=== tx_fill_sched ===
$ cat config.mk
export PLATFORM = sky130hd
export DESIGN_NAME = tx_fill_sched
export DESIGN_NICKNAME = d
export VERILOG_FILES = /design/src/rtl/tx_pkg.sv /design/src/rtl/toggle_sync.sv /design/src/rtl/tx_fill_sched.sv
export SDC_FILE = /design/constraint.sdc
export NUM_CORES = 1
export LEC_CHECK = 0
export CAP_MARGIN = 20
export CORE_MARGIN = 3
export CORE_UTILIZATION = 49
export CTS_BUF_LIST = sky130_fd_sc_hd__clkbuf_4 sky130_fd_sc_hd__clkbuf_8
export CTS_CLUSTER_SIZE = 24
export DETAILED_ROUTE_END_ITERATION = 12
export PLACE_DENSITY = 0.82
export SYNTH_ARGS = -nofsm -noshare
export SYNTH_HDL_FRONTEND = slang
export SYNTH_HIERARCHICAL = 1
export SYNTH_SLANG_ARGS = --single-unit
$ cat constraint.sdc
create_clock -name ff_clk -period 2.2 [get_ports ff_clk]
set_input_delay 0.66 -clock ff_clk [delete_from_list [all_inputs] [get_ports ff_clk]]
set_output_delay 0.66 -clock ff_clk [all_outputs]
set_load 0.05 [all_outputs]
$ cat src/rtl/tx_pkg.sv
// Shared constants and FSM encoding for the transmit ping-pong frame path.
// The PHY-side sender imports the same package so both sides agree on frame layout.
package tx_pkg;

   localparam int unsigned ID_BITS    = 24;
   localparam int unsigned DATA_BITS  = 625;
   localparam int unsigned FRAME_BITS = ID_BITS + DATA_BITS;
   localparam int unsigned ADDR_W     = 10;
   localparam int unsigned DROP_W     = 16;

   // Write-side FSM encoding
   localparam logic [1:0] IDLE   = 2'd0;
   localparam logic [1:0] ARM    = 2'd1;
   localparam logic [1:0] FILL   = 2'd2;
   localparam logic [1:0] COMMIT = 2'd3;

   // Payload is stored LSB-first directly after the header bits
   localparam logic [ADDR_W-1:0] PAYLOAD_BASE = ADDR_W'(ID_BITS);
   localparam logic [ADDR_W-1:0] LAST_CNT     = ADDR_W'(DATA_BITS - 1);

   // Saturating increment for the dropped-bit counter
   function automatic logic [DROP_W-1:0] sat_inc(input logic [DROP_W-1:0] v);
      return (&v) ? v : v + DROP_W'(1);
   endfunction

endpackage

$ cat src/rtl/toggle_sync.sv
// Crosses a toggle-encoded event into the local clock domain and turns each
// toggle edge into a single-cycle pulse.
module toggle_sync (
   input  logic i_clk,
   input  logic i_reset,
   input  logic i_tgl,
   output logic o_pulse
);

   logic r_sync1;
   logic r_sync2;
   logic r_sync3;

   // Two synchroniser flops followed by one edge-detect flop
   always_ff @(posedge i_clk) begin
      if (i_reset) begin
         r_sync1 <= 1'b0;
         r_sync2 <= 1'b0;
         r_sync3 <= 1'b0;
      end else begin
         r_sync1 <= i_tgl;
         r_sync2 <= r_sync1;
         r_sync3 <= r_sync2;
      end
   end

   assign o_pulse = r_sync2 ^ r_sync3;

endmodule

$ cat src/rtl/tx_fill_sched.sv
// Write-side scheduler for the transmit ping-pong frame buffers: frames the
// demodulator bit stream, writes header and payload into the free buffer,
// commits full frames to the PHY side and tracks buffer ownership.
module tx_fill_sched
   import tx_pkg::*;
(
   input  logic               ff_clk,
   input  logic               reset,
   input  logic               bit_valid,
   input  logic               bit_data,
   input  logic               start_req,
   input  logic [ID_BITS-1:0] frameid_in,
   input  logic               tx_done_tgl,
   output logic               wr_en,
   output logic               wr_sel,
   output logic [ADDR_W-1:0]  wr_addr,
   output logic               wr_bit,
   output logic               hdr_we,
   output logic [ID_BITS-1:0] hdr_data,
   output logic               frame_tgl,
   output logic [1:0]         buf_busy,
   output logic               overrun,
   output logic [DROP_W-1:0]  drop_cnt
);

   logic [1:0]        r_state;
   logic [ADDR_W-1:0] r_cnt;
   logic              r_fill_sel;
   logic              r_tx_sel;

   logic [1:0]        w_state_nxt;
   logic [1:0]        w_busy_nxt;
   logic              w_done_pulse;
   logic              w_arm_go;
   logic              w_accept;
   logic              w_last;
   logic              w_commit;
   logic              w_release;
   logic              w_drop;

   toggle_sync u_done_sync (
      .i_clk   (ff_clk),
      .i_reset (reset),
      .i_tgl   (tx_done_tgl),
      .o_pulse (w_done_pulse)
   );

   assign w_arm_go  = (r_state == ARM) && !buf_busy[r_fill_sel];
   assign w_accept  = (r_state == FILL) && bit_valid;
   assign w_last    = w_accept && (r_cnt == LAST_CNT);
   assign w_commit  = (r_state == COMMIT);
   // A spurious done edge with nothing outstanding must not advance tx_sel
   assign w_release = w_done_pulse && buf_busy[r_tx_sel];
   // Bits arriving while no buffer is open (ARM, COMMIT) are lost; IDLE is not framing
   assign w_drop    = bit_valid && ((r_state == ARM) || (r_state == COMMIT));

   // Next-state decode for the framing FSM
   always_comb begin
      w_state_nxt = r_state;
      case (r_state)
         IDLE:    if (start_req) w_state_nxt = ARM;
         ARM:     if (w_arm_go) w_state_nxt = FILL;
         FILL:    if (w_last) w_state_nxt = COMMIT;
         COMMIT:  w_state_nxt = start_req ? ARM : IDLE;
         default: w_state_nxt = IDLE;
      endcase
   end

   // Ownership update: release and commit can land in the same cycle on different buffers
   always_comb begin
      w_busy_nxt = buf_busy;
      if (w_release) w_busy_nxt[r_tx_sel] = 1'b0;
      if (w_commit) w_busy_nxt[r_fill_sel] = 1'b1;
   end

   // FSM state, payload counter and buffer pointers
   always_ff @(posedge ff_clk) begin
      if (reset) begin
         r_state    <= IDLE;
         r_cnt      <= '0;
         r_fill_sel <= 1'b0;
         r_tx_sel   <= 1'b0;
      end else begin
         r_state <= w_state_nxt;
         if (w_arm_go) begin
            r_cnt <= '0;
         end else if (w_accept) begin
            r_cnt <= w_last ? '0 : r_cnt + ADDR_W'(1);
         end
         if (w_commit) r_fill_sel <= ~r_fill_sel;
         if (w_release) r_tx_sel <= ~r_tx_sel;
      end
   end

   // Registered buffer write port: header strobe at frame start, one payload bit per accept
   always_ff @(posedge ff_clk) begin
      if (reset) begin
         wr_en    <= 1'b0;
         wr_sel   <= 1'b0;
         wr_addr  <= '0;
         wr_bit   <= 1'b0;
         hdr_we   <= 1'b0;
         hdr_data <= '0;
      end else begin
         wr_en  <= w_accept;
         hdr_we <= w_arm_go;
         if (w_accept) begin
            wr_addr <= PAYLOAD_BASE + r_cnt;
            wr_bit  <= bit_data;
         end
         if (w_arm_go) begin
            hdr_data <= frameid_in;
            wr_sel   <= r_fill_sel;
         end
      end
   end

   // Commit handshake toward the PHY side and per-buffer ownership flags
   always_ff @(posedge ff_clk) begin
      if (reset) begin
         frame_tgl <= 1'b0;
         buf_busy  <= 2'b00;
      end else begin
         if (w_commit) frame_tgl <= ~frame_tgl;
         buf_busy <= w_busy_nxt;
      end
   end

   // Dropped-bit reporting
   always_ff @(posedge ff_clk) begin
      if (reset) begin
         overrun  <= 1'b0;
         drop_cnt <= '0;
      end else begin
         overrun <= w_drop;
         if (w_drop) drop_cnt <= sat_inc(drop_cnt);
      end
   end

endmodule
=== mtc_sl_frame_builder ===
File: config.mk
export PLATFORM = sky130hd
export DESIGN_NAME = mtc_sl_frame_builder
export DESIGN_NICKNAME = d
export VERILOG_FILES = /design/src/rtl/mtc_sl_frame_builder.sv
export SDC_FILE = /design/constraint.sdc
export NUM_CORES = 2
export LEC_CHECK = 0
export CAP_MARGIN = 30
export CORE_ASPECT_RATIO = 1.1
export CORE_MARGIN = 3
export CORE_UTILIZATION = 64
export CTS_CLUSTER_DIAMETER = 100
export DETAILED_ROUTE_END_ITERATION = 10
export PLACE_DENSITY = 0.85
export SYNTH_ARGS = -nofsm -noshare
export SYNTH_HDL_FRONTEND = slang
export SYNTH_SLANG_ARGS = --single-unit
File: constraint.sdc
create_clock -name clock -period 19.3 [get_ports clock]
set_input_delay 4.825 -clock clock [delete_from_list [all_inputs] [get_ports clock]]
set_output_delay 4.825 -clock clock [all_outputs]
set_load 0.02 [all_outputs]
File: src/rtl/mtc_sl_frame_builder.sv
// mtc_sl_frame_builder
//   Builds the 193-bit MTC2SL word for one sector-logic link from one MTC
//   candidate per cycle and stamps the link trailer (t_reserved, CRC-8,
//   fiberid, slid, comma). Finished words sit in a show-ahead FIFO that
//   feeds the link serializer through a valid/ready handshake.
// Ports
//   clock, rst      system clock, synchronous active-high reset
//   cand_valid      candidate present this cycle (no upstream backpressure)
//   slc_header      SLC header word
//   slc_fields      SLC common fields; bits [39:0] carry the fields, [42:40] are not part of the word
//   slc_cointype    coincidence type
//   mdt_fields      MDT fields
//   mtc2sl          word at FIFO head (all-zero while mtc2sl_valid=0)
//   mtc2sl_valid    FIFO head valid
//   mtc2sl_ready    link takes the head word this cycle
//   drop_cnt        saturating count of candidates dropped for lack of room
//   fifo_level      current FIFO occupancy
// Word layout [192:0]
//   192 datavalid | 191:160 header | 159:120 slc fields | 119:117 cointype |
//   116:111 t_reserved | 110:103 crc | 102:99 fiberid | 98:93 slid |
//   92:85 comma | 84:49 mdt fields | 48:0 m_reserved
module mtc_sl_frame_builder #(
   parameter logic [5:0]  LINK_SLID    = 6'd0,
   parameter logic [3:0]  LINK_FIBERID = 4'd0,
   parameter logic [7:0]  COMMA        = 8'hBC,
   parameter int unsigned FIFO_DEPTH   = 8
) (
   input  logic                          clock,
   input  logic                          rst,
   input  logic                          cand_valid,
   input  logic [31:0]                   slc_header,
   input  logic [42:0]                   slc_fields,
   input  logic [2:0]                    slc_cointype,
   input  logic [35:0]                   mdt_fields,
   output logic [192:0]                  mtc2sl,
   output logic                          mtc2sl_valid,
   input  logic                          mtc2sl_ready,
   output logic [15:0]                   drop_cnt,
   output logic [$clog2(FIFO_DEPTH):0]   fifo_level
);

   localparam int unsigned AW = $clog2(FIFO_DEPTH);
   localparam int unsigned LW = AW + 1;
   localparam int unsigned CW = AW + 2;

   // CRC-8, poly 0x07, init 0, MSB first, no reflection, no final XOR
   function automatic logic [7:0] crc8(input logic [191:0] d);
      logic [7:0] c;
      logic       fb;
      c = '0;
      for (int unsigned i = 0; i < 192; i++) begin
         fb = c[7] ^ d[191 - i];
         c  = {c[6:0], 1'b0} ^ (fb ? 8'h07 : 8'h00);
      end
      return c;
   endfunction

   logic          w_unused_slc;
   logic [192:0]  w_asm;
   logic [7:0]    w_crc;
   logic          w_pop;
   logic          w_push;
   logic          w_admit;
   logic          w_drop;
   logic [LW-1:0] w_level_pop;
   logic [LW-1:0] w_level_next;
   logic [CW-1:0] w_credit;
   logic [AW-1:0] w_rd_next;
   logic [192:0]  w_head_next;
   logic          w_head_valid_next;

   logic          r_s1_valid;
   logic [192:0]  r_s1_word;
   logic          r_s2_valid;
   logic [192:0]  r_s2_word;
   logic [192:0]  r_mem [FIFO_DEPTH];
   logic [AW-1:0] r_wr_ptr;
   logic [AW-1:0] r_rd_ptr;
   logic [LW-1:0] r_level;
   logic [192:0]  r_out_word;
   logic          r_out_valid;
   logic [15:0]   r_drop_cnt;

   assign w_unused_slc = ^slc_fields[42:40];

   assign w_asm = {1'b1, slc_header, slc_fields[39:0], slc_cointype,
                   6'd0, 8'd0, LINK_FIBERID, LINK_SLID, COMMA,
                   mdt_fields, 49'd0};

   // crc field of r_s1_word is zero, so the CRC covers the word as-is
   assign w_crc = crc8(r_s1_word[191:0]);

   assign w_pop        = r_out_valid & mtc2sl_ready;
   assign w_push       = r_s2_valid;
   assign w_level_pop  = r_level - LW'(w_pop);
   assign w_level_next = w_level_pop + LW'(w_push);
   assign w_rd_next    = r_rd_ptr + AW'(w_pop);

   // Every word in S1/S2 already owns a FIFO slot; a pop this cycle frees one
   assign w_credit = CW'(w_level_pop) + CW'(r_s1_valid) + CW'(r_s2_valid);
   assign w_admit  = cand_valid & (w_credit < CW'(FIFO_DEPTH));
   assign w_drop   = cand_valid & ~w_admit;

   // Output register mirrors the head as it will be after this edge; when the
   // FIFO would otherwise be empty the incoming S2 word is forwarded directly.
   always_comb begin
      w_head_next       = '0;
      w_head_valid_next = 1'b0;
      if (w_level_next != '0) begin
         w_head_valid_next = 1'b1;
         if (w_level_pop == '0) begin
            w_head_next = r_s2_word;
         end else begin
            w_head_next = r_mem[w_rd_next];
         end
      end
   end

   always_ff @(posedge clock) begin
      if (rst) begin
         r_s1_valid <= 1'b0;
         r_s1_word  <= '0;
         r_s2_valid <= 1'b0;
         r_s2_word  <= '0;
      end else begin
         r_s1_valid <= w_admit;
         r_s1_word  <= w_asm;
         r_s2_valid <= r_s1_valid;
         r_s2_word  <= {r_s1_word[192:111], w_crc, r_s1_word[102:0]};
      end
   end

   always_ff @(posedge clock) begin
      if (w_push) begin
         r_mem[r_wr_ptr] <= r_s2_word;
      end
   end

   always_ff @(posedge clock) begin
      if (rst) begin
         r_wr_ptr    <= '0;
         r_rd_ptr    <= '0;
         r_level     <= '0;
         r_out_word  <= '0;
         r_out_valid <= 1'b0;
         r_drop_cnt  <= '0;
      end else begin
         r_wr_ptr    <= r_wr_ptr + AW'(w_push);
         r_rd_ptr    <= w_rd_next;
         r_level     <= w_level_next;
         r_out_word  <= w_head_next;
         r_out_valid <= w_head_valid_next;
         if (w_drop && (r_drop_cnt != '1)) begin
            r_drop_cnt <= r_drop_cnt + 16'd1;
         end
      end
   end

   assign mtc2sl       = r_out_word;
   assign mtc2sl_valid = r_out_valid;
   assign drop_cnt     = r_drop_cnt;
   assign fifo_level   = r_level;

endmodule

=== srnorm ===
[config.mk]
export PLATFORM = sky130hd
export DESIGN_NAME = srnorm
export DESIGN_NICKNAME = d
export VERILOG_FILES = /design/src/rtl/srnorm.sv
export SDC_FILE = /design/constraint.sdc
export NUM_CORES = 1
export LEC_CHECK = 0
export CORE_UTILIZATION = 32
export CTS_CLUSTER_SIZE = 8
export DETAILED_ROUTE_END_ITERATION = 10
export MAX_ROUTING_LAYER = met4
export PLACE_DENSITY = 0.53
export SYNTH_ARGS = -nofsm -noshare
export SYNTH_HDL_FRONTEND = slang
export SYNTH_SLANG_ARGS = --single-unit
[constraint.sdc]
create_clock -name clk -period 5.1 [get_ports clk]
set_input_delay 1.02 -clock clk [delete_from_list [all_inputs] [get_ports clk]]
set_output_delay 1.02 -clock clk [all_outputs]
set_load 0.005 [all_outputs]
[src/rtl/srnorm.sv]
// rtl/srnorm.sv - two-stage normalize-and-pack from widened adder sum to IEEE-754 single
//
// Purpose: takes the unnormalized mantissa-adder sum (sign, 10-bit two's complement
// biased exponent, 48-bit magnitude with nominal leading one at bit 46) and emits a
// packed single-precision word. Underflow flushes to zero, overflow yields all-ones.
//
// Ports:
//   clk, rst             rising-edge clock, asynchronous active-high reset
//   in_valid/in_ready    input handshake
//   in_sign, in_exp      sign and biased exponent of the sum
//   in_mant              48-bit magnitude, value = in_mant / 2^46 * 2^(in_exp-127)
//   out_valid/out_ready  output handshake
//   z                    packed single-precision result
//   out_flags            {ovf, unf}, qualified by out_valid
//
// Build option: SRNORM_ROUND_EN selects round-to-nearest-even; otherwise truncation.

module srnorm (
   input  logic        clk,
   input  logic        rst,
   input  logic        in_valid,
   output logic        in_ready,
   input  logic        in_sign,
   input  logic [9:0]  in_exp,
   input  logic [47:0] in_mant,
   output logic        out_valid,
   input  logic        out_ready,
   output logic [31:0] z,
   output logic [1:0]  out_flags
);

   logic               adv1, adv2;
   logic               s1_valid, s1_sign, s1_zero;
   logic signed [10:0] s1_en;
   logic [5:0]         s1_shamt;
   logic [47:0]        s1_mant;

   logic [5:0]         lead_pos;
   logic signed [10:0] en_calc;

   logic [47:0]        sh;
   logic [22:0]        frac;
   logic               inc;
   logic [23:0]        frac_r;
   logic signed [10:0] e_r;
   logic [31:0]        z_next;
   logic [1:0]         flags_next;

   assign adv2     = !out_valid || out_ready;
   assign adv1     = !s1_valid || adv2;
   assign in_ready = adv1 && !rst;

   // Leading-one position; higher bits override lower ones.
   always_comb begin
      lead_pos = 6'd0;
      for (int i = 0; i < 48; i++) begin
         if (in_mant[i]) lead_pos = 6'(i);
      end
   end

   // 11 bits hold in_exp + p - 46 (range -558..512) plus the rounding increment.
   assign en_calc = $signed({in_exp[9], in_exp}) + $signed({5'd0, lead_pos}) - 11'sd46;

   always_ff @(posedge clk or posedge rst) begin
      if (rst) begin
         s1_valid <= 1'b0;
         s1_sign  <= 1'b0;
         s1_zero  <= 1'b0;
         s1_en    <= '0;
         s1_shamt <= '0;
         s1_mant  <= '0;
      end else if (adv1) begin
         s1_valid <= in_valid;
         if (in_valid) begin
            s1_sign  <= in_sign;
            s1_zero  <= (in_mant == 48'd0);
            s1_en    <= en_calc;
            s1_shamt <= 6'd47 - lead_pos;
            s1_mant  <= in_mant;
         end
      end
   end

   // Leading one moved to bit 47; fraction is bits 46:24.
   assign sh   = s1_mant << s1_shamt;
   assign frac = 23'(sh >> 24);

`ifdef SRNORM_ROUND_EN
   logic guard, sticky;
   assign guard  = sh[23];
   assign sticky = |sh[22:0];
   assign inc    = guard && (sticky || frac[0]);
`else
   assign inc    = 1'b0;
`endif

   // A carry out of the 23-bit fraction wraps it to zero and bumps the exponent;
   // the range check below sees the bumped exponent.
   assign frac_r = {1'b0, frac} + {23'd0, inc};
   assign e_r    = s1_en + (frac_r[23] ? 11'sd1 : 11'sd0);

   always_comb begin
      z_next     = 32'h0000_0000;
      flags_next = 2'b00;
      if (s1_zero) begin
         z_next     = 32'h0000_0000;
      end else if (e_r >= 11'sd255) begin
         z_next     = 32'hFFFF_FFFF;
         flags_next = 2'b10;
      end else if (e_r <= 11'sd0) begin
         z_next     = 32'h0000_0000;
         flags_next = 2'b01;
      end else begin
         z_next     = {s1_sign, e_r[7:0], frac_r[22:0]};
      end
   end

   // Output registers only load when advancing, so they hold while stalled.
   always_ff @(posedge clk or posedge rst) begin
      if (rst) begin
         out_valid <= 1'b0;
         z         <= '0;
         out_flags <= '0;
      end else if (adv2) begin
         out_valid <= s1_valid;
         if (s1_valid) begin
            z         <= z_next;
            out_flags <= flags_next;
         end
      end
   end

endmodule
=== spi_slave ===
[src/rtl/spi_slave.sv]
// Mode-0 SPI responder. SCLK/MOSI/SS_n are oversampled in the clk domain.
// Received words are strobed out, and transmit words come from a one-entry buffer.
module spi_slave #(
    parameter int width = 8
) (
    input  logic             clk,
    input  logic             rst,
    input  logic             sclk,
    input  logic             mosi,
    input  logic             ss_n,
    output logic             miso,
    input  logic [width-1:0] tx_data,
    input  logic             tx_load,
    output logic             tx_ready,
    output logic [width-1:0] rx_data,
    output logic             rx_valid,
    output logic             busy,
    output logic [1:0]       dbg_state
);

    localparam int cw = $clog2(width);

    typedef enum logic [1:0] {
        IDLE  = 2'd0,
        LOAD  = 2'd1,
        SHIFT = 2'd2
    } state_t;

    state_t           state;
    logic [1:0]       sclk_sync, mosi_sync, ss_sync;
    logic             sclk_h, ss_h;
    logic [cw-1:0]    bit_cnt;
    logic [width-1:0] tx_buf, tx_shift, rx_shift;
    logic             reload, done;

    logic             sclk_rise, sclk_fall, ss_fall, ss_rise;
    logic             transfer;
    logic [width-1:0] buf_word;

    assign sclk_rise = sclk_sync[1] & ~sclk_h;
    assign sclk_fall = ~sclk_sync[1] & sclk_h;
    assign ss_fall   = ~ss_sync[1] & ss_h;
    assign ss_rise   = ss_sync[1] & ~ss_h;

    // A transfer empties the buffer; an empty buffer contributes all zeros.
    assign transfer  = (state == LOAD) ||
                       (state == SHIFT && !ss_rise && sclk_fall && reload);
    assign buf_word  = tx_ready ? '0 : tx_buf;
    assign dbg_state = state;

    // TX buffer: tx_load is accepted only in a cycle where tx_ready=1, and that
    // acceptance clears tx_ready. RX: rx_valid is a one-cycle strobe; rx_data
    // holds until the next completed word.
    always_ff @(posedge clk) begin
        if (!rst) begin
            state     <= IDLE;
            sclk_sync <= '0;
            mosi_sync <= '0;
            ss_sync   <= '0;
            sclk_h    <= 1'b0;
            ss_h      <= 1'b0;
            bit_cnt   <= '0;
            tx_buf    <= '0;
            tx_shift  <= '0;
            rx_shift  <= '0;
            rx_data   <= '0;
            reload    <= 1'b0;
            done      <= 1'b0;
            rx_valid  <= 1'b0;
            tx_ready  <= 1'b1;
            miso      <= 1'b0;
            busy      <= 1'b0;
        end else begin
            sclk_sync <= {sclk_sync[0], sclk};
            mosi_sync <= {mosi_sync[0], mosi};
            ss_sync   <= {ss_sync[0], ss_n};
            sclk_h    <= sclk_sync[1];
            ss_h      <= ss_sync[1];

            done     <= 1'b0;
            rx_valid <= done;
            busy     <= ~ss_sync[1] & ((state != IDLE) || ss_fall);
            miso     <= (state == SHIFT) ? tx_shift[width-1] : 1'b0;

            // The transfer sees the buffer as it was before a same-cycle load.
            if (tx_load && tx_ready) begin
                tx_buf   <= tx_data;
                tx_ready <= 1'b0;
            end else if (transfer) begin
                tx_ready <= 1'b1;
            end

            case (state)
                IDLE: begin
                    if (ss_fall) begin
                        state   <= LOAD;
                        bit_cnt <= '0;
                        reload  <= 1'b0;
                    end
                end
                LOAD: begin
                    tx_shift <= buf_word;
                    state    <= ss_rise ? IDLE : SHIFT;
                end
                SHIFT: begin
                    if (ss_rise) begin
                        state   <= IDLE;
                        bit_cnt <= '0;
                        reload  <= 1'b0;
                    end else begin
                        if (sclk_rise) begin
                            rx_shift <= {rx_shift[width-2:0], mosi_sync[1]};
                            if (bit_cnt == cw'(width - 1)) begin
                                rx_data <= {rx_shift[width-2:0], mosi_sync[1]};
                                done    <= 1'b1;
                                bit_cnt <= '0;
                                reload  <= 1'b1;
                            end else begin
                                bit_cnt <= bit_cnt + 1'b1;
                            end
                        end
                        if (sclk_fall) begin
                            if (reload) begin
                                tx_shift <= buf_word;
                                reload   <= 1'b0;
                            end else begin
                                tx_shift <= {tx_shift[width-2:0], 1'b0};
                            end
                        end
                    end
                end
                default: state <= IDLE;
            endcase
        end
    end

endmodule
[config.mk]
export PLATFORM = sky130hd
export DESIGN_NAME = spi_slave
export DESIGN_NICKNAME = d
export VERILOG_FILES = /design/src/rtl/spi_slave.sv
export SDC_FILE = /design/constraint.sdc
export NUM_CORES = 1
export LEC_CHECK = 0
export ABC_AREA = 1
export CAP_MARGIN = 20
export CORE_MARGIN = 2
export CORE_UTILIZATION = 55
export DETAILED_ROUTE_END_ITERATION = 8
export PLACE_DENSITY = 0.8
export RECOVER_POWER = 100
export SYNTH_ARGS = -nofsm -noshare
export SYNTH_HDL_FRONTEND = slang
export SYNTH_SLANG_ARGS = --single-unit
[constraint.sdc]
create_clock -name clk -period 2.8 [get_ports clk]
set_input_delay 0.56 -clock clk [delete_from_list [all_inputs] [get_ports clk]]
set_output_delay 0.56 -clock clk [all_outputs]
set_load 0.05 [all_outputs]
=== regfile_wb_arbiter ===
<file path="src/rtl/regfile_wb_arbiter.sv">
// Register-file writeback arbiter: merges ALU and load results onto one write port
// and can sweep zeros into registers 1..NUM_REGS-1.
//   state | meaning
//   ARB   | arbitrate ALU/MEM writebacks, MEM favoured unless ALU has waited twice
//   CLEAR | write zero to one register per cycle; both requesters held off
module regfile_wb_arbiter #(
  parameter int DATA_WIDTH    = 32,
  parameter int ADDRESS_WIDTH = 5,
  parameter int NUM_REGS      = 32
) (
  input  logic                     clk,
  input  logic                     rst,
  input  logic                     alu_valid,
  input  logic [ADDRESS_WIDTH-1:0] alu_dest,
  input  logic [DATA_WIDTH-1:0]    alu_data,
  output logic                     alu_ready,
  input  logic                     mem_valid,
  input  logic [ADDRESS_WIDTH-1:0] mem_dest,
  input  logic [DATA_WIDTH-1:0]    mem_data,
  output logic                     mem_ready,
  input  logic                     clr_start,
  output logic                     clr_busy,
  output logic                     RegWrite,
  output logic [ADDRESS_WIDTH-1:0] rg_wrt_dest,
  output logic [DATA_WIDTH-1:0]    rg_wrt_data,
  output logic                     wb_src
);

  typedef enum logic {ARB = 1'b0, CLEAR = 1'b1} state_t;

  localparam logic [ADDRESS_WIDTH-1:0] LAST_IDX = ADDRESS_WIDTH'(NUM_REGS - 1);

  state_t                   state, state_next;
  logic [ADDRESS_WIDTH-1:0] idx;
  logic [1:0]               starve;
  logic                     alu_win, mem_win, sweep_done;

  assign sweep_done = (idx == LAST_IDX);
  assign alu_ready  = alu_win;
  assign mem_ready  = mem_win;

  always_ff @(posedge clk or negedge rst) begin
    if (!rst) state <= ARB;
    else      state <= state_next;
  end

  always_comb begin
    state_next = state;
    alu_win    = 1'b0;
    mem_win    = 1'b0;
    clr_busy   = 1'b0;
    case (state)
      ARB: begin
        // A clear request blocks both grants in the cycle it is raised.
        if (clr_start)
          state_next = CLEAR;
        else if (mem_valid && !(alu_valid && starve == 2'd2))
          mem_win = 1'b1;
        else if (alu_valid)
          alu_win = 1'b1;
      end
      CLEAR: begin
        clr_busy = 1'b1;
        if (sweep_done) state_next = ARB;
      end
      default: state_next = ARB;
    endcase
  end

  always_ff @(posedge clk or negedge rst) begin
    if (!rst) begin
      idx         <= '0;
      starve      <= 2'd0;
      RegWrite    <= 1'b0;
      rg_wrt_dest <= '0;
      rg_wrt_data <= '0;
      wb_src      <= 1'b0;
    end else begin
      if (alu_valid && !alu_win)
        starve <= (starve == 2'd2) ? 2'd2 : starve + 2'd1;
      else
        starve <= 2'd0;

      RegWrite <= 1'b0;
      if (state == CLEAR) begin
        RegWrite    <= 1'b1;
        rg_wrt_dest <= idx;
        rg_wrt_data <= '0;
        wb_src      <= 1'b0;
        idx         <= sweep_done ? '0 : idx + ADDRESS_WIDTH'(1);
      end else if (alu_win) begin
        // Writes to register 0 complete the handshake but never strobe the file.
        RegWrite    <= (alu_dest != '0);
        rg_wrt_dest <= alu_dest;
        rg_wrt_data <= alu_data;
        wb_src      <= 1'b0;
      end else if (mem_win) begin
        RegWrite    <= (mem_dest != '0);
        rg_wrt_dest <= mem_dest;
        rg_wrt_data <= mem_data;
        wb_src      <= 1'b1;
      end else if (clr_start) begin
        idx <= ADDRESS_WIDTH'(1);
      end
    end
  end

endmodule

</file>
<file path="config.mk">
export PLATFORM = sky130hd
export DESIGN_NAME = regfile_wb_arbiter
export DESIGN_NICKNAME = d
export VERILOG_FILES = /design/src/rtl/regfile_wb_arbiter.sv
export SDC_FILE = /design/constraint.sdc
export NUM_CORES = 1
export LEC_CHECK = 0
export CORE_UTILIZATION = 40
export CTS_CLUSTER_SIZE = 25
export DETAILED_ROUTE_END_ITERATION = 10
export GPL_TIMING_DRIVEN = 0
export PLACE_DENSITY = 0.86
export SYNTH_ARGS = -nofsm -noshare
export SYNTH_HDL_FRONTEND = slang
export SYNTH_SLANG_ARGS = --single-unit
</file>
<file path="constraint.sdc">
create_clock -name clk -period 2.5 [get_ports clk]
set_clock_uncertainty 0.2 [all_clocks]
set_input_delay 0.75 -clock clk [delete_from_list [all_inputs] [get_ports clk]]
set_output_delay 0.75 -clock clk [all_outputs]
set_load 0.05 [all_outputs]
</file>
tx_fill_sched, placed cells, one colour a class:
(4 px per µm)
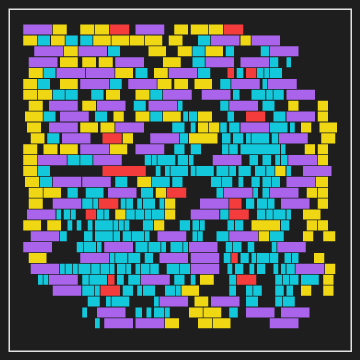
combinational and other logic -> cyan  # cells 231, share of their area 36%
clock drivers and dummy loads -> red  # cells 16, share of their area 4.6%
sequential cells -> purple  # cells 75, share of their area 36%
remaining buffers and delay cells -> yellow  # cells 102, share of their area 24%

==> reports/metrics.cfg, tx_fill_sched <==
[flow_run]
max-cap-violations = 0

[critical_path]
path_class = reg -> out
cp.arrival_ps = 1510
cp_slowest_cell = clkdlybuf4s50_1
start_kind = flip-flop

[floorplan]
die_area_um2 = 7250
rows = 28
die_h_um = 85.1

[finish]
nMultiInputCombCells = 218
seq_share_pct = 34.8
signal_buffers = 102

[outcome]
status = complete, no violations

[logic_synthesis]
synth_area_per_cell_um2 = 9.62

[global_routing]
grt_pass1_wl_mm = 12.4

[final_timing]
rsz0062_at_grt = no
hold_violations = 0

[clocking]
holdBufCountCts = 0
cts_made_buffers = 9

[worst_hold_path]
hold_depth = 1

-- tx_fill_sched: final timing paths --
kind | from | end | slack (ps)
setup reg to reg | drop_cnt[0] | drop_cnt[1] | 310
setup / recovery | hdr_data[10] | hdr_data[10] | 30
hold / removal | u_done_sync/r_sync1 | u_done_sync/r_sync2 | 450
hold reg to reg | u_done_sync/r_sync1 | u_done_sync/r_sync2 | 450
-- tx_fill_sched: per-layer routing --
metal | part of all wire (%) | vias to the layer above
met1 | 43 | 1295
li1 | - | 1359
met4 | 2.6 | 0
met3 | 6.3 | 11
met2 | 48 | 86
met5 | 0 | -
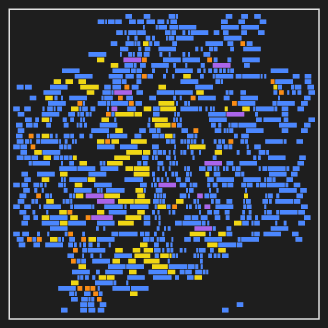
srnorm: drive-strength map
(2 px per µm)
_6 and larger -> purple  # cells 13, share 1.5%
_3 and _4 cells -> orange  # cells 34, share 4.0%
_2 cells -> yellow  # cells 93, share 11%
_0 and _1 cells -> blue  # cells 716, share 84%

srnorm, metal 1:
(3 px per µm)
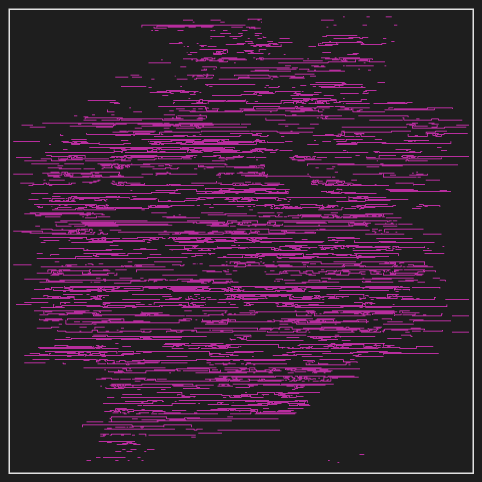
share of all routed wire = 54%
wire length on this layer = 11,500 µm

==> reports/metrics.cfg, srnorm <==
[clocking]
clock_latency_ps = 360
holdBufCountCts = 0
clock-root-buffer = clkbuf_16
clk_path_buf_depth = 2

[finish]
final_cells = 1141
logic_area_um2 = 4440
mostFrequentLayoutCells = 100 x dfrtp_1, 98 x clkdlybuf4s50_1, 93 x nand2_1, 62 x o21ai_0, 60 x mux2_2
fin_area_um2 = 8970

[critical_path]
worst-r2r-cell-count = 8
cp.depth = 19
startpoint = in_mant[2]
path_class = in -> reg
cp_max_fo = 2
r2r-end = z[8]
critical_path_buf_inv_count = 4

[final_timing]
rsz0062_at_grt = no
worstMarginPinSlew_ps = 991
fmax_mhz = 215
worst_slack_ps = 441
fin_skew_ps = 10.9
report.final.slew_viol_count = 0

[worst_hold_path]
whs_endpoint = out_flags[1]

[logic_synthesis]
yosys-stat-area_um2 = 7410
ys_types = 64
mux_share_pct = 24.5
ys_sh_adder_pct = 2.80
area_leaders = dfrtp_1 34%, mux2_2 9.1%, mux4_2 6.1%

[global_routing]
grt_pass1_vias = 5933
grt_use_met3_pct = 2.71
track_usage_pct = 19.0

[outcome]
status = complete, no violations

[route]
dr_wl_met3_um = 778
drt-pass1-iter-count = 4

[placement]
dp_cells = 1126

[floorplan]
rows = 55

[flow_run]
max-cap-violations = 0

-- srnorm: final cells by class --
type	instances	share of cell area, %
Tap cell	285	3.97
Clock buffer	9	2.51
Multi-Input combinational cell	581	49.5
Clock inverter	6	0.767
Timing Repair Buffer	130	13.6
Inverter	28	1.20
Sequential cell	102	28.5
-- srnorm: registers in the layout (all words and copies together), names as in the netlist --
name and flops:
out_flags 2, s1_shamt 6, out_valid 1, s1_zero 1
s1_valid 1, s1_mant 47, z 32, s1_sign 1
s1_en 11
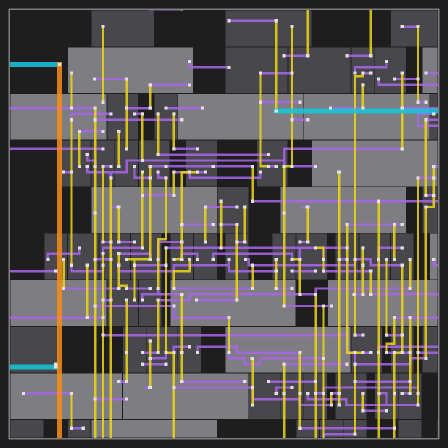
spi_slave: close-up of the layout
Region (4, 37) to (29, 62) µm. Cells in grey, sequential cells in the stronger grey; small squares are vias.
metal 2 -> yellow
metal 1 -> purple
metal 3 -> cyan
metal 4 -> orange
netlist names of flops here include = rx_shift (7), rx_data (5)
most frequent = nand2_1 (19), dfxtp_1 (13), nand3_1 (12)
cells with their middle in the window = 57
sequential cells in the window = 13

spi_slave, drive-strength map:
(6 px per µm)
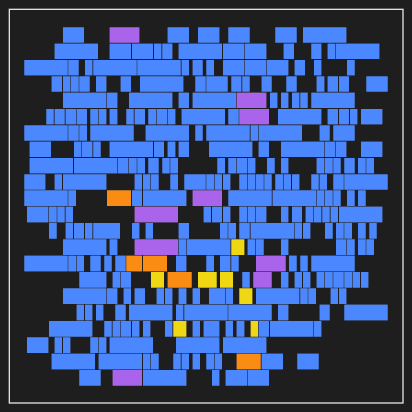
_2 cells -> yellow  # cells 7, share 2.2%
_0 and _1 cells -> blue  # cells 293, share 93%
_6 and larger -> purple  # cells 9, share 2.9%
_3 and _4 cells -> orange  # cells 5, share 1.6%

==> reports/metrics.cfg, spi_slave <==
[outcome]
status = complete, no violations

[flow_run]
max-cap-violations = 0

[finish]
largest_cell_class = sequential cells
drive_above_1_share_pct = 6.69
final_util_pct = 68.0
layout.non_clock_inverters = 36
flops = 50
sh_comb_area_pct = 36.3
final_cells = 362

[worst_hold_path]
hold_depth = 2

[clocking]
clk_pin_slew_ps = 100
clock_latency_ps = 310
cts.sinks = 50

[route]
wl_met1_mm = 1.74
viasPerCell = 4.91

[placement]
dp_cells = 354
placement.cell_area_um2 = 2390

[critical_path]
cp_max_fo = 12
crit_required_ps = 2240
r2r_slack_ps = 1220
critPathTopFamily = buffers and inverters
critical_path_buf_inv_count = 1

[final_timing]
period_minus_slack_ps = 2360
hold_ws_ps = 417

[global_routing]
track_usage_pct = 20.8
grt_util_met2_pct = 38.3

[logic_synthesis]
ys.flops = 50

[floorplan]
die_x_um = 65.4

## spi_slave: through the flow
step | worst slack [ps]
after floorplan | 1260
after global routing | 383
after detailed placement | 712
final | 437
after global placement | 797
after CTS | 475
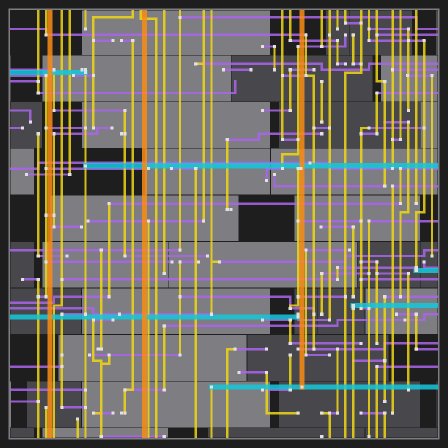
mtc_sl_frame_builder: close-up of the layout
Region (57, 217) to (82, 242) µm. Cells in grey, sequential cells in the stronger grey; small squares are vias.
metal 4 -> orange
metal 1 -> purple
metal 2 -> yellow
metal 3 -> cyan
cells with their middle in the window = 24
netlist names of flops here include = r_mem (9), mtc2sl (2)
sequential cells in the window = 12
most frequent = edfxtp_1 (9), mux4_2 (4)

==> reports/metrics.cfg, mtc_sl_frame_builder <==
[floorplan]
io_pins = 332
die_area_um2 = 85300
core_um2 = 80700
die_h_um = 306
fp_util_pct = 64.9

[finish]
sh_comb_area_pct = 25.3
clk_share_pct = 6.66
regArea_um2 = 36500
layout.cells.most_common = edfxtp_1
signal_buffers = 305
mostFrequentLayoutCells = 960 x edfxtp_1, 381 x dfxtp_1, 259 x clkdlybuf4s50_1, 240 x mux4_2, 234 x nor2b_1
logic_area_um2 = 15200

[global_routing]
grt_pass1_wl_mm = 177
grt_pass1_vias = 28370

[logic_synthesis]
yosys-stat-area_um2 = 52400
synth.most_common_cell = edfxtp_1
synthArstFlopShare_pct = 0
netlist_area_um2 = 52400
ys_cells = 2844
synthCells = 2844
area_leaders = edfxtp_1 55%, dfxtp_1 15%, mux4_2 10%
flop_cell = edfxtp_1

[outcome]
status = complete, no violations

[critical_path]
critical_path_buf_inv_count = 5
cp.arrival_ps = 8770
worst-r2r-cell-count = 17

[final_timing]
finalClockPeriodUsage_pct = 42.8
period_minus_slack_ps = 8260
fin_skew_ps = 24.5

[worst_hold_path]
whs_endpoint = r_s2_valid
hp-start = r_s1_valid

[route]
drt_iter0_drc = 2792
dr_total_vias = 26571
drt-pass1-iter-count = 5

[clocking]
post_cts_buffers = 0
clock-root-buffer = clkbuf_16

[placement]
hpwlAfterDp_mm = 65.7

[mtc_sl_frame_builder: per-layer routing]
layer	GRT usage, %	share of wire [%]	vias to the layer above
li1	-	-	11185
met1	36.6	37	13610
met2	46.5	50	1484
met3	5.12	8.6	292
met4	12.4	4.5	0
met5	0	0	-
[mtc_sl_frame_builder: cell families (layout without fill, tap and decap cells)]
family          after synthesis  after routing  share of synthesized area (%)
compound gates              123            123                           1.76
xor+xnor                    369            369                           9.40
fa+ha+maj                     9              9                          0.215
buf+inv                     214            537                           2.06
flops                      1341           1341                           69.6
mux                         362            362                           12.7
other cells                   1             68                        0.00716
simple gates                425            425                           4.28
regfile_wb_arbiter, drive-strength map:
(4 px per µm)
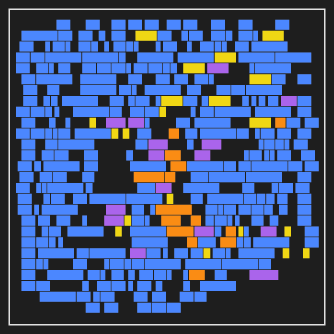
_3 and _4 cells -> orange  # cells 14, share 4.0%
_0 and _1 cells -> blue  # cells 298, share 86%
_6 and larger -> purple  # cells 15, share 4.3%
_2 cells -> yellow  # cells 20, share 5.8%

==> reports/metrics.cfg, regfile_wb_arbiter <==
[outcome]
status = complete, no violations

[critical_path]
startpoint = clr_start
timing.rr.start = starve[1]
cp_slowest_cell = and3_4
start_kind = primary input

[route]
drt-pass1-iter-count = 5
top_layer = met4
dr_total_vias = 2173

[finish]
nNetsFinal = 430
reg_top3 = rg_wrt_data: 32 flops, idx: 5 flops, rg_wrt_dest: 5 flops

[placement]
hpwlAfterDp_mm = 4.87

[logic_synthesis]
synth_area_per_cell_um2 = 10.8
yosys-stat-area_um2 = 2340
area_leaders = dfrtp_1 50%, a2bb2oi_1 11%, o21ai_0 6.0%
syn-num-nets = 300
top_area_share_pct = 50.2

[global_routing]
grt_pass1_wl_mm = 10.7
use_met1_pct = 28.2

[floorplan]
die_h_um = 78.5

[clocking]
cts_resized = 27
clk_path_buf_depth = 2

[final_timing]
hold_violations = 0

-- regfile_wb_arbiter: Yosys cell counts, types with 2 or more instances --
| master | n |
|---|---|
| nor2_1 | 5 |
| a221oi_1 | 5 |
| dfrtp_1 | 47 |
| ha_1 | 4 |
| or4_1 | 2 |
| o21ai_0 | 28 |
| a2bb2oi_2 | 8 |
| and3b_1 | 2 |
| and3_1 | 2 |
| a22o_1 | 4 |
| nand2b_1 | 6 |
| o21ai_1 | 5 |
| a2bb2oi_1 | 29 |
| nand2_1 | 37 |
| inv_1 | 3 |
| buf_2 | 6 |
| buf_6 | 7 |

==> notes/layouts.md <==
Pictures saved along the way, in no particular order.

Routing congestion map.
Plate I
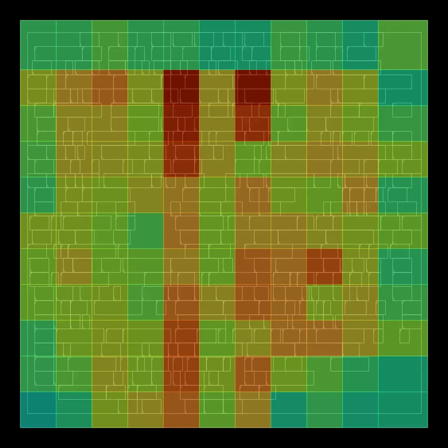
Plate II
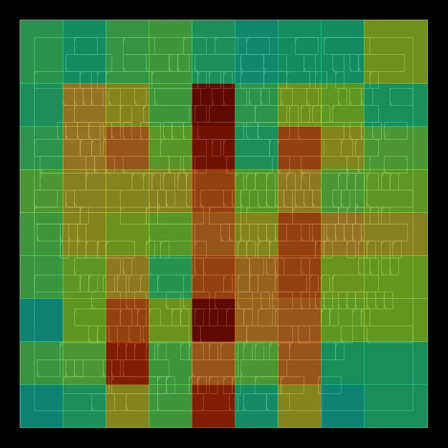
Plate III
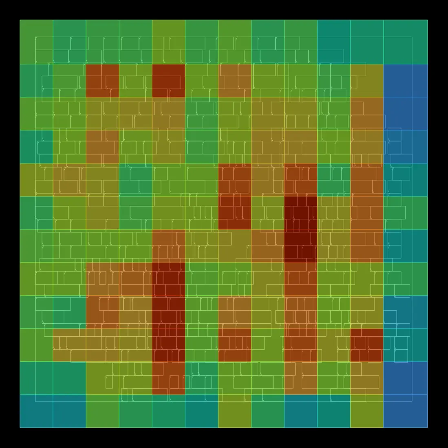
Plate IV
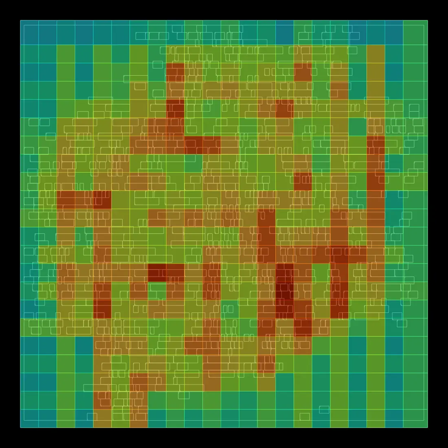
Plate V
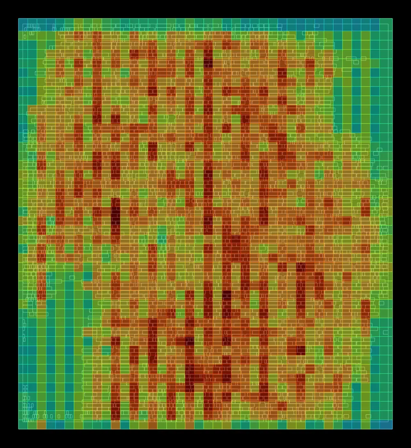
Plate V: mtc_sl_frame_builder
Plate IV: srnorm
Plate I: regfile_wb_arbiter
Plate II: spi_slave
Plate III: tx_fill_sched
The one with the least wire per cell is Plate II.


=== sram_1rw_arbiter ===
sram_1rw_arbiter, routing congestion map:
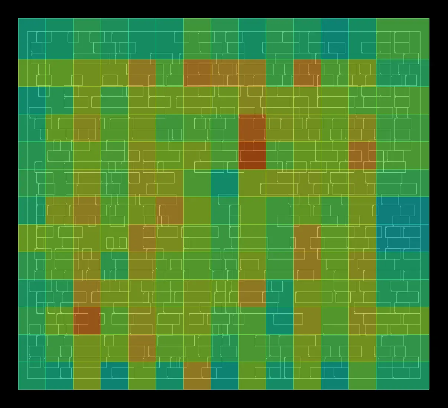

### src/rtl/sram_arb_pkg.sv
// -----------------------------------------------------------------------------
// sram_arb_pkg
// Shared types and constants for the single-port SRAM arbiter.
//   - default macro geometry (1024 x 20, 10 mask granules)
//   - width of the write starvation counter
//   - arbiter state enum (INIT, RUN)
//   - grant-source enum (NONE, RD, WR, INIT)
// -----------------------------------------------------------------------------
package sram_arb_pkg;

    localparam int DEF_ADDR_W   = 10;
    localparam int DEF_DATA_W   = 20;
    localparam int DEF_MASK_W   = 10;
    localparam int STARVE_CNT_W = 4;

    typedef enum logic {
        ST_INIT = 1'b0,
        ST_RUN  = 1'b1
    } arb_state_e;

    typedef enum logic [1:0] {
        GNT_NONE = 2'd0,
        GNT_RD   = 2'd1,
        GNT_WR   = 2'd2,
        GNT_INIT = 2'd3
    } gnt_src_e;

endpackage

### src/rtl/sram_init_sweeper.sv
// -----------------------------------------------------------------------------
// sram_init_sweeper
// Walks every macro address once, producing an all-ones-mask zero write per
// cycle while enabled. Used only when SRAM_ARB_INIT_CLEAR_EN is defined.
// Ports:
//   clock, reset    core clock, asynchronous active-high reset
//   sweep_en_i      advance the sweep this cycle (write is being issued)
//   sweep_addr_o    address of the current clear write
//   sweep_wdata_o   clear data (all zeros)
//   sweep_wmask_o   clear mask (all granules)
//   sweep_done_o    current write is the last address of the sweep
// -----------------------------------------------------------------------------
module sram_init_sweeper
    import sram_arb_pkg::*;
#(
    parameter int ADDR_W = DEF_ADDR_W,
    parameter int DATA_W = DEF_DATA_W,
    parameter int MASK_W = DEF_MASK_W
) (
    input  logic              clock,
    input  logic              reset,
    input  logic              sweep_en_i,
    output logic [ADDR_W-1:0] sweep_addr_o,
    output logic [DATA_W-1:0] sweep_wdata_o,
    output logic [MASK_W-1:0] sweep_wmask_o,
    output logic              sweep_done_o
);

    logic [ADDR_W-1:0] addr_q;
    logic [ADDR_W-1:0] addr_d;

    always_comb begin
        addr_d = addr_q;
        if (sweep_en_i) begin
            addr_d = addr_q + ADDR_W'(1);
        end
    end

    // A reset in the middle of a sweep restarts it from address 0.
    always_ff @(posedge clock or posedge reset) begin
        if (reset) begin
            addr_q <= '0;
        end else begin
            addr_q <= addr_d;
        end
    end

    assign sweep_addr_o  = addr_q;
    assign sweep_wdata_o = '0;
    assign sweep_wmask_o = '1;
    assign sweep_done_o  = sweep_en_i && (addr_q == {ADDR_W{1'b1}});

endmodule

### src/rtl/sram_1rw_arbiter.sv
// -----------------------------------------------------------------------------
// sram_1rw_arbiter
// Shares one single-port SRAM macro (1-cycle read latency, granule write mask)
// between a read requester and a masked-write requester. Read has priority,
// except when the write has stalled STARVE_LIMIT cycles or both target the
// same address (write goes first so the read returns the new data).
//
// Optional feature: define SRAM_ARB_INIT_CLEAR_EN to zero the whole macro in
// INIT (one write per address); otherwise INIT lasts a single cycle.
//
// Ports:
//   clock, reset                  core/macro clock, async active-high reset
//   rd_req_valid/ready/addr       read request handshake
//   rd_resp_valid/data            read response, one cycle after the grant
//   wr_req_valid/ready/addr/data/mask   masked write request handshake
//   sram_addr/en/wmode/wmask/wdata      macro command (driven in grant cycle)
//   sram_rdata                    macro read data
//   init_done                     arbiter is in RUN and accepting requests
// -----------------------------------------------------------------------------
module sram_1rw_arbiter
    import sram_arb_pkg::*;
#(
    parameter int ADDR_W       = DEF_ADDR_W,
    parameter int DATA_W       = DEF_DATA_W,
    parameter int MASK_W       = DEF_MASK_W,
    parameter int STARVE_LIMIT = 4
) (
    input  logic              clock,
    input  logic              reset,
    input  logic              rd_req_valid,
    output logic              rd_req_ready,
    input  logic [ADDR_W-1:0] rd_req_addr,
    output logic              rd_resp_valid,
    output logic [DATA_W-1:0] rd_resp_data,
    input  logic              wr_req_valid,
    output logic              wr_req_ready,
    input  logic [ADDR_W-1:0] wr_req_addr,
    input  logic [DATA_W-1:0] wr_req_data,
    input  logic [MASK_W-1:0] wr_req_mask,
    output logic [ADDR_W-1:0] sram_addr,
    output logic              sram_en,
    output logic              sram_wmode,
    output logic [MASK_W-1:0] sram_wmask,
    output logic [DATA_W-1:0] sram_wdata,
    input  logic [DATA_W-1:0] sram_rdata,
    output logic              init_done
);

    localparam logic [STARVE_CNT_W-1:0] STARVE_MAX = STARVE_CNT_W'(STARVE_LIMIT);

    arb_state_e              state_q, state_d;
    gnt_src_e                gnt_src;
    logic [STARVE_CNT_W-1:0] starve_q, starve_d;
    logic                    rd_resp_valid_q;
    logic                    write_wins;

    // Last command driven to the macro; replayed on idle cycles so the macro
    // inputs only toggle when something is actually issued.
    logic [ADDR_W-1:0] addr_q;
    logic              wmode_q;
    logic [MASK_W-1:0] wmask_q;
    logic [DATA_W-1:0] wdata_q;

`ifdef SRAM_ARB_INIT_CLEAR_EN
    logic              sweep_en;
    logic [ADDR_W-1:0] sweep_addr;
    logic [DATA_W-1:0] sweep_wdata;
    logic [MASK_W-1:0] sweep_wmask;
    logic              sweep_done;

    // INIT is the reset state, so gate on the reset pin itself to keep the
    // macro quiet while reset is still asserted.
    assign sweep_en = (state_q == ST_INIT) && !reset;

    sram_init_sweeper #(
        .ADDR_W (ADDR_W),
        .DATA_W (DATA_W),
        .MASK_W (MASK_W)
    ) u_sweeper (
        .clock         (clock),
        .reset         (reset),
        .sweep_en_i    (sweep_en),
        .sweep_addr_o  (sweep_addr),
        .sweep_wdata_o (sweep_wdata),
        .sweep_wmask_o (sweep_wmask),
        .sweep_done_o  (sweep_done)
    );
`endif

    // Same-address conflict: issue the write first so the read sees new data.
    assign write_wins = wr_req_valid &&
                        (!rd_req_valid || (starve_q >= STARVE_MAX) ||
                         (rd_req_addr == wr_req_addr));

    always_comb begin
        state_d = state_q;
        gnt_src = GNT_NONE;
        case (state_q)
            ST_INIT: begin
`ifdef SRAM_ARB_INIT_CLEAR_EN
                if (sweep_en) begin
                    gnt_src = GNT_INIT;
                end
                if (sweep_done) begin
                    state_d = ST_RUN;
                end
`else
                state_d = ST_RUN;
`endif
            end
            ST_RUN: begin
                if (write_wins) begin
                    gnt_src = GNT_WR;
                end else if (rd_req_valid) begin
                    gnt_src = GNT_RD;
                end
            end
            default: state_d = ST_INIT;
        endcase
    end

    // Counts consecutive cycles a pending write was passed over.
    always_comb begin
        starve_d = '0;
        if (wr_req_valid && (gnt_src != GNT_WR)) begin
            starve_d = (starve_q >= STARVE_MAX) ? STARVE_MAX
                                                : starve_q + STARVE_CNT_W'(1);
        end
    end

    always_comb begin
        sram_en    = (gnt_src != GNT_NONE);
        sram_addr  = addr_q;
        sram_wmode = wmode_q;
        sram_wmask = wmask_q;
        sram_wdata = wdata_q;
        case (gnt_src)
            GNT_RD: begin
                sram_addr  = rd_req_addr;
                sram_wmode = 1'b0;
            end
            GNT_WR: begin
                sram_addr  = wr_req_addr;
                sram_wmode = 1'b1;
                sram_wmask = wr_req_mask;
                sram_wdata = wr_req_data;
            end
`ifdef SRAM_ARB_INIT_CLEAR_EN
            GNT_INIT: begin
                sram_addr  = sweep_addr;
                sram_wmode = 1'b1;
                sram_wmask = sweep_wmask;
                sram_wdata = sweep_wdata;
            end
`endif
            default: ;
        endcase
    end

    always_ff @(posedge clock or posedge reset) begin
        if (reset) begin
            state_q         <= ST_INIT;
            starve_q        <= '0;
            rd_resp_valid_q <= 1'b0;
            addr_q          <= '0;
            wmode_q         <= 1'b0;
            wmask_q         <= '0;
            wdata_q         <= '0;
        end else begin
            state_q         <= state_d;
            starve_q        <= starve_d;
            rd_resp_valid_q <= (gnt_src == GNT_RD);
            addr_q          <= sram_addr;
            wmode_q         <= sram_wmode;
            wmask_q         <= sram_wmask;
            wdata_q         <= sram_wdata;
        end
    end

    assign rd_req_ready  = (gnt_src == GNT_RD);
    assign wr_req_ready  = (gnt_src == GNT_WR);
    // Macro output is already registered inside the macro; pass it straight on.
    assign rd_resp_valid = rd_resp_valid_q;
    assign rd_resp_data  = sram_rdata;
    assign init_done     = (state_q == ST_RUN);

endmodule

### config.mk
export PLATFORM = sky130hd
export DESIGN_NAME = sram_1rw_arbiter
export DESIGN_NICKNAME = d
export VERILOG_FILES = /design/src/rtl/sram_arb_pkg.sv /design/src/rtl/sram_init_sweeper.sv /design/src/rtl/sram_1rw_arbiter.sv
export SDC_FILE = /design/constraint.sdc
export NUM_CORES = 1
export LEC_CHECK = 0
export CELL_PAD_IN_SITES_DETAIL_PLACEMENT = 1
export CELL_PAD_IN_SITES_GLOBAL_PLACEMENT = 1
export CORE_ASPECT_RATIO = 0.9
export CORE_MARGIN = 2
export CORE_UTILIZATION = 24
export DETAILED_ROUTE_END_ITERATION = 12
export GPL_TIMING_DRIVEN = 0
export HOLD_SLACK_MARGIN = 0.08
export PLACE_DENSITY_LB_ADDON = 0.1
export RECOVER_POWER = 100
export SYNTH_ARGS = -nofsm -noshare
export SYNTH_HDL_FRONTEND = slang
export SYNTH_SLANG_ARGS = --single-unit
### constraint.sdc
create_clock -name clock -period 2 [get_ports clock]
set_input_delay 0.2 -clock clock [delete_from_list [all_inputs] [get_ports clock]]
set_output_delay 0.2 -clock clock [all_outputs]
set_load 0.005 [all_outputs]
=== wli_encoder_flat ===
<file path="config.mk">
export PLATFORM = sky130hd
export DESIGN_NAME = wli_encoder_flat
export DESIGN_NICKNAME = d
export VERILOG_FILES = /design/src/rtl/wli_encoder_if.sv /design/src/rtl/wli_encoder.sv /design/src/flat_wrapper.sv
export SDC_FILE = /design/constraint.sdc
export NUM_CORES = 1
export LEC_CHECK = 0
export CAP_MARGIN = 20
export CORE_MARGIN = 2
export CORE_UTILIZATION = 45
export CTS_BUF_LIST = sky130_fd_sc_hd__clkbuf_8
export DETAILED_ROUTE_END_ITERATION = 7
export GPL_ROUTABILITY_DRIVEN = 0
export PLACE_DENSITY = 0.69
export SLEW_MARGIN = 20
export SYNTH_ARGS = -nofsm -noshare
export SYNTH_HDL_FRONTEND = slang
export SYNTH_SLANG_ARGS = --single-unit
</file>
<file path="constraint.sdc">
create_clock -name Clock -period 2 [get_ports Clock]
set_clock_uncertainty 0.15 [all_clocks]
set_input_delay 0.2 -clock Clock [delete_from_list [all_inputs] [get_ports Clock]]
set_output_delay 0.2 -clock Clock [all_outputs]
set_load 0.01 [all_outputs]
</file>
<file path="src/rtl/wli_encoder_if.sv">
// Handshake bundle for wli_encoder: control word A..G in, recovered select and flags out.
// The encoder uses the slave modport; the upstream/downstream agent uses master.
interface wli_encoder_if;
  logic InValid;
  logic InReady;
  logic InA, InB, InC, InD, InE, InF, InG;
  logic OutValid;
  logic OutReady;
  logic SZero, SOne, STwo;
  logic OutIllegal;
  logic OutAmbig;

  modport master (
    output InValid, InA, InB, InC, InD, InE, InF, InG, OutReady,
    input  InReady, OutValid, SZero, SOne, STwo, OutIllegal, OutAmbig
  );

  modport slave (
    input  InValid, InA, InB, InC, InD, InE, InF, InG, OutReady,
    output InReady, OutValid, SZero, SOne, STwo, OutIllegal, OutAmbig
  );
endinterface

</file>
<file path="src/rtl/wli_encoder.sv">
// Recovers the 3-bit select from a 7-line write-line word; optional ErrCount under WLI_ERR_CNT_EN.
// Latency: a word accepted into an empty FIFO is on the outputs the next cycle.
// Backpressure: InReady = ~full from a registered count; a full FIFO refuses even on a same-cycle pop.

module syncFifo #(
  parameter int WIDTH = 5,
  parameter int DEPTH = 4
) (
  input  logic             Clock,
  input  logic             Reset,
  input  logic             pushValid,
  output logic             pushReady,
  input  logic [WIDTH-1:0] pushData,
  output logic             popValid,
  input  logic             popReady,
  output logic [WIDTH-1:0] popData
);
  localparam int PTR_W = (DEPTH > 1) ? $clog2(DEPTH) : 1;
  localparam int OCC_W = $clog2(DEPTH + 1);

  logic [WIDTH-1:0] mem [DEPTH];
  logic [PTR_W-1:0] wrPtr, rdPtr;
  logic [OCC_W-1:0] count;
  logic [WIDTH-1:0] lastPop;
  logic             doPush, doPop;

  assign pushReady = (count != OCC_W'(DEPTH));
  assign popValid  = (count != '0);
  assign doPush    = pushValid & pushReady;
  assign doPop     = popReady & popValid;
  // While empty the head shows the last entry popped (zero after reset).
  assign popData   = popValid ? mem[rdPtr] : lastPop;

  always_ff @(posedge Clock) begin
    if (doPush) begin
      mem[wrPtr] <= pushData;
    end
  end

  always_ff @(posedge Clock or posedge Reset) begin
    if (Reset) begin
      wrPtr   <= '0;
      rdPtr   <= '0;
      count   <= '0;
      lastPop <= '0;
    end else begin
      if (doPush) begin
        wrPtr <= wrPtr + PTR_W'(1);
      end
      if (doPop) begin
        rdPtr   <= rdPtr + PTR_W'(1);
        lastPop <= mem[rdPtr];
      end
      if (doPush && !doPop) begin
        count <= count + OCC_W'(1);
      end else if (doPop && !doPush) begin
        count <= count - OCC_W'(1);
      end
    end
  end
endmodule

module wli_encoder #(
  parameter int DEPTH        = 4,
  parameter bit DROP_ILLEGAL = 1'b0
`ifdef WLI_ERR_CNT_EN
  ,
  parameter int CNT_W        = 8
`endif
) (
  input  logic             Clock,
  input  logic             Reset,
  wli_encoder_if.slave     bus
`ifdef WLI_ERR_CNT_EN
  ,
  output logic [CNT_W-1:0] ErrCount
`endif
);
  typedef struct packed {
    logic [2:0] sel;
    logic       illegal;
    logic       ambig;
  } wliEntry;

  wliEntry    encWord;
  wliEntry    headWord;
  logic [6:0] word;
  logic       pushValid;

  assign word = {bus.InA, bus.InB, bus.InC, bus.InD, bus.InE, bus.InF, bus.InG};

  // Where several selects drive the same word, the lowest select is reported.
  always_comb begin
    encWord = '0;
    case (word)
      7'b1000111: begin
        encWord.sel   = 3'b000;
        encWord.ambig = 1'b1;
      end
      7'b0000110: encWord.sel = 3'b001;
      7'b0000111: begin
        encWord.sel   = 3'b010;
        encWord.ambig = 1'b1;
      end
      7'b1111111: encWord.sel = 3'b100;
      7'b0111111: encWord.sel = 3'b101;
      default:    encWord.illegal = 1'b1;
    endcase
  end

  // A dropped illegal word still completes the handshake; it just never reaches the FIFO.
  assign pushValid = bus.InValid & ~(DROP_ILLEGAL & encWord.illegal);

  syncFifo #(
    .WIDTH($bits(wliEntry)),
    .DEPTH(DEPTH)
  ) fifo (
    .Clock    (Clock),
    .Reset    (Reset),
    .pushValid(pushValid),
    .pushReady(bus.InReady),
    .pushData (encWord),
    .popValid (bus.OutValid),
    .popReady (bus.OutReady),
    .popData  (headWord)
  );

  assign {bus.STwo, bus.SOne, bus.SZero} = headWord.sel;
  assign bus.OutIllegal = headWord.illegal;
  assign bus.OutAmbig   = headWord.ambig;

`ifdef WLI_ERR_CNT_EN
  logic accept;
  assign accept = bus.InValid & bus.InReady;

  always_ff @(posedge Clock or posedge Reset) begin
    if (Reset) begin
      ErrCount <= '0;
    end else if (accept && encWord.illegal && (ErrCount != '1)) begin
      ErrCount <= ErrCount + CNT_W'(1);
    end
  end
`endif
endmodule
</file>
<file path="src/flat_wrapper.sv">
// flat-port wrapper written by rule: the top's interface ports become plain ports
module wli_encoder_flat 
#(
  parameter int DEPTH        = 4,
  parameter bit DROP_ILLEGAL = 1'b0

)
  (Clock, Reset, bus_InValid, bus_InA, bus_InB, bus_InC, bus_InD, bus_InE, bus_InF, bus_InG, bus_OutReady, bus_InReady, bus_OutValid, bus_SZero, bus_SOne, bus_STwo, bus_OutIllegal, bus_OutAmbig);
  wli_encoder_if bus_i ();
  input  logic Clock;
  input  logic Reset;
  input wire logic [$bits(bus_i.InValid)-1:0] bus_InValid;
  input wire logic [$bits(bus_i.InA)-1:0] bus_InA;
  input wire logic [$bits(bus_i.InB)-1:0] bus_InB;
  input wire logic [$bits(bus_i.InC)-1:0] bus_InC;
  input wire logic [$bits(bus_i.InD)-1:0] bus_InD;
  input wire logic [$bits(bus_i.InE)-1:0] bus_InE;
  input wire logic [$bits(bus_i.InF)-1:0] bus_InF;
  input wire logic [$bits(bus_i.InG)-1:0] bus_InG;
  input wire logic [$bits(bus_i.OutReady)-1:0] bus_OutReady;
  output wire logic [$bits(bus_i.InReady)-1:0] bus_InReady;
  output wire logic [$bits(bus_i.OutValid)-1:0] bus_OutValid;
  output wire logic [$bits(bus_i.SZero)-1:0] bus_SZero;
  output wire logic [$bits(bus_i.SOne)-1:0] bus_SOne;
  output wire logic [$bits(bus_i.STwo)-1:0] bus_STwo;
  output wire logic [$bits(bus_i.OutIllegal)-1:0] bus_OutIllegal;
  output wire logic [$bits(bus_i.OutAmbig)-1:0] bus_OutAmbig;
  assign bus_i.InValid = bus_InValid;
  assign bus_i.InA = bus_InA;
  assign bus_i.InB = bus_InB;
  assign bus_i.InC = bus_InC;
  assign bus_i.InD = bus_InD;
  assign bus_i.InE = bus_InE;
  assign bus_i.InF = bus_InF;
  assign bus_i.InG = bus_InG;
  assign bus_i.OutReady = bus_OutReady;
  assign bus_InReady = bus_i.InReady;
  assign bus_OutValid = bus_i.OutValid;
  assign bus_SZero = bus_i.SZero;
  assign bus_SOne = bus_i.SOne;
  assign bus_STwo = bus_i.STwo;
  assign bus_OutIllegal = bus_i.OutIllegal;
  assign bus_OutAmbig = bus_i.OutAmbig;
  wli_encoder #(.DEPTH(DEPTH), .DROP_ILLEGAL(DROP_ILLEGAL)) u_core (.Clock(Clock), .Reset(Reset), .bus(bus_i));
endmodule
</file>
=== updown_counter_param ===
`config.mk`:
```
export PLATFORM = sky130hd
export DESIGN_NAME = updown_counter_param
export DESIGN_NICKNAME = d
export VERILOG_FILES = /design/src/rtl/counter_pkg.sv /design/src/rtl/tick_gen.sv /design/src/rtl/updown_counter_param.sv
export SDC_FILE = /design/constraint.sdc
export NUM_CORES = 1
export LEC_CHECK = 0
export CAP_MARGIN = 5
export CORE_ASPECT_RATIO = 1.5
export CORE_MARGIN = 2
export CORE_UTILIZATION = 55
export CTS_CLUSTER_DIAMETER = 80
export DETAILED_ROUTE_END_ITERATION = 12
export PLACE_DENSITY_LB_ADDON = 0.12
export SYNTH_ARGS = -nofsm -noshare
export SYNTH_HDL_FRONTEND = slang
export SYNTH_SLANG_ARGS = --single-unit
```
`constraint.sdc`:
```
create_clock -name clk -period 5.91 [get_ports clk]
set_input_delay 0.591 -clock clk [delete_from_list [all_inputs] [get_ports clk]]
set_output_delay 0.591 -clock clk [all_outputs]
set_load 0.005 [all_outputs]
```
`src/rtl/counter_pkg.sv`:
```
// Shared constants for the stopwatch counter path: FSM encodings and
// default rates/terminal value used by the display chain.
package counter_pkg;

    localparam logic [1:0] ST_STOP  = 2'b00;
    localparam logic [1:0] ST_RUN   = 2'b01;
    localparam logic [1:0] ST_CLEAR = 2'b10;

    localparam int unsigned DEF_CLK_HZ    = 100_000_000;
    localparam int unsigned DEF_TICK_HZ   = 10;
    localparam int unsigned DEF_MAX_COUNT = 9999;

endpackage : counter_pkg

```
`src/rtl/tick_gen.sv`:
```
// Prescaler producing a one-cycle tick every DIV enabled cycles; the phase
// restarts from zero whenever enable drops.
module tick_gen #(
    parameter int unsigned DIV = 10
) (
    input  logic clk,
    input  logic reset,
    input  logic enable,
    output logic o_tick
);

    localparam int unsigned      PS_W = (DIV > 1) ? $clog2(DIV) : 1;
    localparam logic [PS_W-1:0]  LAST = PS_W'(DIV - 1);

    logic [PS_W-1:0] ps_q, ps_d;

    always_ff @(posedge clk or posedge reset) begin
        if (reset) begin
            ps_q <= '0;
        end else begin
            ps_q <= ps_d;
        end
    end

    always_comb begin
        ps_d = '0;
        if (enable) begin
            ps_d = (ps_q == LAST) ? '0 : ps_q + PS_W'(1);
        end
    end

    assign o_tick = enable && (ps_q == LAST);

endmodule : tick_gen

```
`src/rtl/updown_counter_param.sv`:
```
// Run/stop/clear up-down counter with configurable modulus, tick-enable
// stepping, load while stopped and a registered wrap pulse.
module updown_counter_param
    import counter_pkg::*;
#(
    parameter  int unsigned CLK_HZ    = DEF_CLK_HZ,
    parameter  int unsigned TICK_HZ   = DEF_TICK_HZ,
    parameter  int unsigned MAX_COUNT = DEF_MAX_COUNT,
    localparam int unsigned CNT_W     = $clog2(MAX_COUNT + 1)
) (
    input  logic             clk,
    input  logic             reset,
    input  logic             i_run,
    input  logic             i_clear,
    input  logic             i_updown,
    input  logic             i_load,
    input  logic [CNT_W-1:0] i_load_val,
    output logic [CNT_W-1:0] o_count,
    output logic             o_run,
    output logic             o_tick,
    output logic             o_wrap
);

    localparam int unsigned      DIV     = CLK_HZ / TICK_HZ;
    localparam logic [CNT_W-1:0] MAX_VAL = CNT_W'(MAX_COUNT);

    logic [1:0]       state_q, state_d;
    logic             run_prev_q, clr_prev_q;
    logic [CNT_W-1:0] cnt_q, cnt_d;
    logic             wrap_q, wrap_d;
    logic             run_rise, clr_rise;
    logic             tick;

    assign run_rise = i_run & ~run_prev_q;
    assign clr_rise = i_clear & ~clr_prev_q;

    tick_gen #(
        .DIV (DIV)
    ) u_tick_gen (
        .clk    (clk),
        .reset  (reset),
        .enable (state_q == ST_RUN),
        .o_tick (tick)
    );

    always_ff @(posedge clk or posedge reset) begin
        if (reset) begin
            state_q    <= ST_STOP;
            run_prev_q <= 1'b0;
            clr_prev_q <= 1'b0;
            cnt_q      <= '0;
            wrap_q     <= 1'b0;
        end else begin
            state_q    <= state_d;
            run_prev_q <= i_run;
            clr_prev_q <= i_clear;
            cnt_q      <= cnt_d;
            wrap_q     <= wrap_d;
        end
    end

    // Next state: a clear edge always wins over a coincident run edge.
    always_comb begin
        state_d = state_q;
        case (state_q)
            ST_STOP: begin
                if (clr_rise)      state_d = ST_CLEAR;
                else if (run_rise) state_d = ST_RUN;
            end
            ST_RUN: begin
                if (clr_rise)      state_d = ST_CLEAR;
                else if (run_rise) state_d = ST_STOP;
            end
            default: state_d = ST_STOP;
        endcase
    end

    // Count update: clear, tick step with wrap, or saturating load in STOP.
    always_comb begin
        cnt_d  = cnt_q;
        wrap_d = 1'b0;
        if (state_q == ST_CLEAR) begin
            cnt_d = '0;
        end else if (tick) begin
            if (i_updown) begin
                if (cnt_q == MAX_VAL) begin
                    cnt_d  = '0;
                    wrap_d = 1'b1;
                end else begin
                    cnt_d = cnt_q + CNT_W'(1);
                end
            end else begin
                if (cnt_q == '0) begin
                    cnt_d  = MAX_VAL;
                    wrap_d = 1'b1;
                end else begin
                    cnt_d = cnt_q - CNT_W'(1);
                end
            end
        end else if ((state_q == ST_STOP) && i_load) begin
            cnt_d = (i_load_val > MAX_VAL) ? MAX_VAL : i_load_val;
        end
    end

    assign o_count = cnt_q;
    assign o_run   = (state_q == ST_RUN);
    assign o_tick  = tick;
    assign o_wrap  = wrap_q;

endmodule : updown_counter_param

```
=== mem_stage ===
File: config.mk
export PLATFORM = sky130hd
export DESIGN_NAME = mem_stage
export DESIGN_NICKNAME = d
export VERILOG_FILES = /design/src/rtl/mem_stage.sv
export SDC_FILE = /design/constraint.sdc
export NUM_CORES = 1
export LEC_CHECK = 0
export CAP_MARGIN = 20
export CORE_MARGIN = 2
export CORE_UTILIZATION = 35
export DETAILED_ROUTE_END_ITERATION = 12
export GPL_TIMING_DRIVEN = 1
export HOLD_SLACK_MARGIN = 0.12
export PLACE_DENSITY = 0.87
export SYNTH_ARGS = -nofsm -noshare
export SYNTH_HDL_FRONTEND = slang
export SYNTH_SLANG_ARGS = --single-unit
File: constraint.sdc
create_clock -name clk -period 2.5 [get_ports clk]
set_input_delay 0.625 -clock clk [delete_from_list [all_inputs] [get_ports clk]]
set_output_delay 0.625 -clock clk [all_outputs]
set_load 0.005 [all_outputs]
File: src/rtl/mem_stage.sv
// MEM pipeline stage: load/store over a req/ack data bus, stall request while pending.
// Optional macro MEM_ALIGN_CHECK_EN traps misaligned half/word accesses instead of issuing them.
package mem_stage_pkg;
  localparam logic [7:0] OP_LB  = 8'b1110_0000;
  localparam logic [7:0] OP_LH  = 8'b1110_0001;
  localparam logic [7:0] OP_LW  = 8'b1110_0011;
  localparam logic [7:0] OP_LBU = 8'b1110_0100;
  localparam logic [7:0] OP_LHU = 8'b1110_0101;
  localparam logic [7:0] OP_SB  = 8'b1110_1000;
  localparam logic [7:0] OP_SH  = 8'b1110_1001;
  localparam logic [7:0] OP_SW  = 8'b1110_1011;
endpackage

module mem_stage
  import mem_stage_pkg::*;
(
  input  logic        clk,
  input  logic        rst,
  input  logic [4:0]  waddr_i,
  input  logic [31:0] wdata_i,
  input  logic        we_i,
  input  logic [7:0]  aluop_i,
  input  logic [31:0] mem_addr_i,
  input  logic [31:0] reg1_i,
  input  logic        mem_stall_i,
  output logic [4:0]  waddr_o,
  output logic [31:0] wdata_o,
  output logic        we_o,
  output logic        stallreq_o,
  output logic        dreq_o,
  output logic        dwe_o,
  output logic [3:0]  dbe_o,
  output logic [31:0] daddr_o,
  output logic [31:0] dwdata_o,
  input  logic        dack_i,
  input  logic [31:0] drdata_i,
  output logic        excp_ale_o
);

  typedef enum logic [1:0] {IDLE, WAIT, DONE} state_t;

  state_t      state;
  logic [31:0] rdata_q;

  logic [1:0]  a;
  logic        is_load, is_store, misaligned, access;
  logic [3:0]  be;
  logic [31:0] wd;
  logic [7:0]  byte_lane;
  logic [15:0] half_lane;
  logic [31:0] load_data;

  assign a = mem_addr_i[1:0];

  // NOTE: every signal gets a default before the case so no latch is inferred.
  always_comb begin
    is_load  = 1'b0;
    is_store = 1'b0;
    be       = 4'b0000;
    wd       = 32'h0;
    case (aluop_i)
      OP_LB, OP_LBU: begin is_load = 1'b1;  be = 4'b0001 << a; end
      OP_LH, OP_LHU: begin is_load = 1'b1;  be = a[1] ? 4'b1100 : 4'b0011; end
      OP_LW:         begin is_load = 1'b1;  be = 4'b1111; end
      OP_SB: begin is_store = 1'b1; be = 4'b0001 << a;  wd = {4{reg1_i[7:0]}};  end
      OP_SH: begin is_store = 1'b1; be = a[1] ? 4'b1100 : 4'b0011; wd = {2{reg1_i[15:0]}}; end
      OP_SW: begin is_store = 1'b1; be = 4'b1111;       wd = reg1_i; end
      default: ;
    endcase
  end

`ifdef MEM_ALIGN_CHECK_EN
  always_comb begin
    misaligned = 1'b0;
    case (aluop_i)
      OP_LH, OP_LHU, OP_SH: misaligned = a[0];
      OP_LW, OP_SW:         misaligned = |a;
      default: ;
    endcase
  end
`else
  assign misaligned = 1'b0;
`endif

  // Only an IDLE-cycle op can start an access; WAIT/DONE see the same held op.
  assign access = (state == IDLE) && (is_load || is_store) && !misaligned;

  always_comb begin
    case (a)
      2'd0:    byte_lane = rdata_q[7:0];
      2'd1:    byte_lane = rdata_q[15:8];
      2'd2:    byte_lane = rdata_q[23:16];
      default: byte_lane = rdata_q[31:24];
    endcase
    half_lane = a[1] ? rdata_q[31:16] : rdata_q[15:0];
    case (aluop_i)
      OP_LB:   load_data = {{24{byte_lane[7]}}, byte_lane};
      OP_LBU:  load_data = {24'h0, byte_lane};
      OP_LH:   load_data = {{16{half_lane[15]}}, half_lane};
      OP_LHU:  load_data = {16'h0, half_lane};
      default: load_data = rdata_q;
    endcase
  end

  assign dreq_o     = access || (state == WAIT);
  assign stallreq_o = dreq_o;
  assign dwe_o      = dreq_o && is_store;
  assign dbe_o      = dreq_o ? be : 4'b0000;
  assign dwdata_o   = dreq_o ? wd : 32'h0;
  assign daddr_o    = {mem_addr_i[31:2], 2'b00};

  assign excp_ale_o = (state == IDLE) && misaligned;
  assign waddr_o    = waddr_i;
  assign we_o       = excp_ale_o ? 1'b0 : we_i;
  assign wdata_o    = (state == DONE && is_load) ? load_data : wdata_i;

  // NOTE: sequential state uses non-blocking assignments so all flops update together.
  always_ff @(posedge clk) begin
    if (rst) begin
      state   <= IDLE;
      rdata_q <= 32'h0;
    end else begin
      case (state)
        IDLE: if (access) begin
          if (dack_i) begin
            state   <= DONE;
            rdata_q <= drdata_i;
          end else begin
            state <= WAIT;
          end
        end
        WAIT: if (dack_i) begin
          state   <= DONE;
          rdata_q <= drdata_i;
        end
        DONE: if (!mem_stall_i) state <= IDLE;
        default: state <= IDLE;
      endcase
    end
  end

endmodule

mem_stage, placed cells, one colour a class:
(4 px per µm)
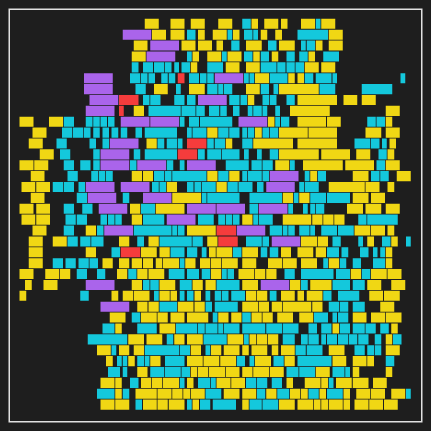
clock drivers and dummy loads -> red  # cells 8, share of their area 1.4%
combinational and other logic -> cyan  # cells 360, share of their area 42%
remaining buffers and delay cells -> yellow  # cells 315, share of their area 46%
sequential cells -> purple  # cells 34, share of their area 11%

==> reports/metrics.cfg, mem_stage <==
[floorplan]
die_x_um = 103
core_um2 = 9590

[critical_path]
critical_path_buf_inv_count = 7
crit_top_cell = buf_4
cp_slowest_cell = a41o_1
r2r_slack_ps = 850
critPathTopFamily = buffers and inverters

[logic_synthesis]
ys.flops = 34
netlist_logic_family_top = AND-OR/OR-AND gates
simple_gate_area_share_pct = 23.2

[outcome]
status = finished, violations left
violations = negative setup slack

[route]
dr_total_vias = 5234
drc = 0
drt-pass1-iter-count = 7

[finish]
largest_cell_class = buffers
mostFrequentLayoutCells = 99 x clkdlybuf4s50_1, 78 x buf_4, 61 x buf_2, 52 x buf_6
final_util_pct = 68.5
flops = 34
layout.non_clock_inverters = 9
fin_area_um2 = 6570

[global_routing]
grt_max_degree = 37
grt.busiest_layer = met2

[pwr]
switching_share_pct = 29.8
p_leak_nw = 2.63

[final_timing]
worst_slack_ps = -316
setup_violations = 70
slew_headroom_pct = 64.7
period_minus_slack_ps = 2820

[flow_run]
tool_warnings = 28

[worst_hold_path]
hold_depth = 2

[clocking]
cts.sinks = 34
cts_max_level = 2

mem_stage: cells in the mapped netlist (5+ instances only):
library cell / n / area share, %
nor2_1: 50 / 5.5
nand2_1: 48 / 5.3
a21oi_1: 45 / 6.6
buf_4: 42 / 9.2
o211ai_1: 40 / 8.8
dfxtp_1: 34 / 20
nand3_1: 32 / 4.7
a31oi_1: 29 / 5.3
a22oi_1: 23 / 5.1
clkbuf_1: 23 / 2.5
buf_2: 15 / 2.2
and2_1: 11 / 2.0
mux2i_1: 9 / 2.6
inv_1: 8 / 0.88
mux4_2: 8 / 5.3
o21ai_0: 8 / 1.2
nand2b_1: 5 / 0.92
wli_encoder_flat, placed cells, one colour a class:
(6 px per µm)
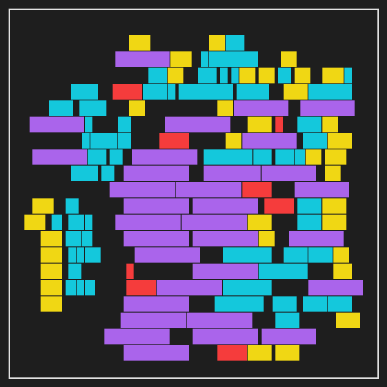
remaining buffers and delay cells -> yellow  # cells 35, share of their area 17%
sequential cells -> purple  # cells 32, share of their area 48%
combinational and other logic -> cyan  # cells 57, share of their area 30%
clock drivers and dummy loads -> red  # cells 8, share of their area 4.8%

==> reports/metrics.cfg, wli_encoder_flat <==
[global_routing]
grt_pass1_vias = 859
track_usage_pct = 15.1

[critical_path]
crit_top_cell = xor2_1
crit_required_ps = 2060
cp-end-kind = flip-flop
cp_max_fo = 5

[finish]
clockBufferCount = 6
n_fill_cell = 238
seq_share_pct = 46.5
drive_above_1_share_pct = 39.4

[final_timing]
fmax_mhz = 475
worst_slack_ps = -103
setup_violations = 7
slew_headroom_pct = 68.0

[logic_synthesis]
netlist_area_um2 = 1470
synthCells = 92
yosys-stat-area_um2 = 1470
flop_cell = edfxtp_1

[clocking]
holdBufCountCts = 0
clk_pin_slew_ps = 60

[route]
dr_total_vias = 841
routedWlPerCell_um = 13.2

[outcome]
status = finished, violations left
violations = negative setup slack

[worst_hold_path]
hold_class = in -> async

[flow_run]
max-cap-violations = 0

[wli_encoder_flat: sequential cells by signal (all words and copies together), names as in the netlist]
name                 cells
u_core.fifo.mem         20
u_core.fifo.lastPop      5
u_core.fifo.wrPtr        2
u_core.fifo.rdPtr        2
u_core.fifo.count        3
[wli_encoder_flat: metrics by stage]
stage	utilization, %	total power [W]	area (µm²)
after global placement	57.2	0.00213	1760
final	63.0	0.00281	1940
after global routing	63.0	0.00299	1940
after floorplan	-	0.00178	1490
after detailed placement	57.2	0.00217	1760
after CTS	62.4	0.00281	1920
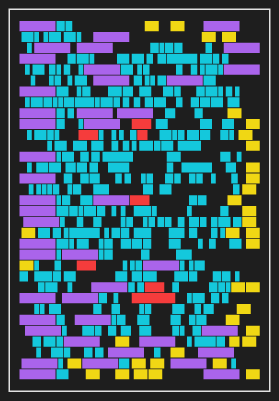
updown_counter_param: placed cells, one colour a class
(4 px per µm)
clock drivers and dummy loads -> red  # cells 7, share of their area 3.1%
sequential cells -> purple  # cells 43, share of their area 31%
combinational and other logic -> cyan  # cells 295, share of their area 55%
remaining buffers and delay cells -> yellow  # cells 37, share of their area 11%

==> reports/metrics.cfg, updown_counter_param <==
[outcome]
status = complete, no violations

[finish]
fin_area_um2 = 3520
mostFrequentLayoutCells = 44 x nor2_1, 43 x dfrtp_1, 36 x clkdlybuf4s50_1, 25 x nand2_1, 23 x xnor2_1
regArea_um2 = 1080
n_fill_cell = 470
drive_above_1_share_pct = 7.85
syn_to_final_growth_pct = 15.5
layout.cells.most_common = nor2_1
flops = 43

[logic_synthesis]
top_area_share_pct = 35.3
yosysWarnings = 0
edf_count = 0

[floorplan]
taps = 70

[clocking]
clk_path_buf_depth = 2

[global_routing]
use_met1_pct = 34.8
grt.busiest_layer = met2

[pwr]
pg_seq_w = 0.000376

[final_timing]
hold_ws_ps = 487

[route]
dr_wl_met3_um = 498
drc = 0

-- updown_counter_param: sequential cells by signal, summed over array words and instances, names as in the netlist --
name / count
clr_prev_q: 1
o_wrap: 1
u_tick_gen.ps_q: 24
run_prev_q: 1
state_q: 2
o_count: 14
-- updown_counter_param: worst max-delay path, cell delays in order, from the launching register on --
cell             delay [ps]
dfrtp_1                 390
ha_1                    210
nand3_1                 160
nor2_1                  390
nand4_1                 520
inv_1                   310
clkdlybuf4s50_1         540
sram_1rw_arbiter, placed cells, one colour a class:
(4 px per µm)
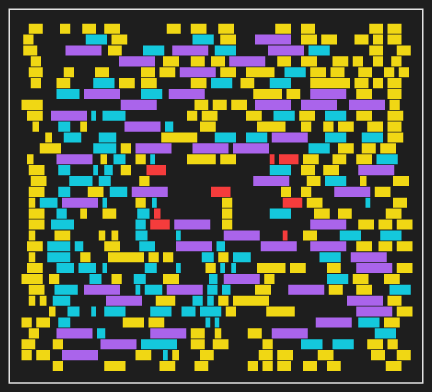
combinational and other logic -> cyan  # cells 94, share of their area 24%
remaining buffers and delay cells -> yellow  # cells 206, share of their area 48%
sequential cells -> purple  # cells 47, share of their area 27%
clock drivers and dummy loads -> red  # cells 8, share of their area 1.8%

## Picture notes: 'routing congestion map' of sram_1rw_arbiter
Routed WL per cell: 15.2 µm
Global Route Usage Sum: 14.6%

==> reports/metrics.cfg, sram_1rw_arbiter <==
[outcome]
status = finished, violations left
violations = negative setup slack

[route]
ant_nets = 0
drt-pass1-iter-count = 5

[finish]
clockBufferCount = 7
layout.non_clock_inverters = 3
nMultiInputCombCells = 91

[clocking]
cts_tree = yes
clk_path_buf_depth = 2

[critical_path]
r2r-end = addr_q[2]
cp.arrival_ps = 2410

[placement]
gp_congestion = 0.712
placement.cell_area_um2 = 3660
dp_worst_setup_slack_ps = -1450

[final_timing]
worst_slack_ps = -610
setup_violations = 72

[global_routing]
grt_pass1_vias = 2122
grt_max_degree = 28

[floorplan]
die_h_um = 93.1

[logic_synthesis]
ys_seq_share_pct = 55.6

-- sram_1rw_arbiter: cells in the mapped netlist, drive strengths merged, types with 2 or more instances --
cell type and number:
dfrtp 47, nand2 2, xnor2 8, a21oi 11, a22oi 10, conb 2
ha 4, inv 3, mux2 31, nor2 13, nand4 2, buf 23
xor2 2, clkbuf 5
-- sram_1rw_arbiter: power by group --
part           switching [W]  internal, W
Sequential         0.0000540      0.00113
Clock               0.000313     0.000246
Combinational       0.000468     0.000951
Total               0.000834      0.00232

==> layout pictures side by side <==
Close-up of the layout.
shot_01.png
Region (3, 33) to (28, 58) µm. Cells in grey, sequential cells in the stronger grey; small squares are vias.
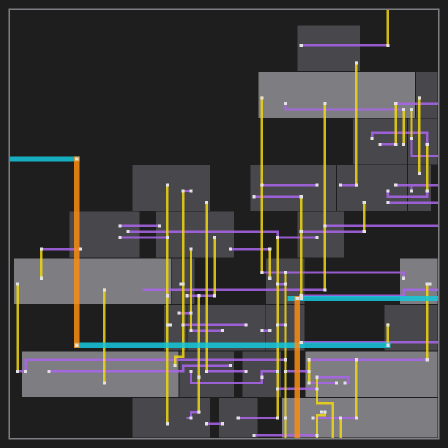
shot_02.png
Region (13, 57) to (38, 82) µm. Cells in grey, sequential cells in the stronger grey; small squares are vias.
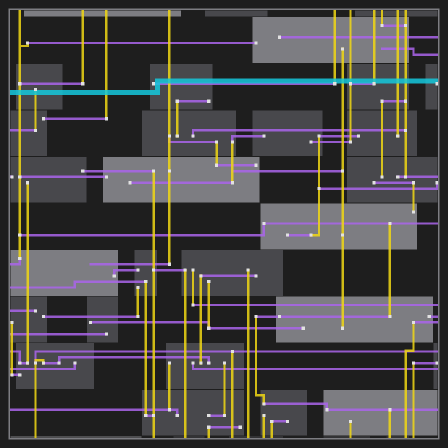
shot_03.png
Region (13, 65) to (38, 90) µm. Cells in grey, sequential cells in the stronger grey; small squares are vias.
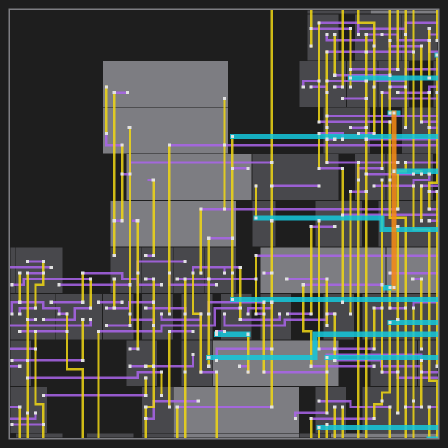
shot_04.png
Region (4, 59) to (29, 84) µm. Cells in grey, sequential cells in the stronger grey; small squares are vias.
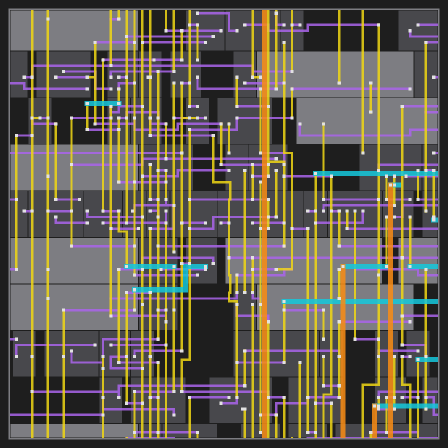
| picture | from |
|---|---|
| shot_02.png | sram_1rw_arbiter |
| shot_03.png | mem_stage |
| shot_01.png | wli_encoder_flat |
| shot_04.png | updown_counter_param |


=== ac2_sched ===
<file path="src/rtl/ac2_pkg.sv">
// Shared types and helpers for the AC2 adder scheduler.
package ac2_pkg;

  localparam int N_SR = 4;

  typedef logic [1:0] sr_idx_t;

  typedef enum logic {IDLE = 1'b0, ISSUE = 1'b1} ac2_state_t;

  function automatic logic [N_SR-1:0] onehot4(input sr_idx_t idx);
    logic [N_SR-1:0] v;
    v = 4'b0000;
    v[idx] = 1'b1;
    return v;
  endfunction

endpackage

</file>
<file path="src/rtl/ac2_sched_chk.sv">
// Invariant checks for the AC2 scheduler's bookkeeping and one-hot outputs.
module ac2_sched_chk (
  input logic       clk,
  input logic       rst_n,
  input logic [3:0] pend_set,
  input logic [3:0] pend_clr,
  input logic [3:0] gnt,
  input logic [3:0] wb_en
);

  a_no_collision: assert property (@(posedge clk) disable iff (!rst_n)
    (pend_set & pend_clr) == 4'b0000);

  a_gnt_onehot: assert property (@(posedge clk) disable iff (!rst_n)
    $onehot0(gnt));

  a_wb_onehot: assert property (@(posedge clk) disable iff (!rst_n)
    $onehot0(wb_en));

endmodule

</file>
<file path="src/rtl/rr_arb4.sv">
// Combinational 4-way round-robin arbiter: first set request at or after ptr.
module rr_arb4
  import ac2_pkg::*;
(
  input  logic [3:0] req,
  input  sr_idx_t    ptr,
  output logic       valid,
  output sr_idx_t    idx
);

  sr_idx_t cand;

  always_comb begin
    valid = 1'b0;
    idx   = ptr;
    cand  = ptr;
    for (int k = 0; k < 4; k++) begin
      cand = ptr + sr_idx_t'(k);
      if (!valid && req[cand]) begin
        valid = 1'b1;
        idx   = cand;
      end else begin
        valid = valid;
      end
    end
  end

endmodule

</file>
<file path="src/rtl/ac2_sched.sv">
// Round-robin scheduler sharing the AC2 adder among four accumulation shift
// registers, with a latency-matched write-back enable.
module ac2_sched
  import ac2_pkg::*;
#(
  parameter int ADD_LAT = 1
) (
  input  logic          clk,
  input  logic          rst_n,
  input  logic          clear,
  input  logic [N_SR-1:0] req,
  output logic [N_SR-1:0] gnt,
  output sr_idx_t       sel_w_en,
  output logic          add_valid,
  input  logic          add_ready,
  output logic [N_SR-1:0] wb_en,
  output sr_idx_t       wb_sel,
  output logic          busy
);

  ac2_state_t      state, state_n;
  logic [N_SR-1:0] pending, gnt_q, elig, pend_set;
  sr_idx_t         rr_ptr, win_idx;
  logic            win_valid, fire, load;
  logic [ADD_LAT-1:0] dl_v;
  sr_idx_t         dl_idx [ADD_LAT];

  // gnt_q masks a requester still holding req in the cycle after its grant
  assign elig      = req & ~pending & ~gnt_q;
  assign add_valid = (state == ISSUE);
  assign fire      = add_valid & add_ready;
  assign gnt       = (fire && !clear) ? onehot4(sel_w_en) : 4'b0000;
  assign wb_en     = dl_v[ADD_LAT-1] ? onehot4(dl_idx[ADD_LAT-1]) : 4'b0000;
  assign wb_sel    = dl_v[ADD_LAT-1] ? dl_idx[ADD_LAT-1] : 2'd0;
  assign busy      = add_valid | (|pending);
  assign pend_set  = load ? onehot4(win_idx) : 4'b0000;

  rr_arb4 u_arb (
    .req   (elig),
    .ptr   (rr_ptr),
    .valid (win_valid),
    .idx   (win_idx)
  );

  always_comb begin
    state_n = state;
    load    = 1'b0;
    case (state)
      IDLE: begin
        if (win_valid) begin
          load    = 1'b1;
          state_n = ISSUE;
        end else begin
          state_n = IDLE;
        end
      end
      ISSUE: begin
        if (fire && win_valid) begin
          load    = 1'b1;
          state_n = ISSUE;
        end else if (fire) begin
          state_n = IDLE;
        end else begin
          state_n = ISSUE;
        end
      end
      default: state_n = IDLE;
    endcase
  end

  // clear flushes in-flight work but keeps rr_ptr and sel_w_en
  always_ff @(posedge clk) begin
    if (!rst_n) begin
      state    <= IDLE;
      sel_w_en <= 2'd0;
      pending  <= 4'b0000;
      rr_ptr   <= 2'd0;
      gnt_q    <= 4'b0000;
      dl_v     <= '0;
      for (int i = 0; i < ADD_LAT; i++) dl_idx[i] <= 2'd0;
    end else if (clear) begin
      state   <= IDLE;
      pending <= 4'b0000;
      gnt_q   <= 4'b0000;
      dl_v    <= '0;
    end else begin
      state   <= state_n;
      gnt_q   <= gnt;
      pending <= (pending & ~wb_en) | pend_set;
      if (load) begin
        sel_w_en <= win_idx;
        rr_ptr   <= win_idx + 2'd1;
      end
      dl_v[0]   <= fire;
      dl_idx[0] <= sel_w_en;
      for (int i = 1; i < ADD_LAT; i++) begin
        dl_v[i]   <= dl_v[i-1];
        dl_idx[i] <= dl_idx[i-1];
      end
    end
  end

  ac2_sched_chk u_chk (
    .clk      (clk),
    .rst_n    (rst_n),
    .pend_set (pend_set),
    .pend_clr (wb_en),
    .gnt      (gnt),
    .wb_en    (wb_en)
  );

endmodule

</file>
<file path="config.mk">
export PLATFORM = sky130hd
export DESIGN_NAME = ac2_sched
export DESIGN_NICKNAME = d
export VERILOG_FILES = /design/src/rtl/ac2_pkg.sv /design/src/rtl/ac2_sched_chk.sv /design/src/rtl/rr_arb4.sv /design/src/rtl/ac2_sched.sv
export SDC_FILE = /design/constraint.sdc
export NUM_CORES = 1
export LEC_CHECK = 0
export CAP_MARGIN = 30
export CORE_MARGIN = 8
export CORE_UTILIZATION = 51
export CTS_CLUSTER_DIAMETER = 40
export DETAILED_ROUTE_END_ITERATION = 7
export GPL_TIMING_DRIVEN = 0
export PLACE_DENSITY = 0.89
export SLEW_MARGIN = 20
export SYNTH_ARGS = -nofsm -noshare
export SYNTH_HDL_FRONTEND = slang
export SYNTH_SLANG_ARGS = --single-unit
export TNS_END_PERCENT = 10
</file>
<file path="constraint.sdc">
create_clock -name clk -period 4.6 [get_ports clk]
set_input_delay 0.92 -clock clk [delete_from_list [all_inputs] [get_ports clk]]
set_output_delay 0.92 -clock clk [all_outputs]
set_load 0.01 [all_outputs]
</file>
=== mips_cpu_lsu ===
File: config.mk
export PLATFORM = sky130hd
export DESIGN_NAME = mips_cpu_lsu
export DESIGN_NICKNAME = d
export VERILOG_FILES = /design/src/rtl/mips_cpu_lsu_pkg.sv /design/src/rtl/mips_cpu_lsu_lane.sv /design/src/rtl/mips_cpu_lsu.sv
export SDC_FILE = /design/constraint.sdc
export NUM_CORES = 1
export LEC_CHECK = 0
export ABC_CLOCK_PERIOD_IN_PS = 2900
export CORE_MARGIN = 2
export CORE_UTILIZATION = 45
export CTS_CLUSTER_DIAMETER = 40
export DETAILED_ROUTE_END_ITERATION = 16
export PLACE_DENSITY_LB_ADDON = 0.1
export SLEW_MARGIN = 5
export SYNTH_ARGS = -nofsm -noshare
export SYNTH_HDL_FRONTEND = slang
export SYNTH_SLANG_ARGS = --single-unit
File: constraint.sdc
create_clock -name clk -period 2.9 [get_ports clk]
set_clock_uncertainty 0.1 [all_clocks]
set_input_delay 0.58 -clock clk [delete_from_list [all_inputs] [get_ports clk]]
set_output_delay 0.58 -clock clk [all_outputs]
set_load 0.01 [all_outputs]
File: src/rtl/mips_cpu_lsu_pkg.sv
// Shared types and constants for the MIPS load/store unit.
// Op encoding, FSM states and big-endian lane offsets.
package mips_cpu_lsu_pkg;

  typedef enum logic [2:0] {
    OP_LB  = 3'd0,
    OP_LBU = 3'd1,
    OP_LH  = 3'd2,
    OP_LHU = 3'd3,
    OP_LW  = 3'd4,
    OP_SB  = 3'd5,
    OP_SH  = 3'd6,
    OP_SW  = 3'd7
  } lsu_op_t;

  typedef enum logic [1:0] {
    ST_IDLE = 2'd0,
    ST_RD   = 2'd1,
    ST_WR   = 2'd2,
    ST_RESP = 2'd3
  } lsu_state_t;

  // Big-endian: offset 0 is the most significant byte/half of the word.
  localparam logic [1:0] LANE_B0 = 2'd0;
  localparam logic [1:0] LANE_B1 = 2'd1;
  localparam logic [1:0] LANE_B2 = 2'd2;
  localparam logic [1:0] LANE_B3 = 2'd3;
  localparam logic [1:0] LANE_H0 = 2'd0;
  localparam logic [1:0] LANE_H2 = 2'd2;

  function automatic logic is_store(lsu_op_t op);
    return (op == OP_SB) || (op == OP_SH) || (op == OP_SW);
  endfunction

endpackage

File: src/rtl/mips_cpu_lsu_lane.sv
// Combinational lane logic: load extraction/extension and sub-word store merge.
module mips_cpu_lsu_lane
  import mips_cpu_lsu_pkg::*;
(
  input  lsu_op_t     op,
  input  logic [1:0]  addr_lo,
  input  logic [31:0] rword,
  input  logic [31:0] wdata,
  output logic [31:0] load_data,
  output logic [31:0] merged_word
);

  logic [7:0]  byte_val;
  logic [15:0] half_val;

  always_comb begin
    byte_val = rword[31:24];
    case (addr_lo)
      LANE_B0: byte_val = rword[31:24];
      LANE_B1: byte_val = rword[23:16];
      LANE_B2: byte_val = rword[15:8];
      LANE_B3: byte_val = rword[7:0];
      default: byte_val = rword[31:24];
    endcase
    half_val = (addr_lo == LANE_H2) ? rword[15:0] : rword[31:16];
  end

  always_comb begin
    load_data = 32'h0;
    case (op)
      OP_LB:   load_data = {{24{byte_val[7]}}, byte_val};
      OP_LBU:  load_data = {24'h0, byte_val};
      OP_LH:   load_data = {{16{half_val[15]}}, half_val};
      OP_LHU:  load_data = {16'h0, half_val};
      OP_LW:   load_data = rword;
      default: load_data = 32'h0;
    endcase
  end

  always_comb begin
    merged_word = rword;
    case (op)
      OP_SB: begin
        case (addr_lo)
          LANE_B0: merged_word[31:24] = wdata[7:0];
          LANE_B1: merged_word[23:16] = wdata[7:0];
          LANE_B2: merged_word[15:8]  = wdata[7:0];
          LANE_B3: merged_word[7:0]   = wdata[7:0];
          default: merged_word        = rword;
        endcase
      end
      OP_SH: begin
        if (addr_lo == LANE_H0) merged_word[31:16] = wdata[15:0];
        else                    merged_word[15:0]  = wdata[15:0];
      end
      default: merged_word = wdata;
    endcase
  end

endmodule

File: src/rtl/mips_cpu_lsu.sv
// Load/store unit driving the word-wide memory data port; sub-word stores are read-modify-write.
// Optional MIPS_LSU_ALIGN_CHECK_EN enables misalignment/range errors; otherwise addresses are forced aligned.
module mips_cpu_lsu
  import mips_cpu_lsu_pkg::*;
#(
  parameter logic [31:0] DATA_BASE  = 32'h00001000,
  parameter int          DATA_WORDS = 64
) (
  input  logic        clk,
  input  logic        rst_n,
  input  logic        req_valid,
  output logic        req_ready,
  input  logic [2:0]  req_op,
  input  logic [31:0] req_addr,
  input  logic [31:0] req_wdata,
  output logic        resp_valid,
  output logic [31:0] resp_rdata,
  output logic        resp_err,
  output logic [31:0] data_address,
  output logic        data_read,
  output logic        data_write,
  output logic [31:0] data_writedata,
  input  logic [31:0] data_readdata
);

  localparam logic [31:0] DATA_LIMIT = DATA_BASE + 32'(4 * DATA_WORDS);

  lsu_state_t  state_reg;
  lsu_op_t     op_reg;
  logic [1:0]  lo_reg;
  logic [31:0] addr_reg;
  logic [31:0] wword_reg;
  logic [31:0] resp_rdata_reg;
  logic        resp_err_reg;

  lsu_op_t     req_op_t;
  logic [1:0]  lo_next;
  logic        misaligned;
  logic        out_of_range;
  logic        req_err;
  logic [31:0] load_data;
  logic [31:0] merged_word;

  assign req_op_t     = lsu_op_t'(req_op);
  assign out_of_range = (req_addr < DATA_BASE) || (req_addr >= DATA_LIMIT);

  always_comb begin
    lo_next    = req_addr[1:0];
    misaligned = 1'b0;
    case (req_op_t)
      OP_LH, OP_LHU, OP_SH: begin
        lo_next    = {req_addr[1], 1'b0};
        misaligned = req_addr[0];
      end
      OP_LW, OP_SW: begin
        lo_next    = 2'b00;
        misaligned = |req_addr[1:0];
      end
      default: ;
    endcase
  end

`ifdef MIPS_LSU_ALIGN_CHECK_EN
  assign req_err  = misaligned | out_of_range;
  assign resp_err = resp_err_reg;
`else
  logic unused_cfg;
  assign req_err    = 1'b0;
  assign resp_err   = 1'b0;
  assign unused_cfg = ^{misaligned, out_of_range, resp_err_reg};
`endif

  mips_cpu_lsu_lane u_lane (
    .op          (op_reg),
    .addr_lo     (lo_reg),
    .rword       (data_readdata),
    .wdata       (wword_reg),
    .load_data   (load_data),
    .merged_word (merged_word)
  );

  always_ff @(posedge clk or negedge rst_n) begin
    if (!rst_n) begin
      state_reg      <= ST_IDLE;
      op_reg         <= OP_LB;
      lo_reg         <= 2'b00;
      addr_reg       <= 32'h0;
      wword_reg      <= 32'h0;
      resp_rdata_reg <= 32'h0;
      resp_err_reg   <= 1'b0;
    end else begin
      case (state_reg)
        ST_IDLE: begin
          if (req_valid) begin
            op_reg         <= req_op_t;
            lo_reg         <= lo_next;
            addr_reg       <= {req_addr[31:2], 2'b00};
            wword_reg      <= req_wdata;
            resp_rdata_reg <= 32'h0;
            resp_err_reg   <= req_err;
            if (req_err)                state_reg <= ST_RESP;
            else if (req_op_t == OP_SW) state_reg <= ST_WR;
            else                        state_reg <= ST_RD;
          end
        end
        ST_RD: begin
          // Stores reuse wword_reg: it holds the store data until the merge overwrites it.
          if (is_store(op_reg)) begin
            wword_reg <= merged_word;
            state_reg <= ST_WR;
          end else begin
            resp_rdata_reg <= load_data;
            state_reg      <= ST_RESP;
          end
        end
        ST_WR:   state_reg <= ST_RESP;
        ST_RESP: state_reg <= ST_IDLE;
        default: state_reg <= ST_IDLE;
      endcase
    end
  end

  assign req_ready      = (state_reg == ST_IDLE);
  assign resp_valid     = (state_reg == ST_RESP);
  assign resp_rdata     = resp_rdata_reg;
  assign data_address   = addr_reg;
  assign data_read      = (state_reg == ST_RD);
  assign data_write     = (state_reg == ST_WR);
  assign data_writedata = (state_reg == ST_WR) ? wword_reg : 32'h0;

endmodule

=== alu_hs ===
<file path="src/rtl/alu_hs.sv">
// alu_hs -- handshaked ALU with registered result and flags.
//
// Sits between operand fetch and write-back. A new op is taken when
// in_valid && in_ready; the result and flags stay registered and stable
// until the consumer takes them with out_ready. A result may be consumed
// and a new op accepted on the same edge, so back-to-back ops run with
// no bubble.
//
// Optional feature macro: ALU_HS_MUL_EN
//   defined   : op 1000 (unsigned MUL, low N bits) runs on an iterative
//               shift-add unit, one step per cycle for N cycles (BUSY state).
//   undefined : no multiplier is built; op 1000 is illegal (out=0, err=1).
//
// Ports:
//   clk, rst          clock, synchronous active-high reset
//   in_valid/in_ready input handshake; inA, inB operands, op operation code
//   out_valid/out_ready output handshake
//   out               registered result
//   zero/carry/ovf/neg/err  registered flags qualified by out_valid
module alu_hs #(
    parameter int N = 32
) (
    input  logic         clk,
    input  logic         rst,
    input  logic         in_valid,
    output logic         in_ready,
    input  logic [N-1:0] inA,
    input  logic [N-1:0] inB,
    input  logic [3:0]   op,
    output logic         out_valid,
    input  logic         out_ready,
    output logic [N-1:0] out,
    output logic         zero,
    output logic         carry,
    output logic         ovf,
    output logic         neg,
    output logic         err
);

    localparam logic [3:0] OP_AND = 4'b0000;
    localparam logic [3:0] OP_OR  = 4'b0001;
    localparam logic [3:0] OP_ADD = 4'b0010;
    localparam logic [3:0] OP_SUB = 4'b0110;
    localparam logic [3:0] OP_SLT = 4'b0111;
    localparam logic [3:0] OP_NOR = 4'b1100;
`ifdef ALU_HS_MUL_EN
    localparam logic [3:0] OP_MUL = 4'b1000;
    localparam int         CW     = $clog2(N);
`endif

    typedef enum logic [1:0] {
        IDLE = 2'd0,
`ifdef ALU_HS_MUL_EN
        BUSY = 2'd1,
`endif
        DONE = 2'd2
    } state_t;

    state_t state, state_next;

    // ------------------------------------------------------------------
    // Single-cycle datapath
    // ------------------------------------------------------------------
    logic [N:0]   sum, diff;
    logic [N-1:0] res;
    logic         res_c, res_v, res_e;
    logic         is_mul;

    always_comb begin
        // Extra top bit gives the add carry-out and, for SUB, the borrow
        // (set exactly when A < B unsigned).
        sum    = {1'b0, inA} + {1'b0, inB};
        diff   = {1'b0, inA} - {1'b0, inB};
        res    = '0;
        res_c  = 1'b0;
        res_v  = 1'b0;
        res_e  = 1'b0;
        is_mul = 1'b0;
        case (op)
            OP_AND: res = inA & inB;
            OP_OR:  res = inA | inB;
            OP_NOR: res = ~(inA | inB);
            OP_ADD: begin
                res   = sum[N-1:0];
                res_c = sum[N];
                res_v = (inA[N-1] == inB[N-1]) && (res[N-1] != inA[N-1]);
            end
            OP_SUB: begin
                res   = diff[N-1:0];
                res_c = diff[N];
                res_v = (inA[N-1] != inB[N-1]) && (res[N-1] != inA[N-1]);
            end
            OP_SLT: res = {{(N-1){1'b0}}, ($signed(inA) < $signed(inB))};
`ifdef ALU_HS_MUL_EN
            OP_MUL: is_mul = 1'b1;
`endif
            default: res_e = 1'b1;
        endcase
    end

`ifdef ALU_HS_MUL_EN
    // ------------------------------------------------------------------
    // Shift-add multiplier: acc holds {partial product, remaining
    // multiplier bits}. Each step conditionally adds A into the upper
    // half (keeping its carry) and shifts the whole thing right by one.
    // ------------------------------------------------------------------
    logic [N-1:0]   mul_a;
    logic [2*N-1:0] acc, acc_next;
    logic [N:0]     mul_add;
    logic [CW-1:0]  cnt;

    always_comb begin
        mul_add  = {1'b0, acc[2*N-1:N]} + (acc[0] ? {1'b0, mul_a} : {(N+1){1'b0}});
        acc_next = {mul_add, acc[N-1:1]};
    end
`endif

    // ------------------------------------------------------------------
    // Control FSM
    // ------------------------------------------------------------------
    logic accept, load, mul_start, mul_fin;

    always_ff @(posedge clk) begin
        if (rst) state <= IDLE;
        else     state <= state_next;
    end

    always_comb begin
        state_next = state;
        in_ready   = 1'b0;
        out_valid  = 1'b0;
        accept     = 1'b0;
        load       = 1'b0;
        mul_start  = 1'b0;
        mul_fin    = 1'b0;
        case (state)
            IDLE: in_ready = 1'b1;
`ifdef ALU_HS_MUL_EN
            BUSY: begin
                if (cnt == CW'(N-1)) begin
                    mul_fin    = 1'b1;
                    state_next = DONE;
                end
            end
`endif
            DONE: begin
                out_valid = 1'b1;
                in_ready  = out_ready;
                if (out_ready && !in_valid) state_next = IDLE;
            end
            default: state_next = IDLE;
        endcase
        accept = in_valid && in_ready;
        if (accept) begin
`ifdef ALU_HS_MUL_EN
            if (is_mul) begin
                mul_start  = 1'b1;
                state_next = BUSY;
            end else begin
                load       = 1'b1;
                state_next = DONE;
            end
`else
            load       = 1'b1;
            state_next = DONE;
`endif
        end
    end

    // ------------------------------------------------------------------
    // Result / flag registers
    // ------------------------------------------------------------------
    always_ff @(posedge clk) begin
        if (rst) begin
            out   <= '0;
            zero  <= 1'b0;
            carry <= 1'b0;
            ovf   <= 1'b0;
            neg   <= 1'b0;
            err   <= 1'b0;
`ifdef ALU_HS_MUL_EN
            mul_a <= '0;
            acc   <= '0;
            cnt   <= '0;
`endif
        end else begin
            if (load) begin
                out   <= res;
                zero  <= (res == '0);
                carry <= res_c;
                ovf   <= res_v;
                neg   <= res[N-1];
                err   <= res_e;
            end
`ifdef ALU_HS_MUL_EN
            if (mul_start) begin
                mul_a <= inA;
                acc   <= {{N{1'b0}}, inB};
                cnt   <= '0;
            end else if (state == BUSY) begin
                acc <= acc_next;
                cnt <= cnt + 1'b1;
            end
            if (mul_fin) begin
                out   <= acc_next[N-1:0];
                zero  <= (acc_next[N-1:0] == '0);
                carry <= |acc_next[2*N-1:N];
                ovf   <= 1'b0;
                neg   <= acc_next[N-1];
                err   <= 1'b0;
            end
`endif
        end
    end

endmodule
</file>
<file path="config.mk">
export PLATFORM = sky130hd
export DESIGN_NAME = alu_hs
export DESIGN_NICKNAME = d
export VERILOG_FILES = /design/src/rtl/alu_hs.sv
export SDC_FILE = /design/constraint.sdc
export NUM_CORES = 1
export LEC_CHECK = 0
export ABC_AREA = 1
export CELL_PAD_IN_SITES_DETAIL_PLACEMENT = 2
export CELL_PAD_IN_SITES_GLOBAL_PLACEMENT = 2
export CORE_ASPECT_RATIO = 1.75
export CORE_MARGIN = 1
export CORE_UTILIZATION = 30
export CTS_BUF_LIST = sky130_fd_sc_hd__clkbuf_4
export CTS_CLUSTER_DIAMETER = 120
export CTS_CLUSTER_SIZE = 14
export DETAILED_ROUTE_END_ITERATION = 6
export PLACE_DENSITY = 0.95
export SYNTH_ARGS = -nofsm -noshare
export SYNTH_HDL_FRONTEND = slang
export SYNTH_SLANG_ARGS = --single-unit
</file>
<file path="constraint.sdc">
create_clock -name clk -period 5.1 [get_ports clk]
set_input_delay 1.02 -clock clk [delete_from_list [all_inputs] [get_ports clk]]
set_output_delay 1.02 -clock clk [all_outputs]
set_load 0.02 [all_outputs]
</file>
mips_cpu_lsu, drive-strength map:
(3 px per µm)
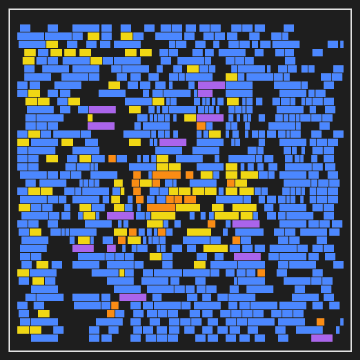
_3 and _4 cells -> orange  # cells 23, share 3.5%
_2 cells -> yellow  # cells 76, share 11%
_0 and _1 cells -> blue  # cells 554, share 83%
_6 and larger -> purple  # cells 13, share 2.0%

mips_cpu_lsu, metal 1:
(4 px per µm)
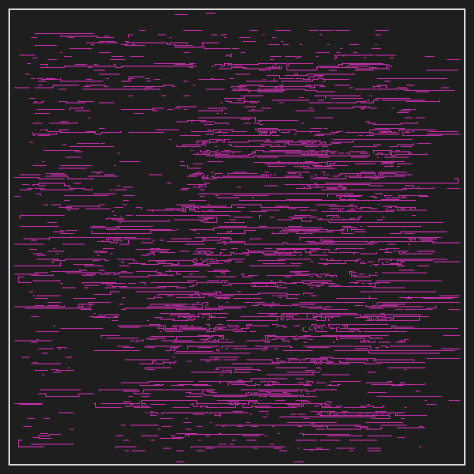
nets with wire on the layer = 648
wire length on this layer = 6,530 µm
main direction = horizontal
share of all routed wire = 40%
longest straight run = 36.3 µm

==> reports/metrics.cfg, mips_cpu_lsu <==
[critical_path]
critPathTopFamily = buffers and inverters
path_class = reg -> out
timing.rr.start = lo_reg[0]
crit_required_ps = 2220
cp_slowest_cell = clkdlybuf4s50_1

[pwr]
power.density_nw_per_um2 = 1120
total_power_w = 0.00876
combPwrFrac_pct = 57.5
p_leak_nw = 3.15
seq_power_share_pct = 29.4

[finish]
clockBufferCount = 11
sh_comb_area_pct = 34.0
seq_share_pct = 32.3
final_cells = 809
signal_buffers = 218
regArea_um2 = 2530
syn_to_final_growth_pct = 45.0
nMultiInputCombCells = 326

[final_timing]
setup_violations = 0
period_minus_slack_ps = 2680
hold_ws_ps = 10.6

[floorplan]
core_um2 = 11600

[placement]
io_buffers = 199
gp_congestion = 0.896

[logic_synthesis]
common_cells = 101 x dfrtp_1, 58 x mux2_2, 32 x and2_1
synthArstFlopShare_pct = 100
netlist_area_um2 = 5390
ys_cells = 469
mux_share_pct = 16.0
ys_types = 51
area_leaders = dfrtp_1 47%, mux2_2 12%, and2_1 3.7%

[global_routing]
globalRouteOverflowTotal = 0

[clocking]
cts.sinks = 101
cts_max_level = 3

[outcome]
status = complete, no violations

mips_cpu_lsu: per-layer routing:
layer  GRT usage [%]  part of all wire [%]
met1            33.4                    40
met2            42.9                    48
met3            6.27                   9.5
met4            9.35                   2.8
met5               0                     0
mips_cpu_lsu: worst max path at each step:
stage          cells after the start              start                  to
2_1_floorplan                      8       state_reg[0]      resp_rdata[28]
4_1_cts                            5       state_reg[0]  data_writedata[14]
5_1_grt                            5       state_reg[0]   data_writedata[3]
3_5_place_dp                       5  data_readdata[23]      resp_rdata[29]
6_report                           5       state_reg[0]   data_writedata[7]
3_3_place_gp                       5  data_readdata[23]      resp_rdata[18]
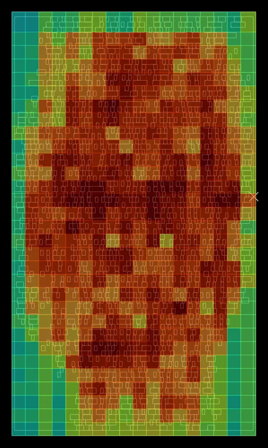
alu_hs: routing congestion map
GRT busiest layer: met2
Global Route Usage Sum: 34.5%
Routed WL per cell: 24.7 µm
final core occ: 36.3%

==> reports/metrics.cfg, alu_hs <==
[logic_synthesis]
synthCells = 1491
syn-num-nets = 1662
ys_sh_adder_pct = 15.8
synthArstFlopShare_pct = 0
ys_types = 37
top_area_cell = nand2_1
edf_count = 0
ys_sh_xor_pct = 0.220
mux_share_pct = 0

[pwr]
p_leak_nw = 5.24
combPwrFrac_pct = 61.8
total_power_w = 0.00162
vdd_drop_max_mv = 0.0940
seq_power_share_pct = 20.2

[outcome]
violations = design-rule violations
status = finished, violations left

[critical_path]
cp.arrival_ps = 4940
crit_required_ps = 5400
timing.rr.start = state[1]
crit_top_cell = nand2_1
start_kind = primary input

[placement]
placement.cell_area_um2 = 9320
dp_worst_setup_slack_ps = 344

[finish]
diodes = 0
syn_to_final_growth_pct = 18.5
largest_reg_flops = 32
fin_area_um2 = 9420

[route]
drc = 2

[final_timing]
hold_violations = 0
setup_violations = 0

[clocking]
cts_tree = yes
post_cts_buffers = 0
cts_made_buffers = 5
cts_max_level = 2

[floorplan]
io_pins = 111
core_um2 = 26000
die_area_um2 = 27200

[worst_hold_path]
hp-start = out[9]
hold_class = reg -> reg

[alu_hs: cells in the final DEF, fill, tap and decap left out, drive strengths merged, types with 10 or more instances in the layout]
cell	count
buf	12
a221oi	24
nand3	162
ha	97
nand4	18
o21ai	52
nor2	232
clkdlybuf4s50	110
nand2	416
dfxtp	37
o211ai	10
a21oi	62
nor3	19
inv	295
[alu_hs: cell type report]
class	instances	area [µm²]	share of cell area, %
clock buffer	5	37.5	0.398
clock inverter	3	68.8	0.730
inverter	295	1110	11.8
multi-input combinational	1116	5880	62.4
sequential	37	741	7.86
tap	320	400	4.25
timing repair buffer	122	1190	12.6
ac2_sched, close-up of the layout:
Region (2, 31) to (27, 56) µm. Cells in grey, sequential cells in the stronger grey; small squares are vias.
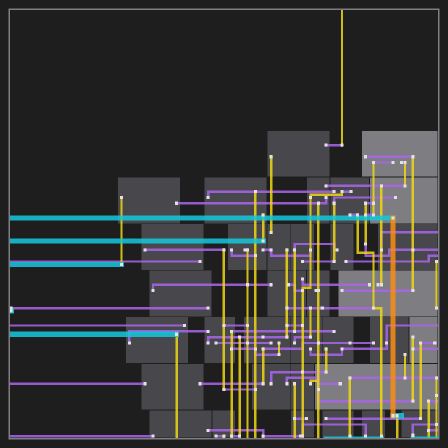
metal 4 -> orange
metal 2 -> yellow
metal 3 -> cyan
metal 1 -> purple
most frequent = clkdlybuf4s50_1 (9), nor2_1 (4), inv_1 (3)
cells with their middle in the window = 32
sequential cells in the window = 3
netlist names of flops here include = gnt_q (2), dl_idx (1)

ac2_sched, routing congestion map:
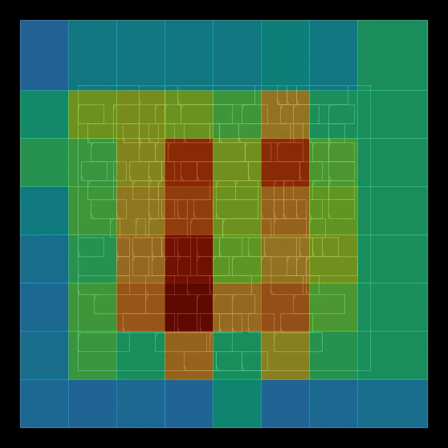
global routing usage on met1: 15.4%
Global Route Usage Sum: 13.8%
final core occ: 69.2%

==> reports/metrics.cfg, ac2_sched <==
[logic_synthesis]
synthArstFlopShare_pct = 0
yosysWarnings = 0
top_area_share_pct = 30.7
ys_cells = 100
edf_count = 2
ys_seq_share_pct = 37.3
flop_cell = dfxtp_1

[floorplan]
core_um2 = 1710

[critical_path]
cp_cell_sequence = clkdlybuf4s50_1 > inv_1 > nand3_1 > nor3b_1 > clkdlybuf4s50_1
critical_path_buf_inv_count = 3
cp_slowest_cell = clkdlybuf4s50_1
startpoint = clear
timing.rr.start = pending[1]
cp-end-kind = output port
crit_required_ps = 3680
endpoint = gnt[2]

[final_timing]
fin_skew_ps = 2.79
setup_violations = 0

[clocking]
cts_made_buffers = 3
holdBufCountCts = 0
clock-root-buffer = clkbuf_4
cts_resized = 0

[worst_hold_path]
hold_depth = 2
hold_class = reg -> reg

[pwr]
vdd_drop_max_mv = 0.236
pg_clk_w = 0.0000787
combPwrFrac_pct = 27.8
clkPwrFrac_pct = 23.4

[finish]
nNetsFinal = 138
drive_above_1_share_pct = 9.60
clockBufferCount = 4
reg_top3 = gnt_q: 4 flops, pending: 4 flops
mostFrequentLayoutCells = 21 x clkdlybuf4s50_1, 14 x dfxtp_1, 11 x nor2_1, 8 x nand2_1, 8 x a21oi_1
layout.non_clock_inverters = 5
fin_area_um2 = 1180

[route]
top_layer = met4
dr_wl_met3_um = 185
dr_total_vias = 840

[placement]
placement.cell_area_um2 = 1150

[global_routing]
grt_util_met2_pct = 23.5
grt_pass1_vias = 856

[outcome]
status = complete, no violations

-- ac2_sched: metrics by stage --
| stage | hold WS [ps] | util (%) | total power [W] | instances | setup WS [ps] |
|---|---|---|---|---|---|
| after floorplan | 501 | - | 0.000227 | 100 | 2140 |
| after global placement | 539 | 67.6 | 0.000257 | 146 | 1020 |
| after detailed placement | 559 | 67.6 | 0.000260 | 146 | 1000 |
| final | 580 | 69.2 | 0.000336 | 150 | 981 |
| after CTS | 572 | 69.2 | 0.000336 | 150 | 982 |
| after global routing | 605 | 69.2 | 0.000355 | 150 | 830 |


==> screenshots <==
Metal 1.
image #1
(4 px per µm)
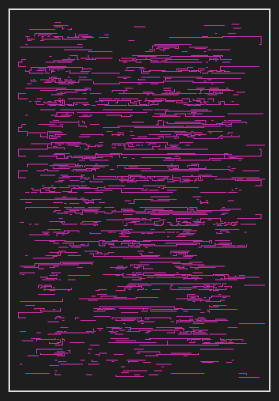
image #2
(3 px per µm)
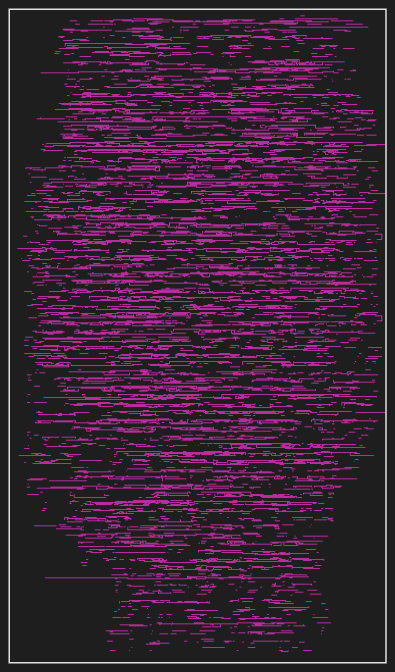
image #3
(8 px per µm)
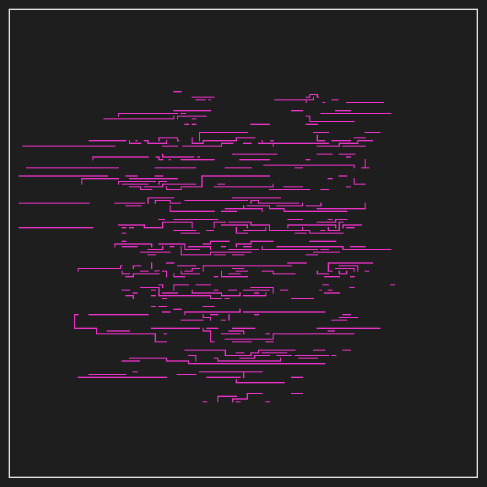
image #4
(6 px per µm)
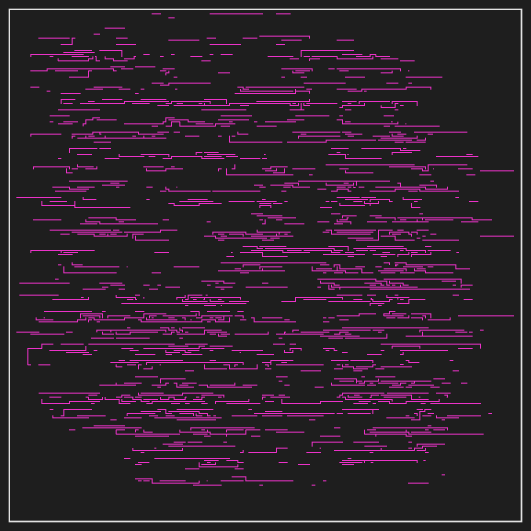
image #5
(4 px per µm)
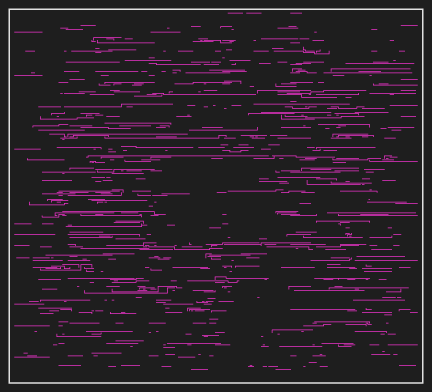
image #6
(4 px per µm)
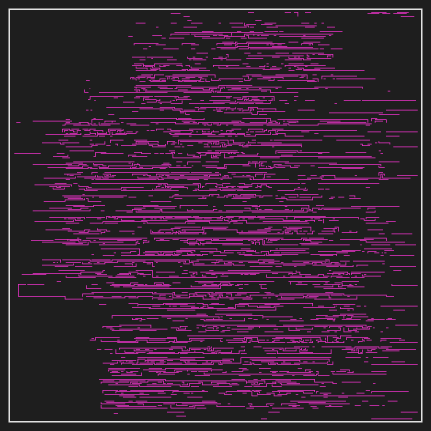
Image #4 comes from tx_fill_sched.
Image #5 comes from sram_1rw_arbiter.
Image #2 comes from alu_hs.
Image #3 comes from ac2_sched.
Image #6 comes from mem_stage.
Image #1 comes from updown_counter_param.
Of these, smallest die: image #3

Key to image #5:
longest straight run = 45.1 µm
main direction = horizontal
share of all routed wire = 43%


==> layout pictures side by side <==
Close-up of the layout.
(a)
Region (16, 73) to (41, 98) µm. Cells in grey, sequential cells in the stronger grey; small squares are vias.
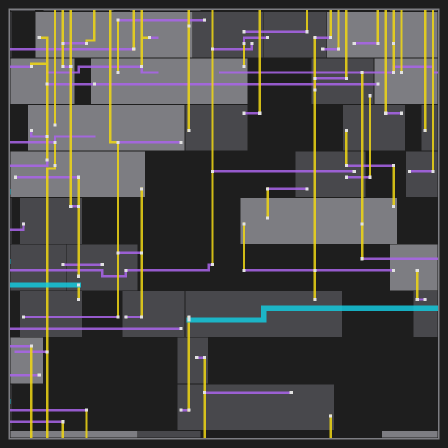
(b)
Region (19, 151) to (44, 176) µm. Cells in grey, sequential cells in the stronger grey; small squares are vias.
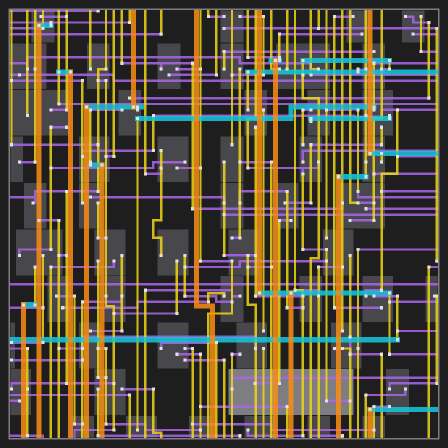
(c)
Region (9, 51) to (34, 76) µm. Cells in grey, sequential cells in the stronger grey; small squares are vias.
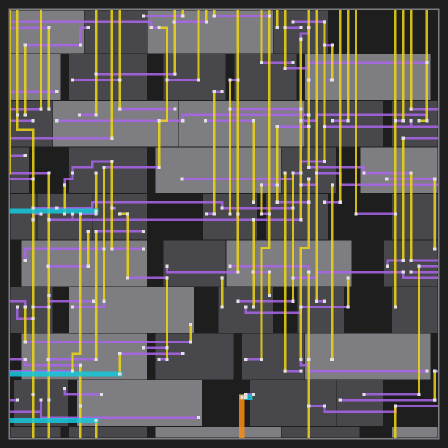
(d)
Region (7, 46) to (32, 71) µm. Cells in grey, sequential cells in the stronger grey; small squares are vias.
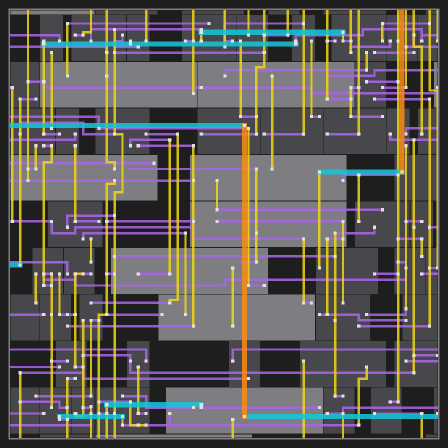
(e)
Region (26, 103) to (51, 128) µm. Cells in grey, sequential cells in the stronger grey; small squares are vias.
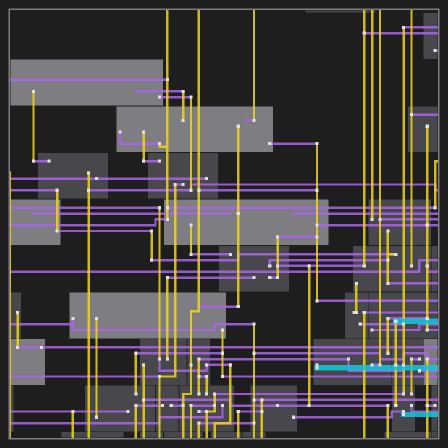
| from | picture |
|---|---|
| srnorm | (e) |
| mips_cpu_lsu | (a) |
| alu_hs | (b) |
| regfile_wb_arbiter | (d) |
| tx_fill_sched | (c) |

Key to (b):
metal 3 -> cyan
metal 2 -> yellow
metal 1 -> purple
metal 4 -> orange
cells with their middle in the window = 45
most frequent = nor2_1 (12), nand2_1 (9)
netlist names of flops here include = out (1)
sequential cells in the window = 1

No activity file was given, so power comes from the tool's default toggle rates.
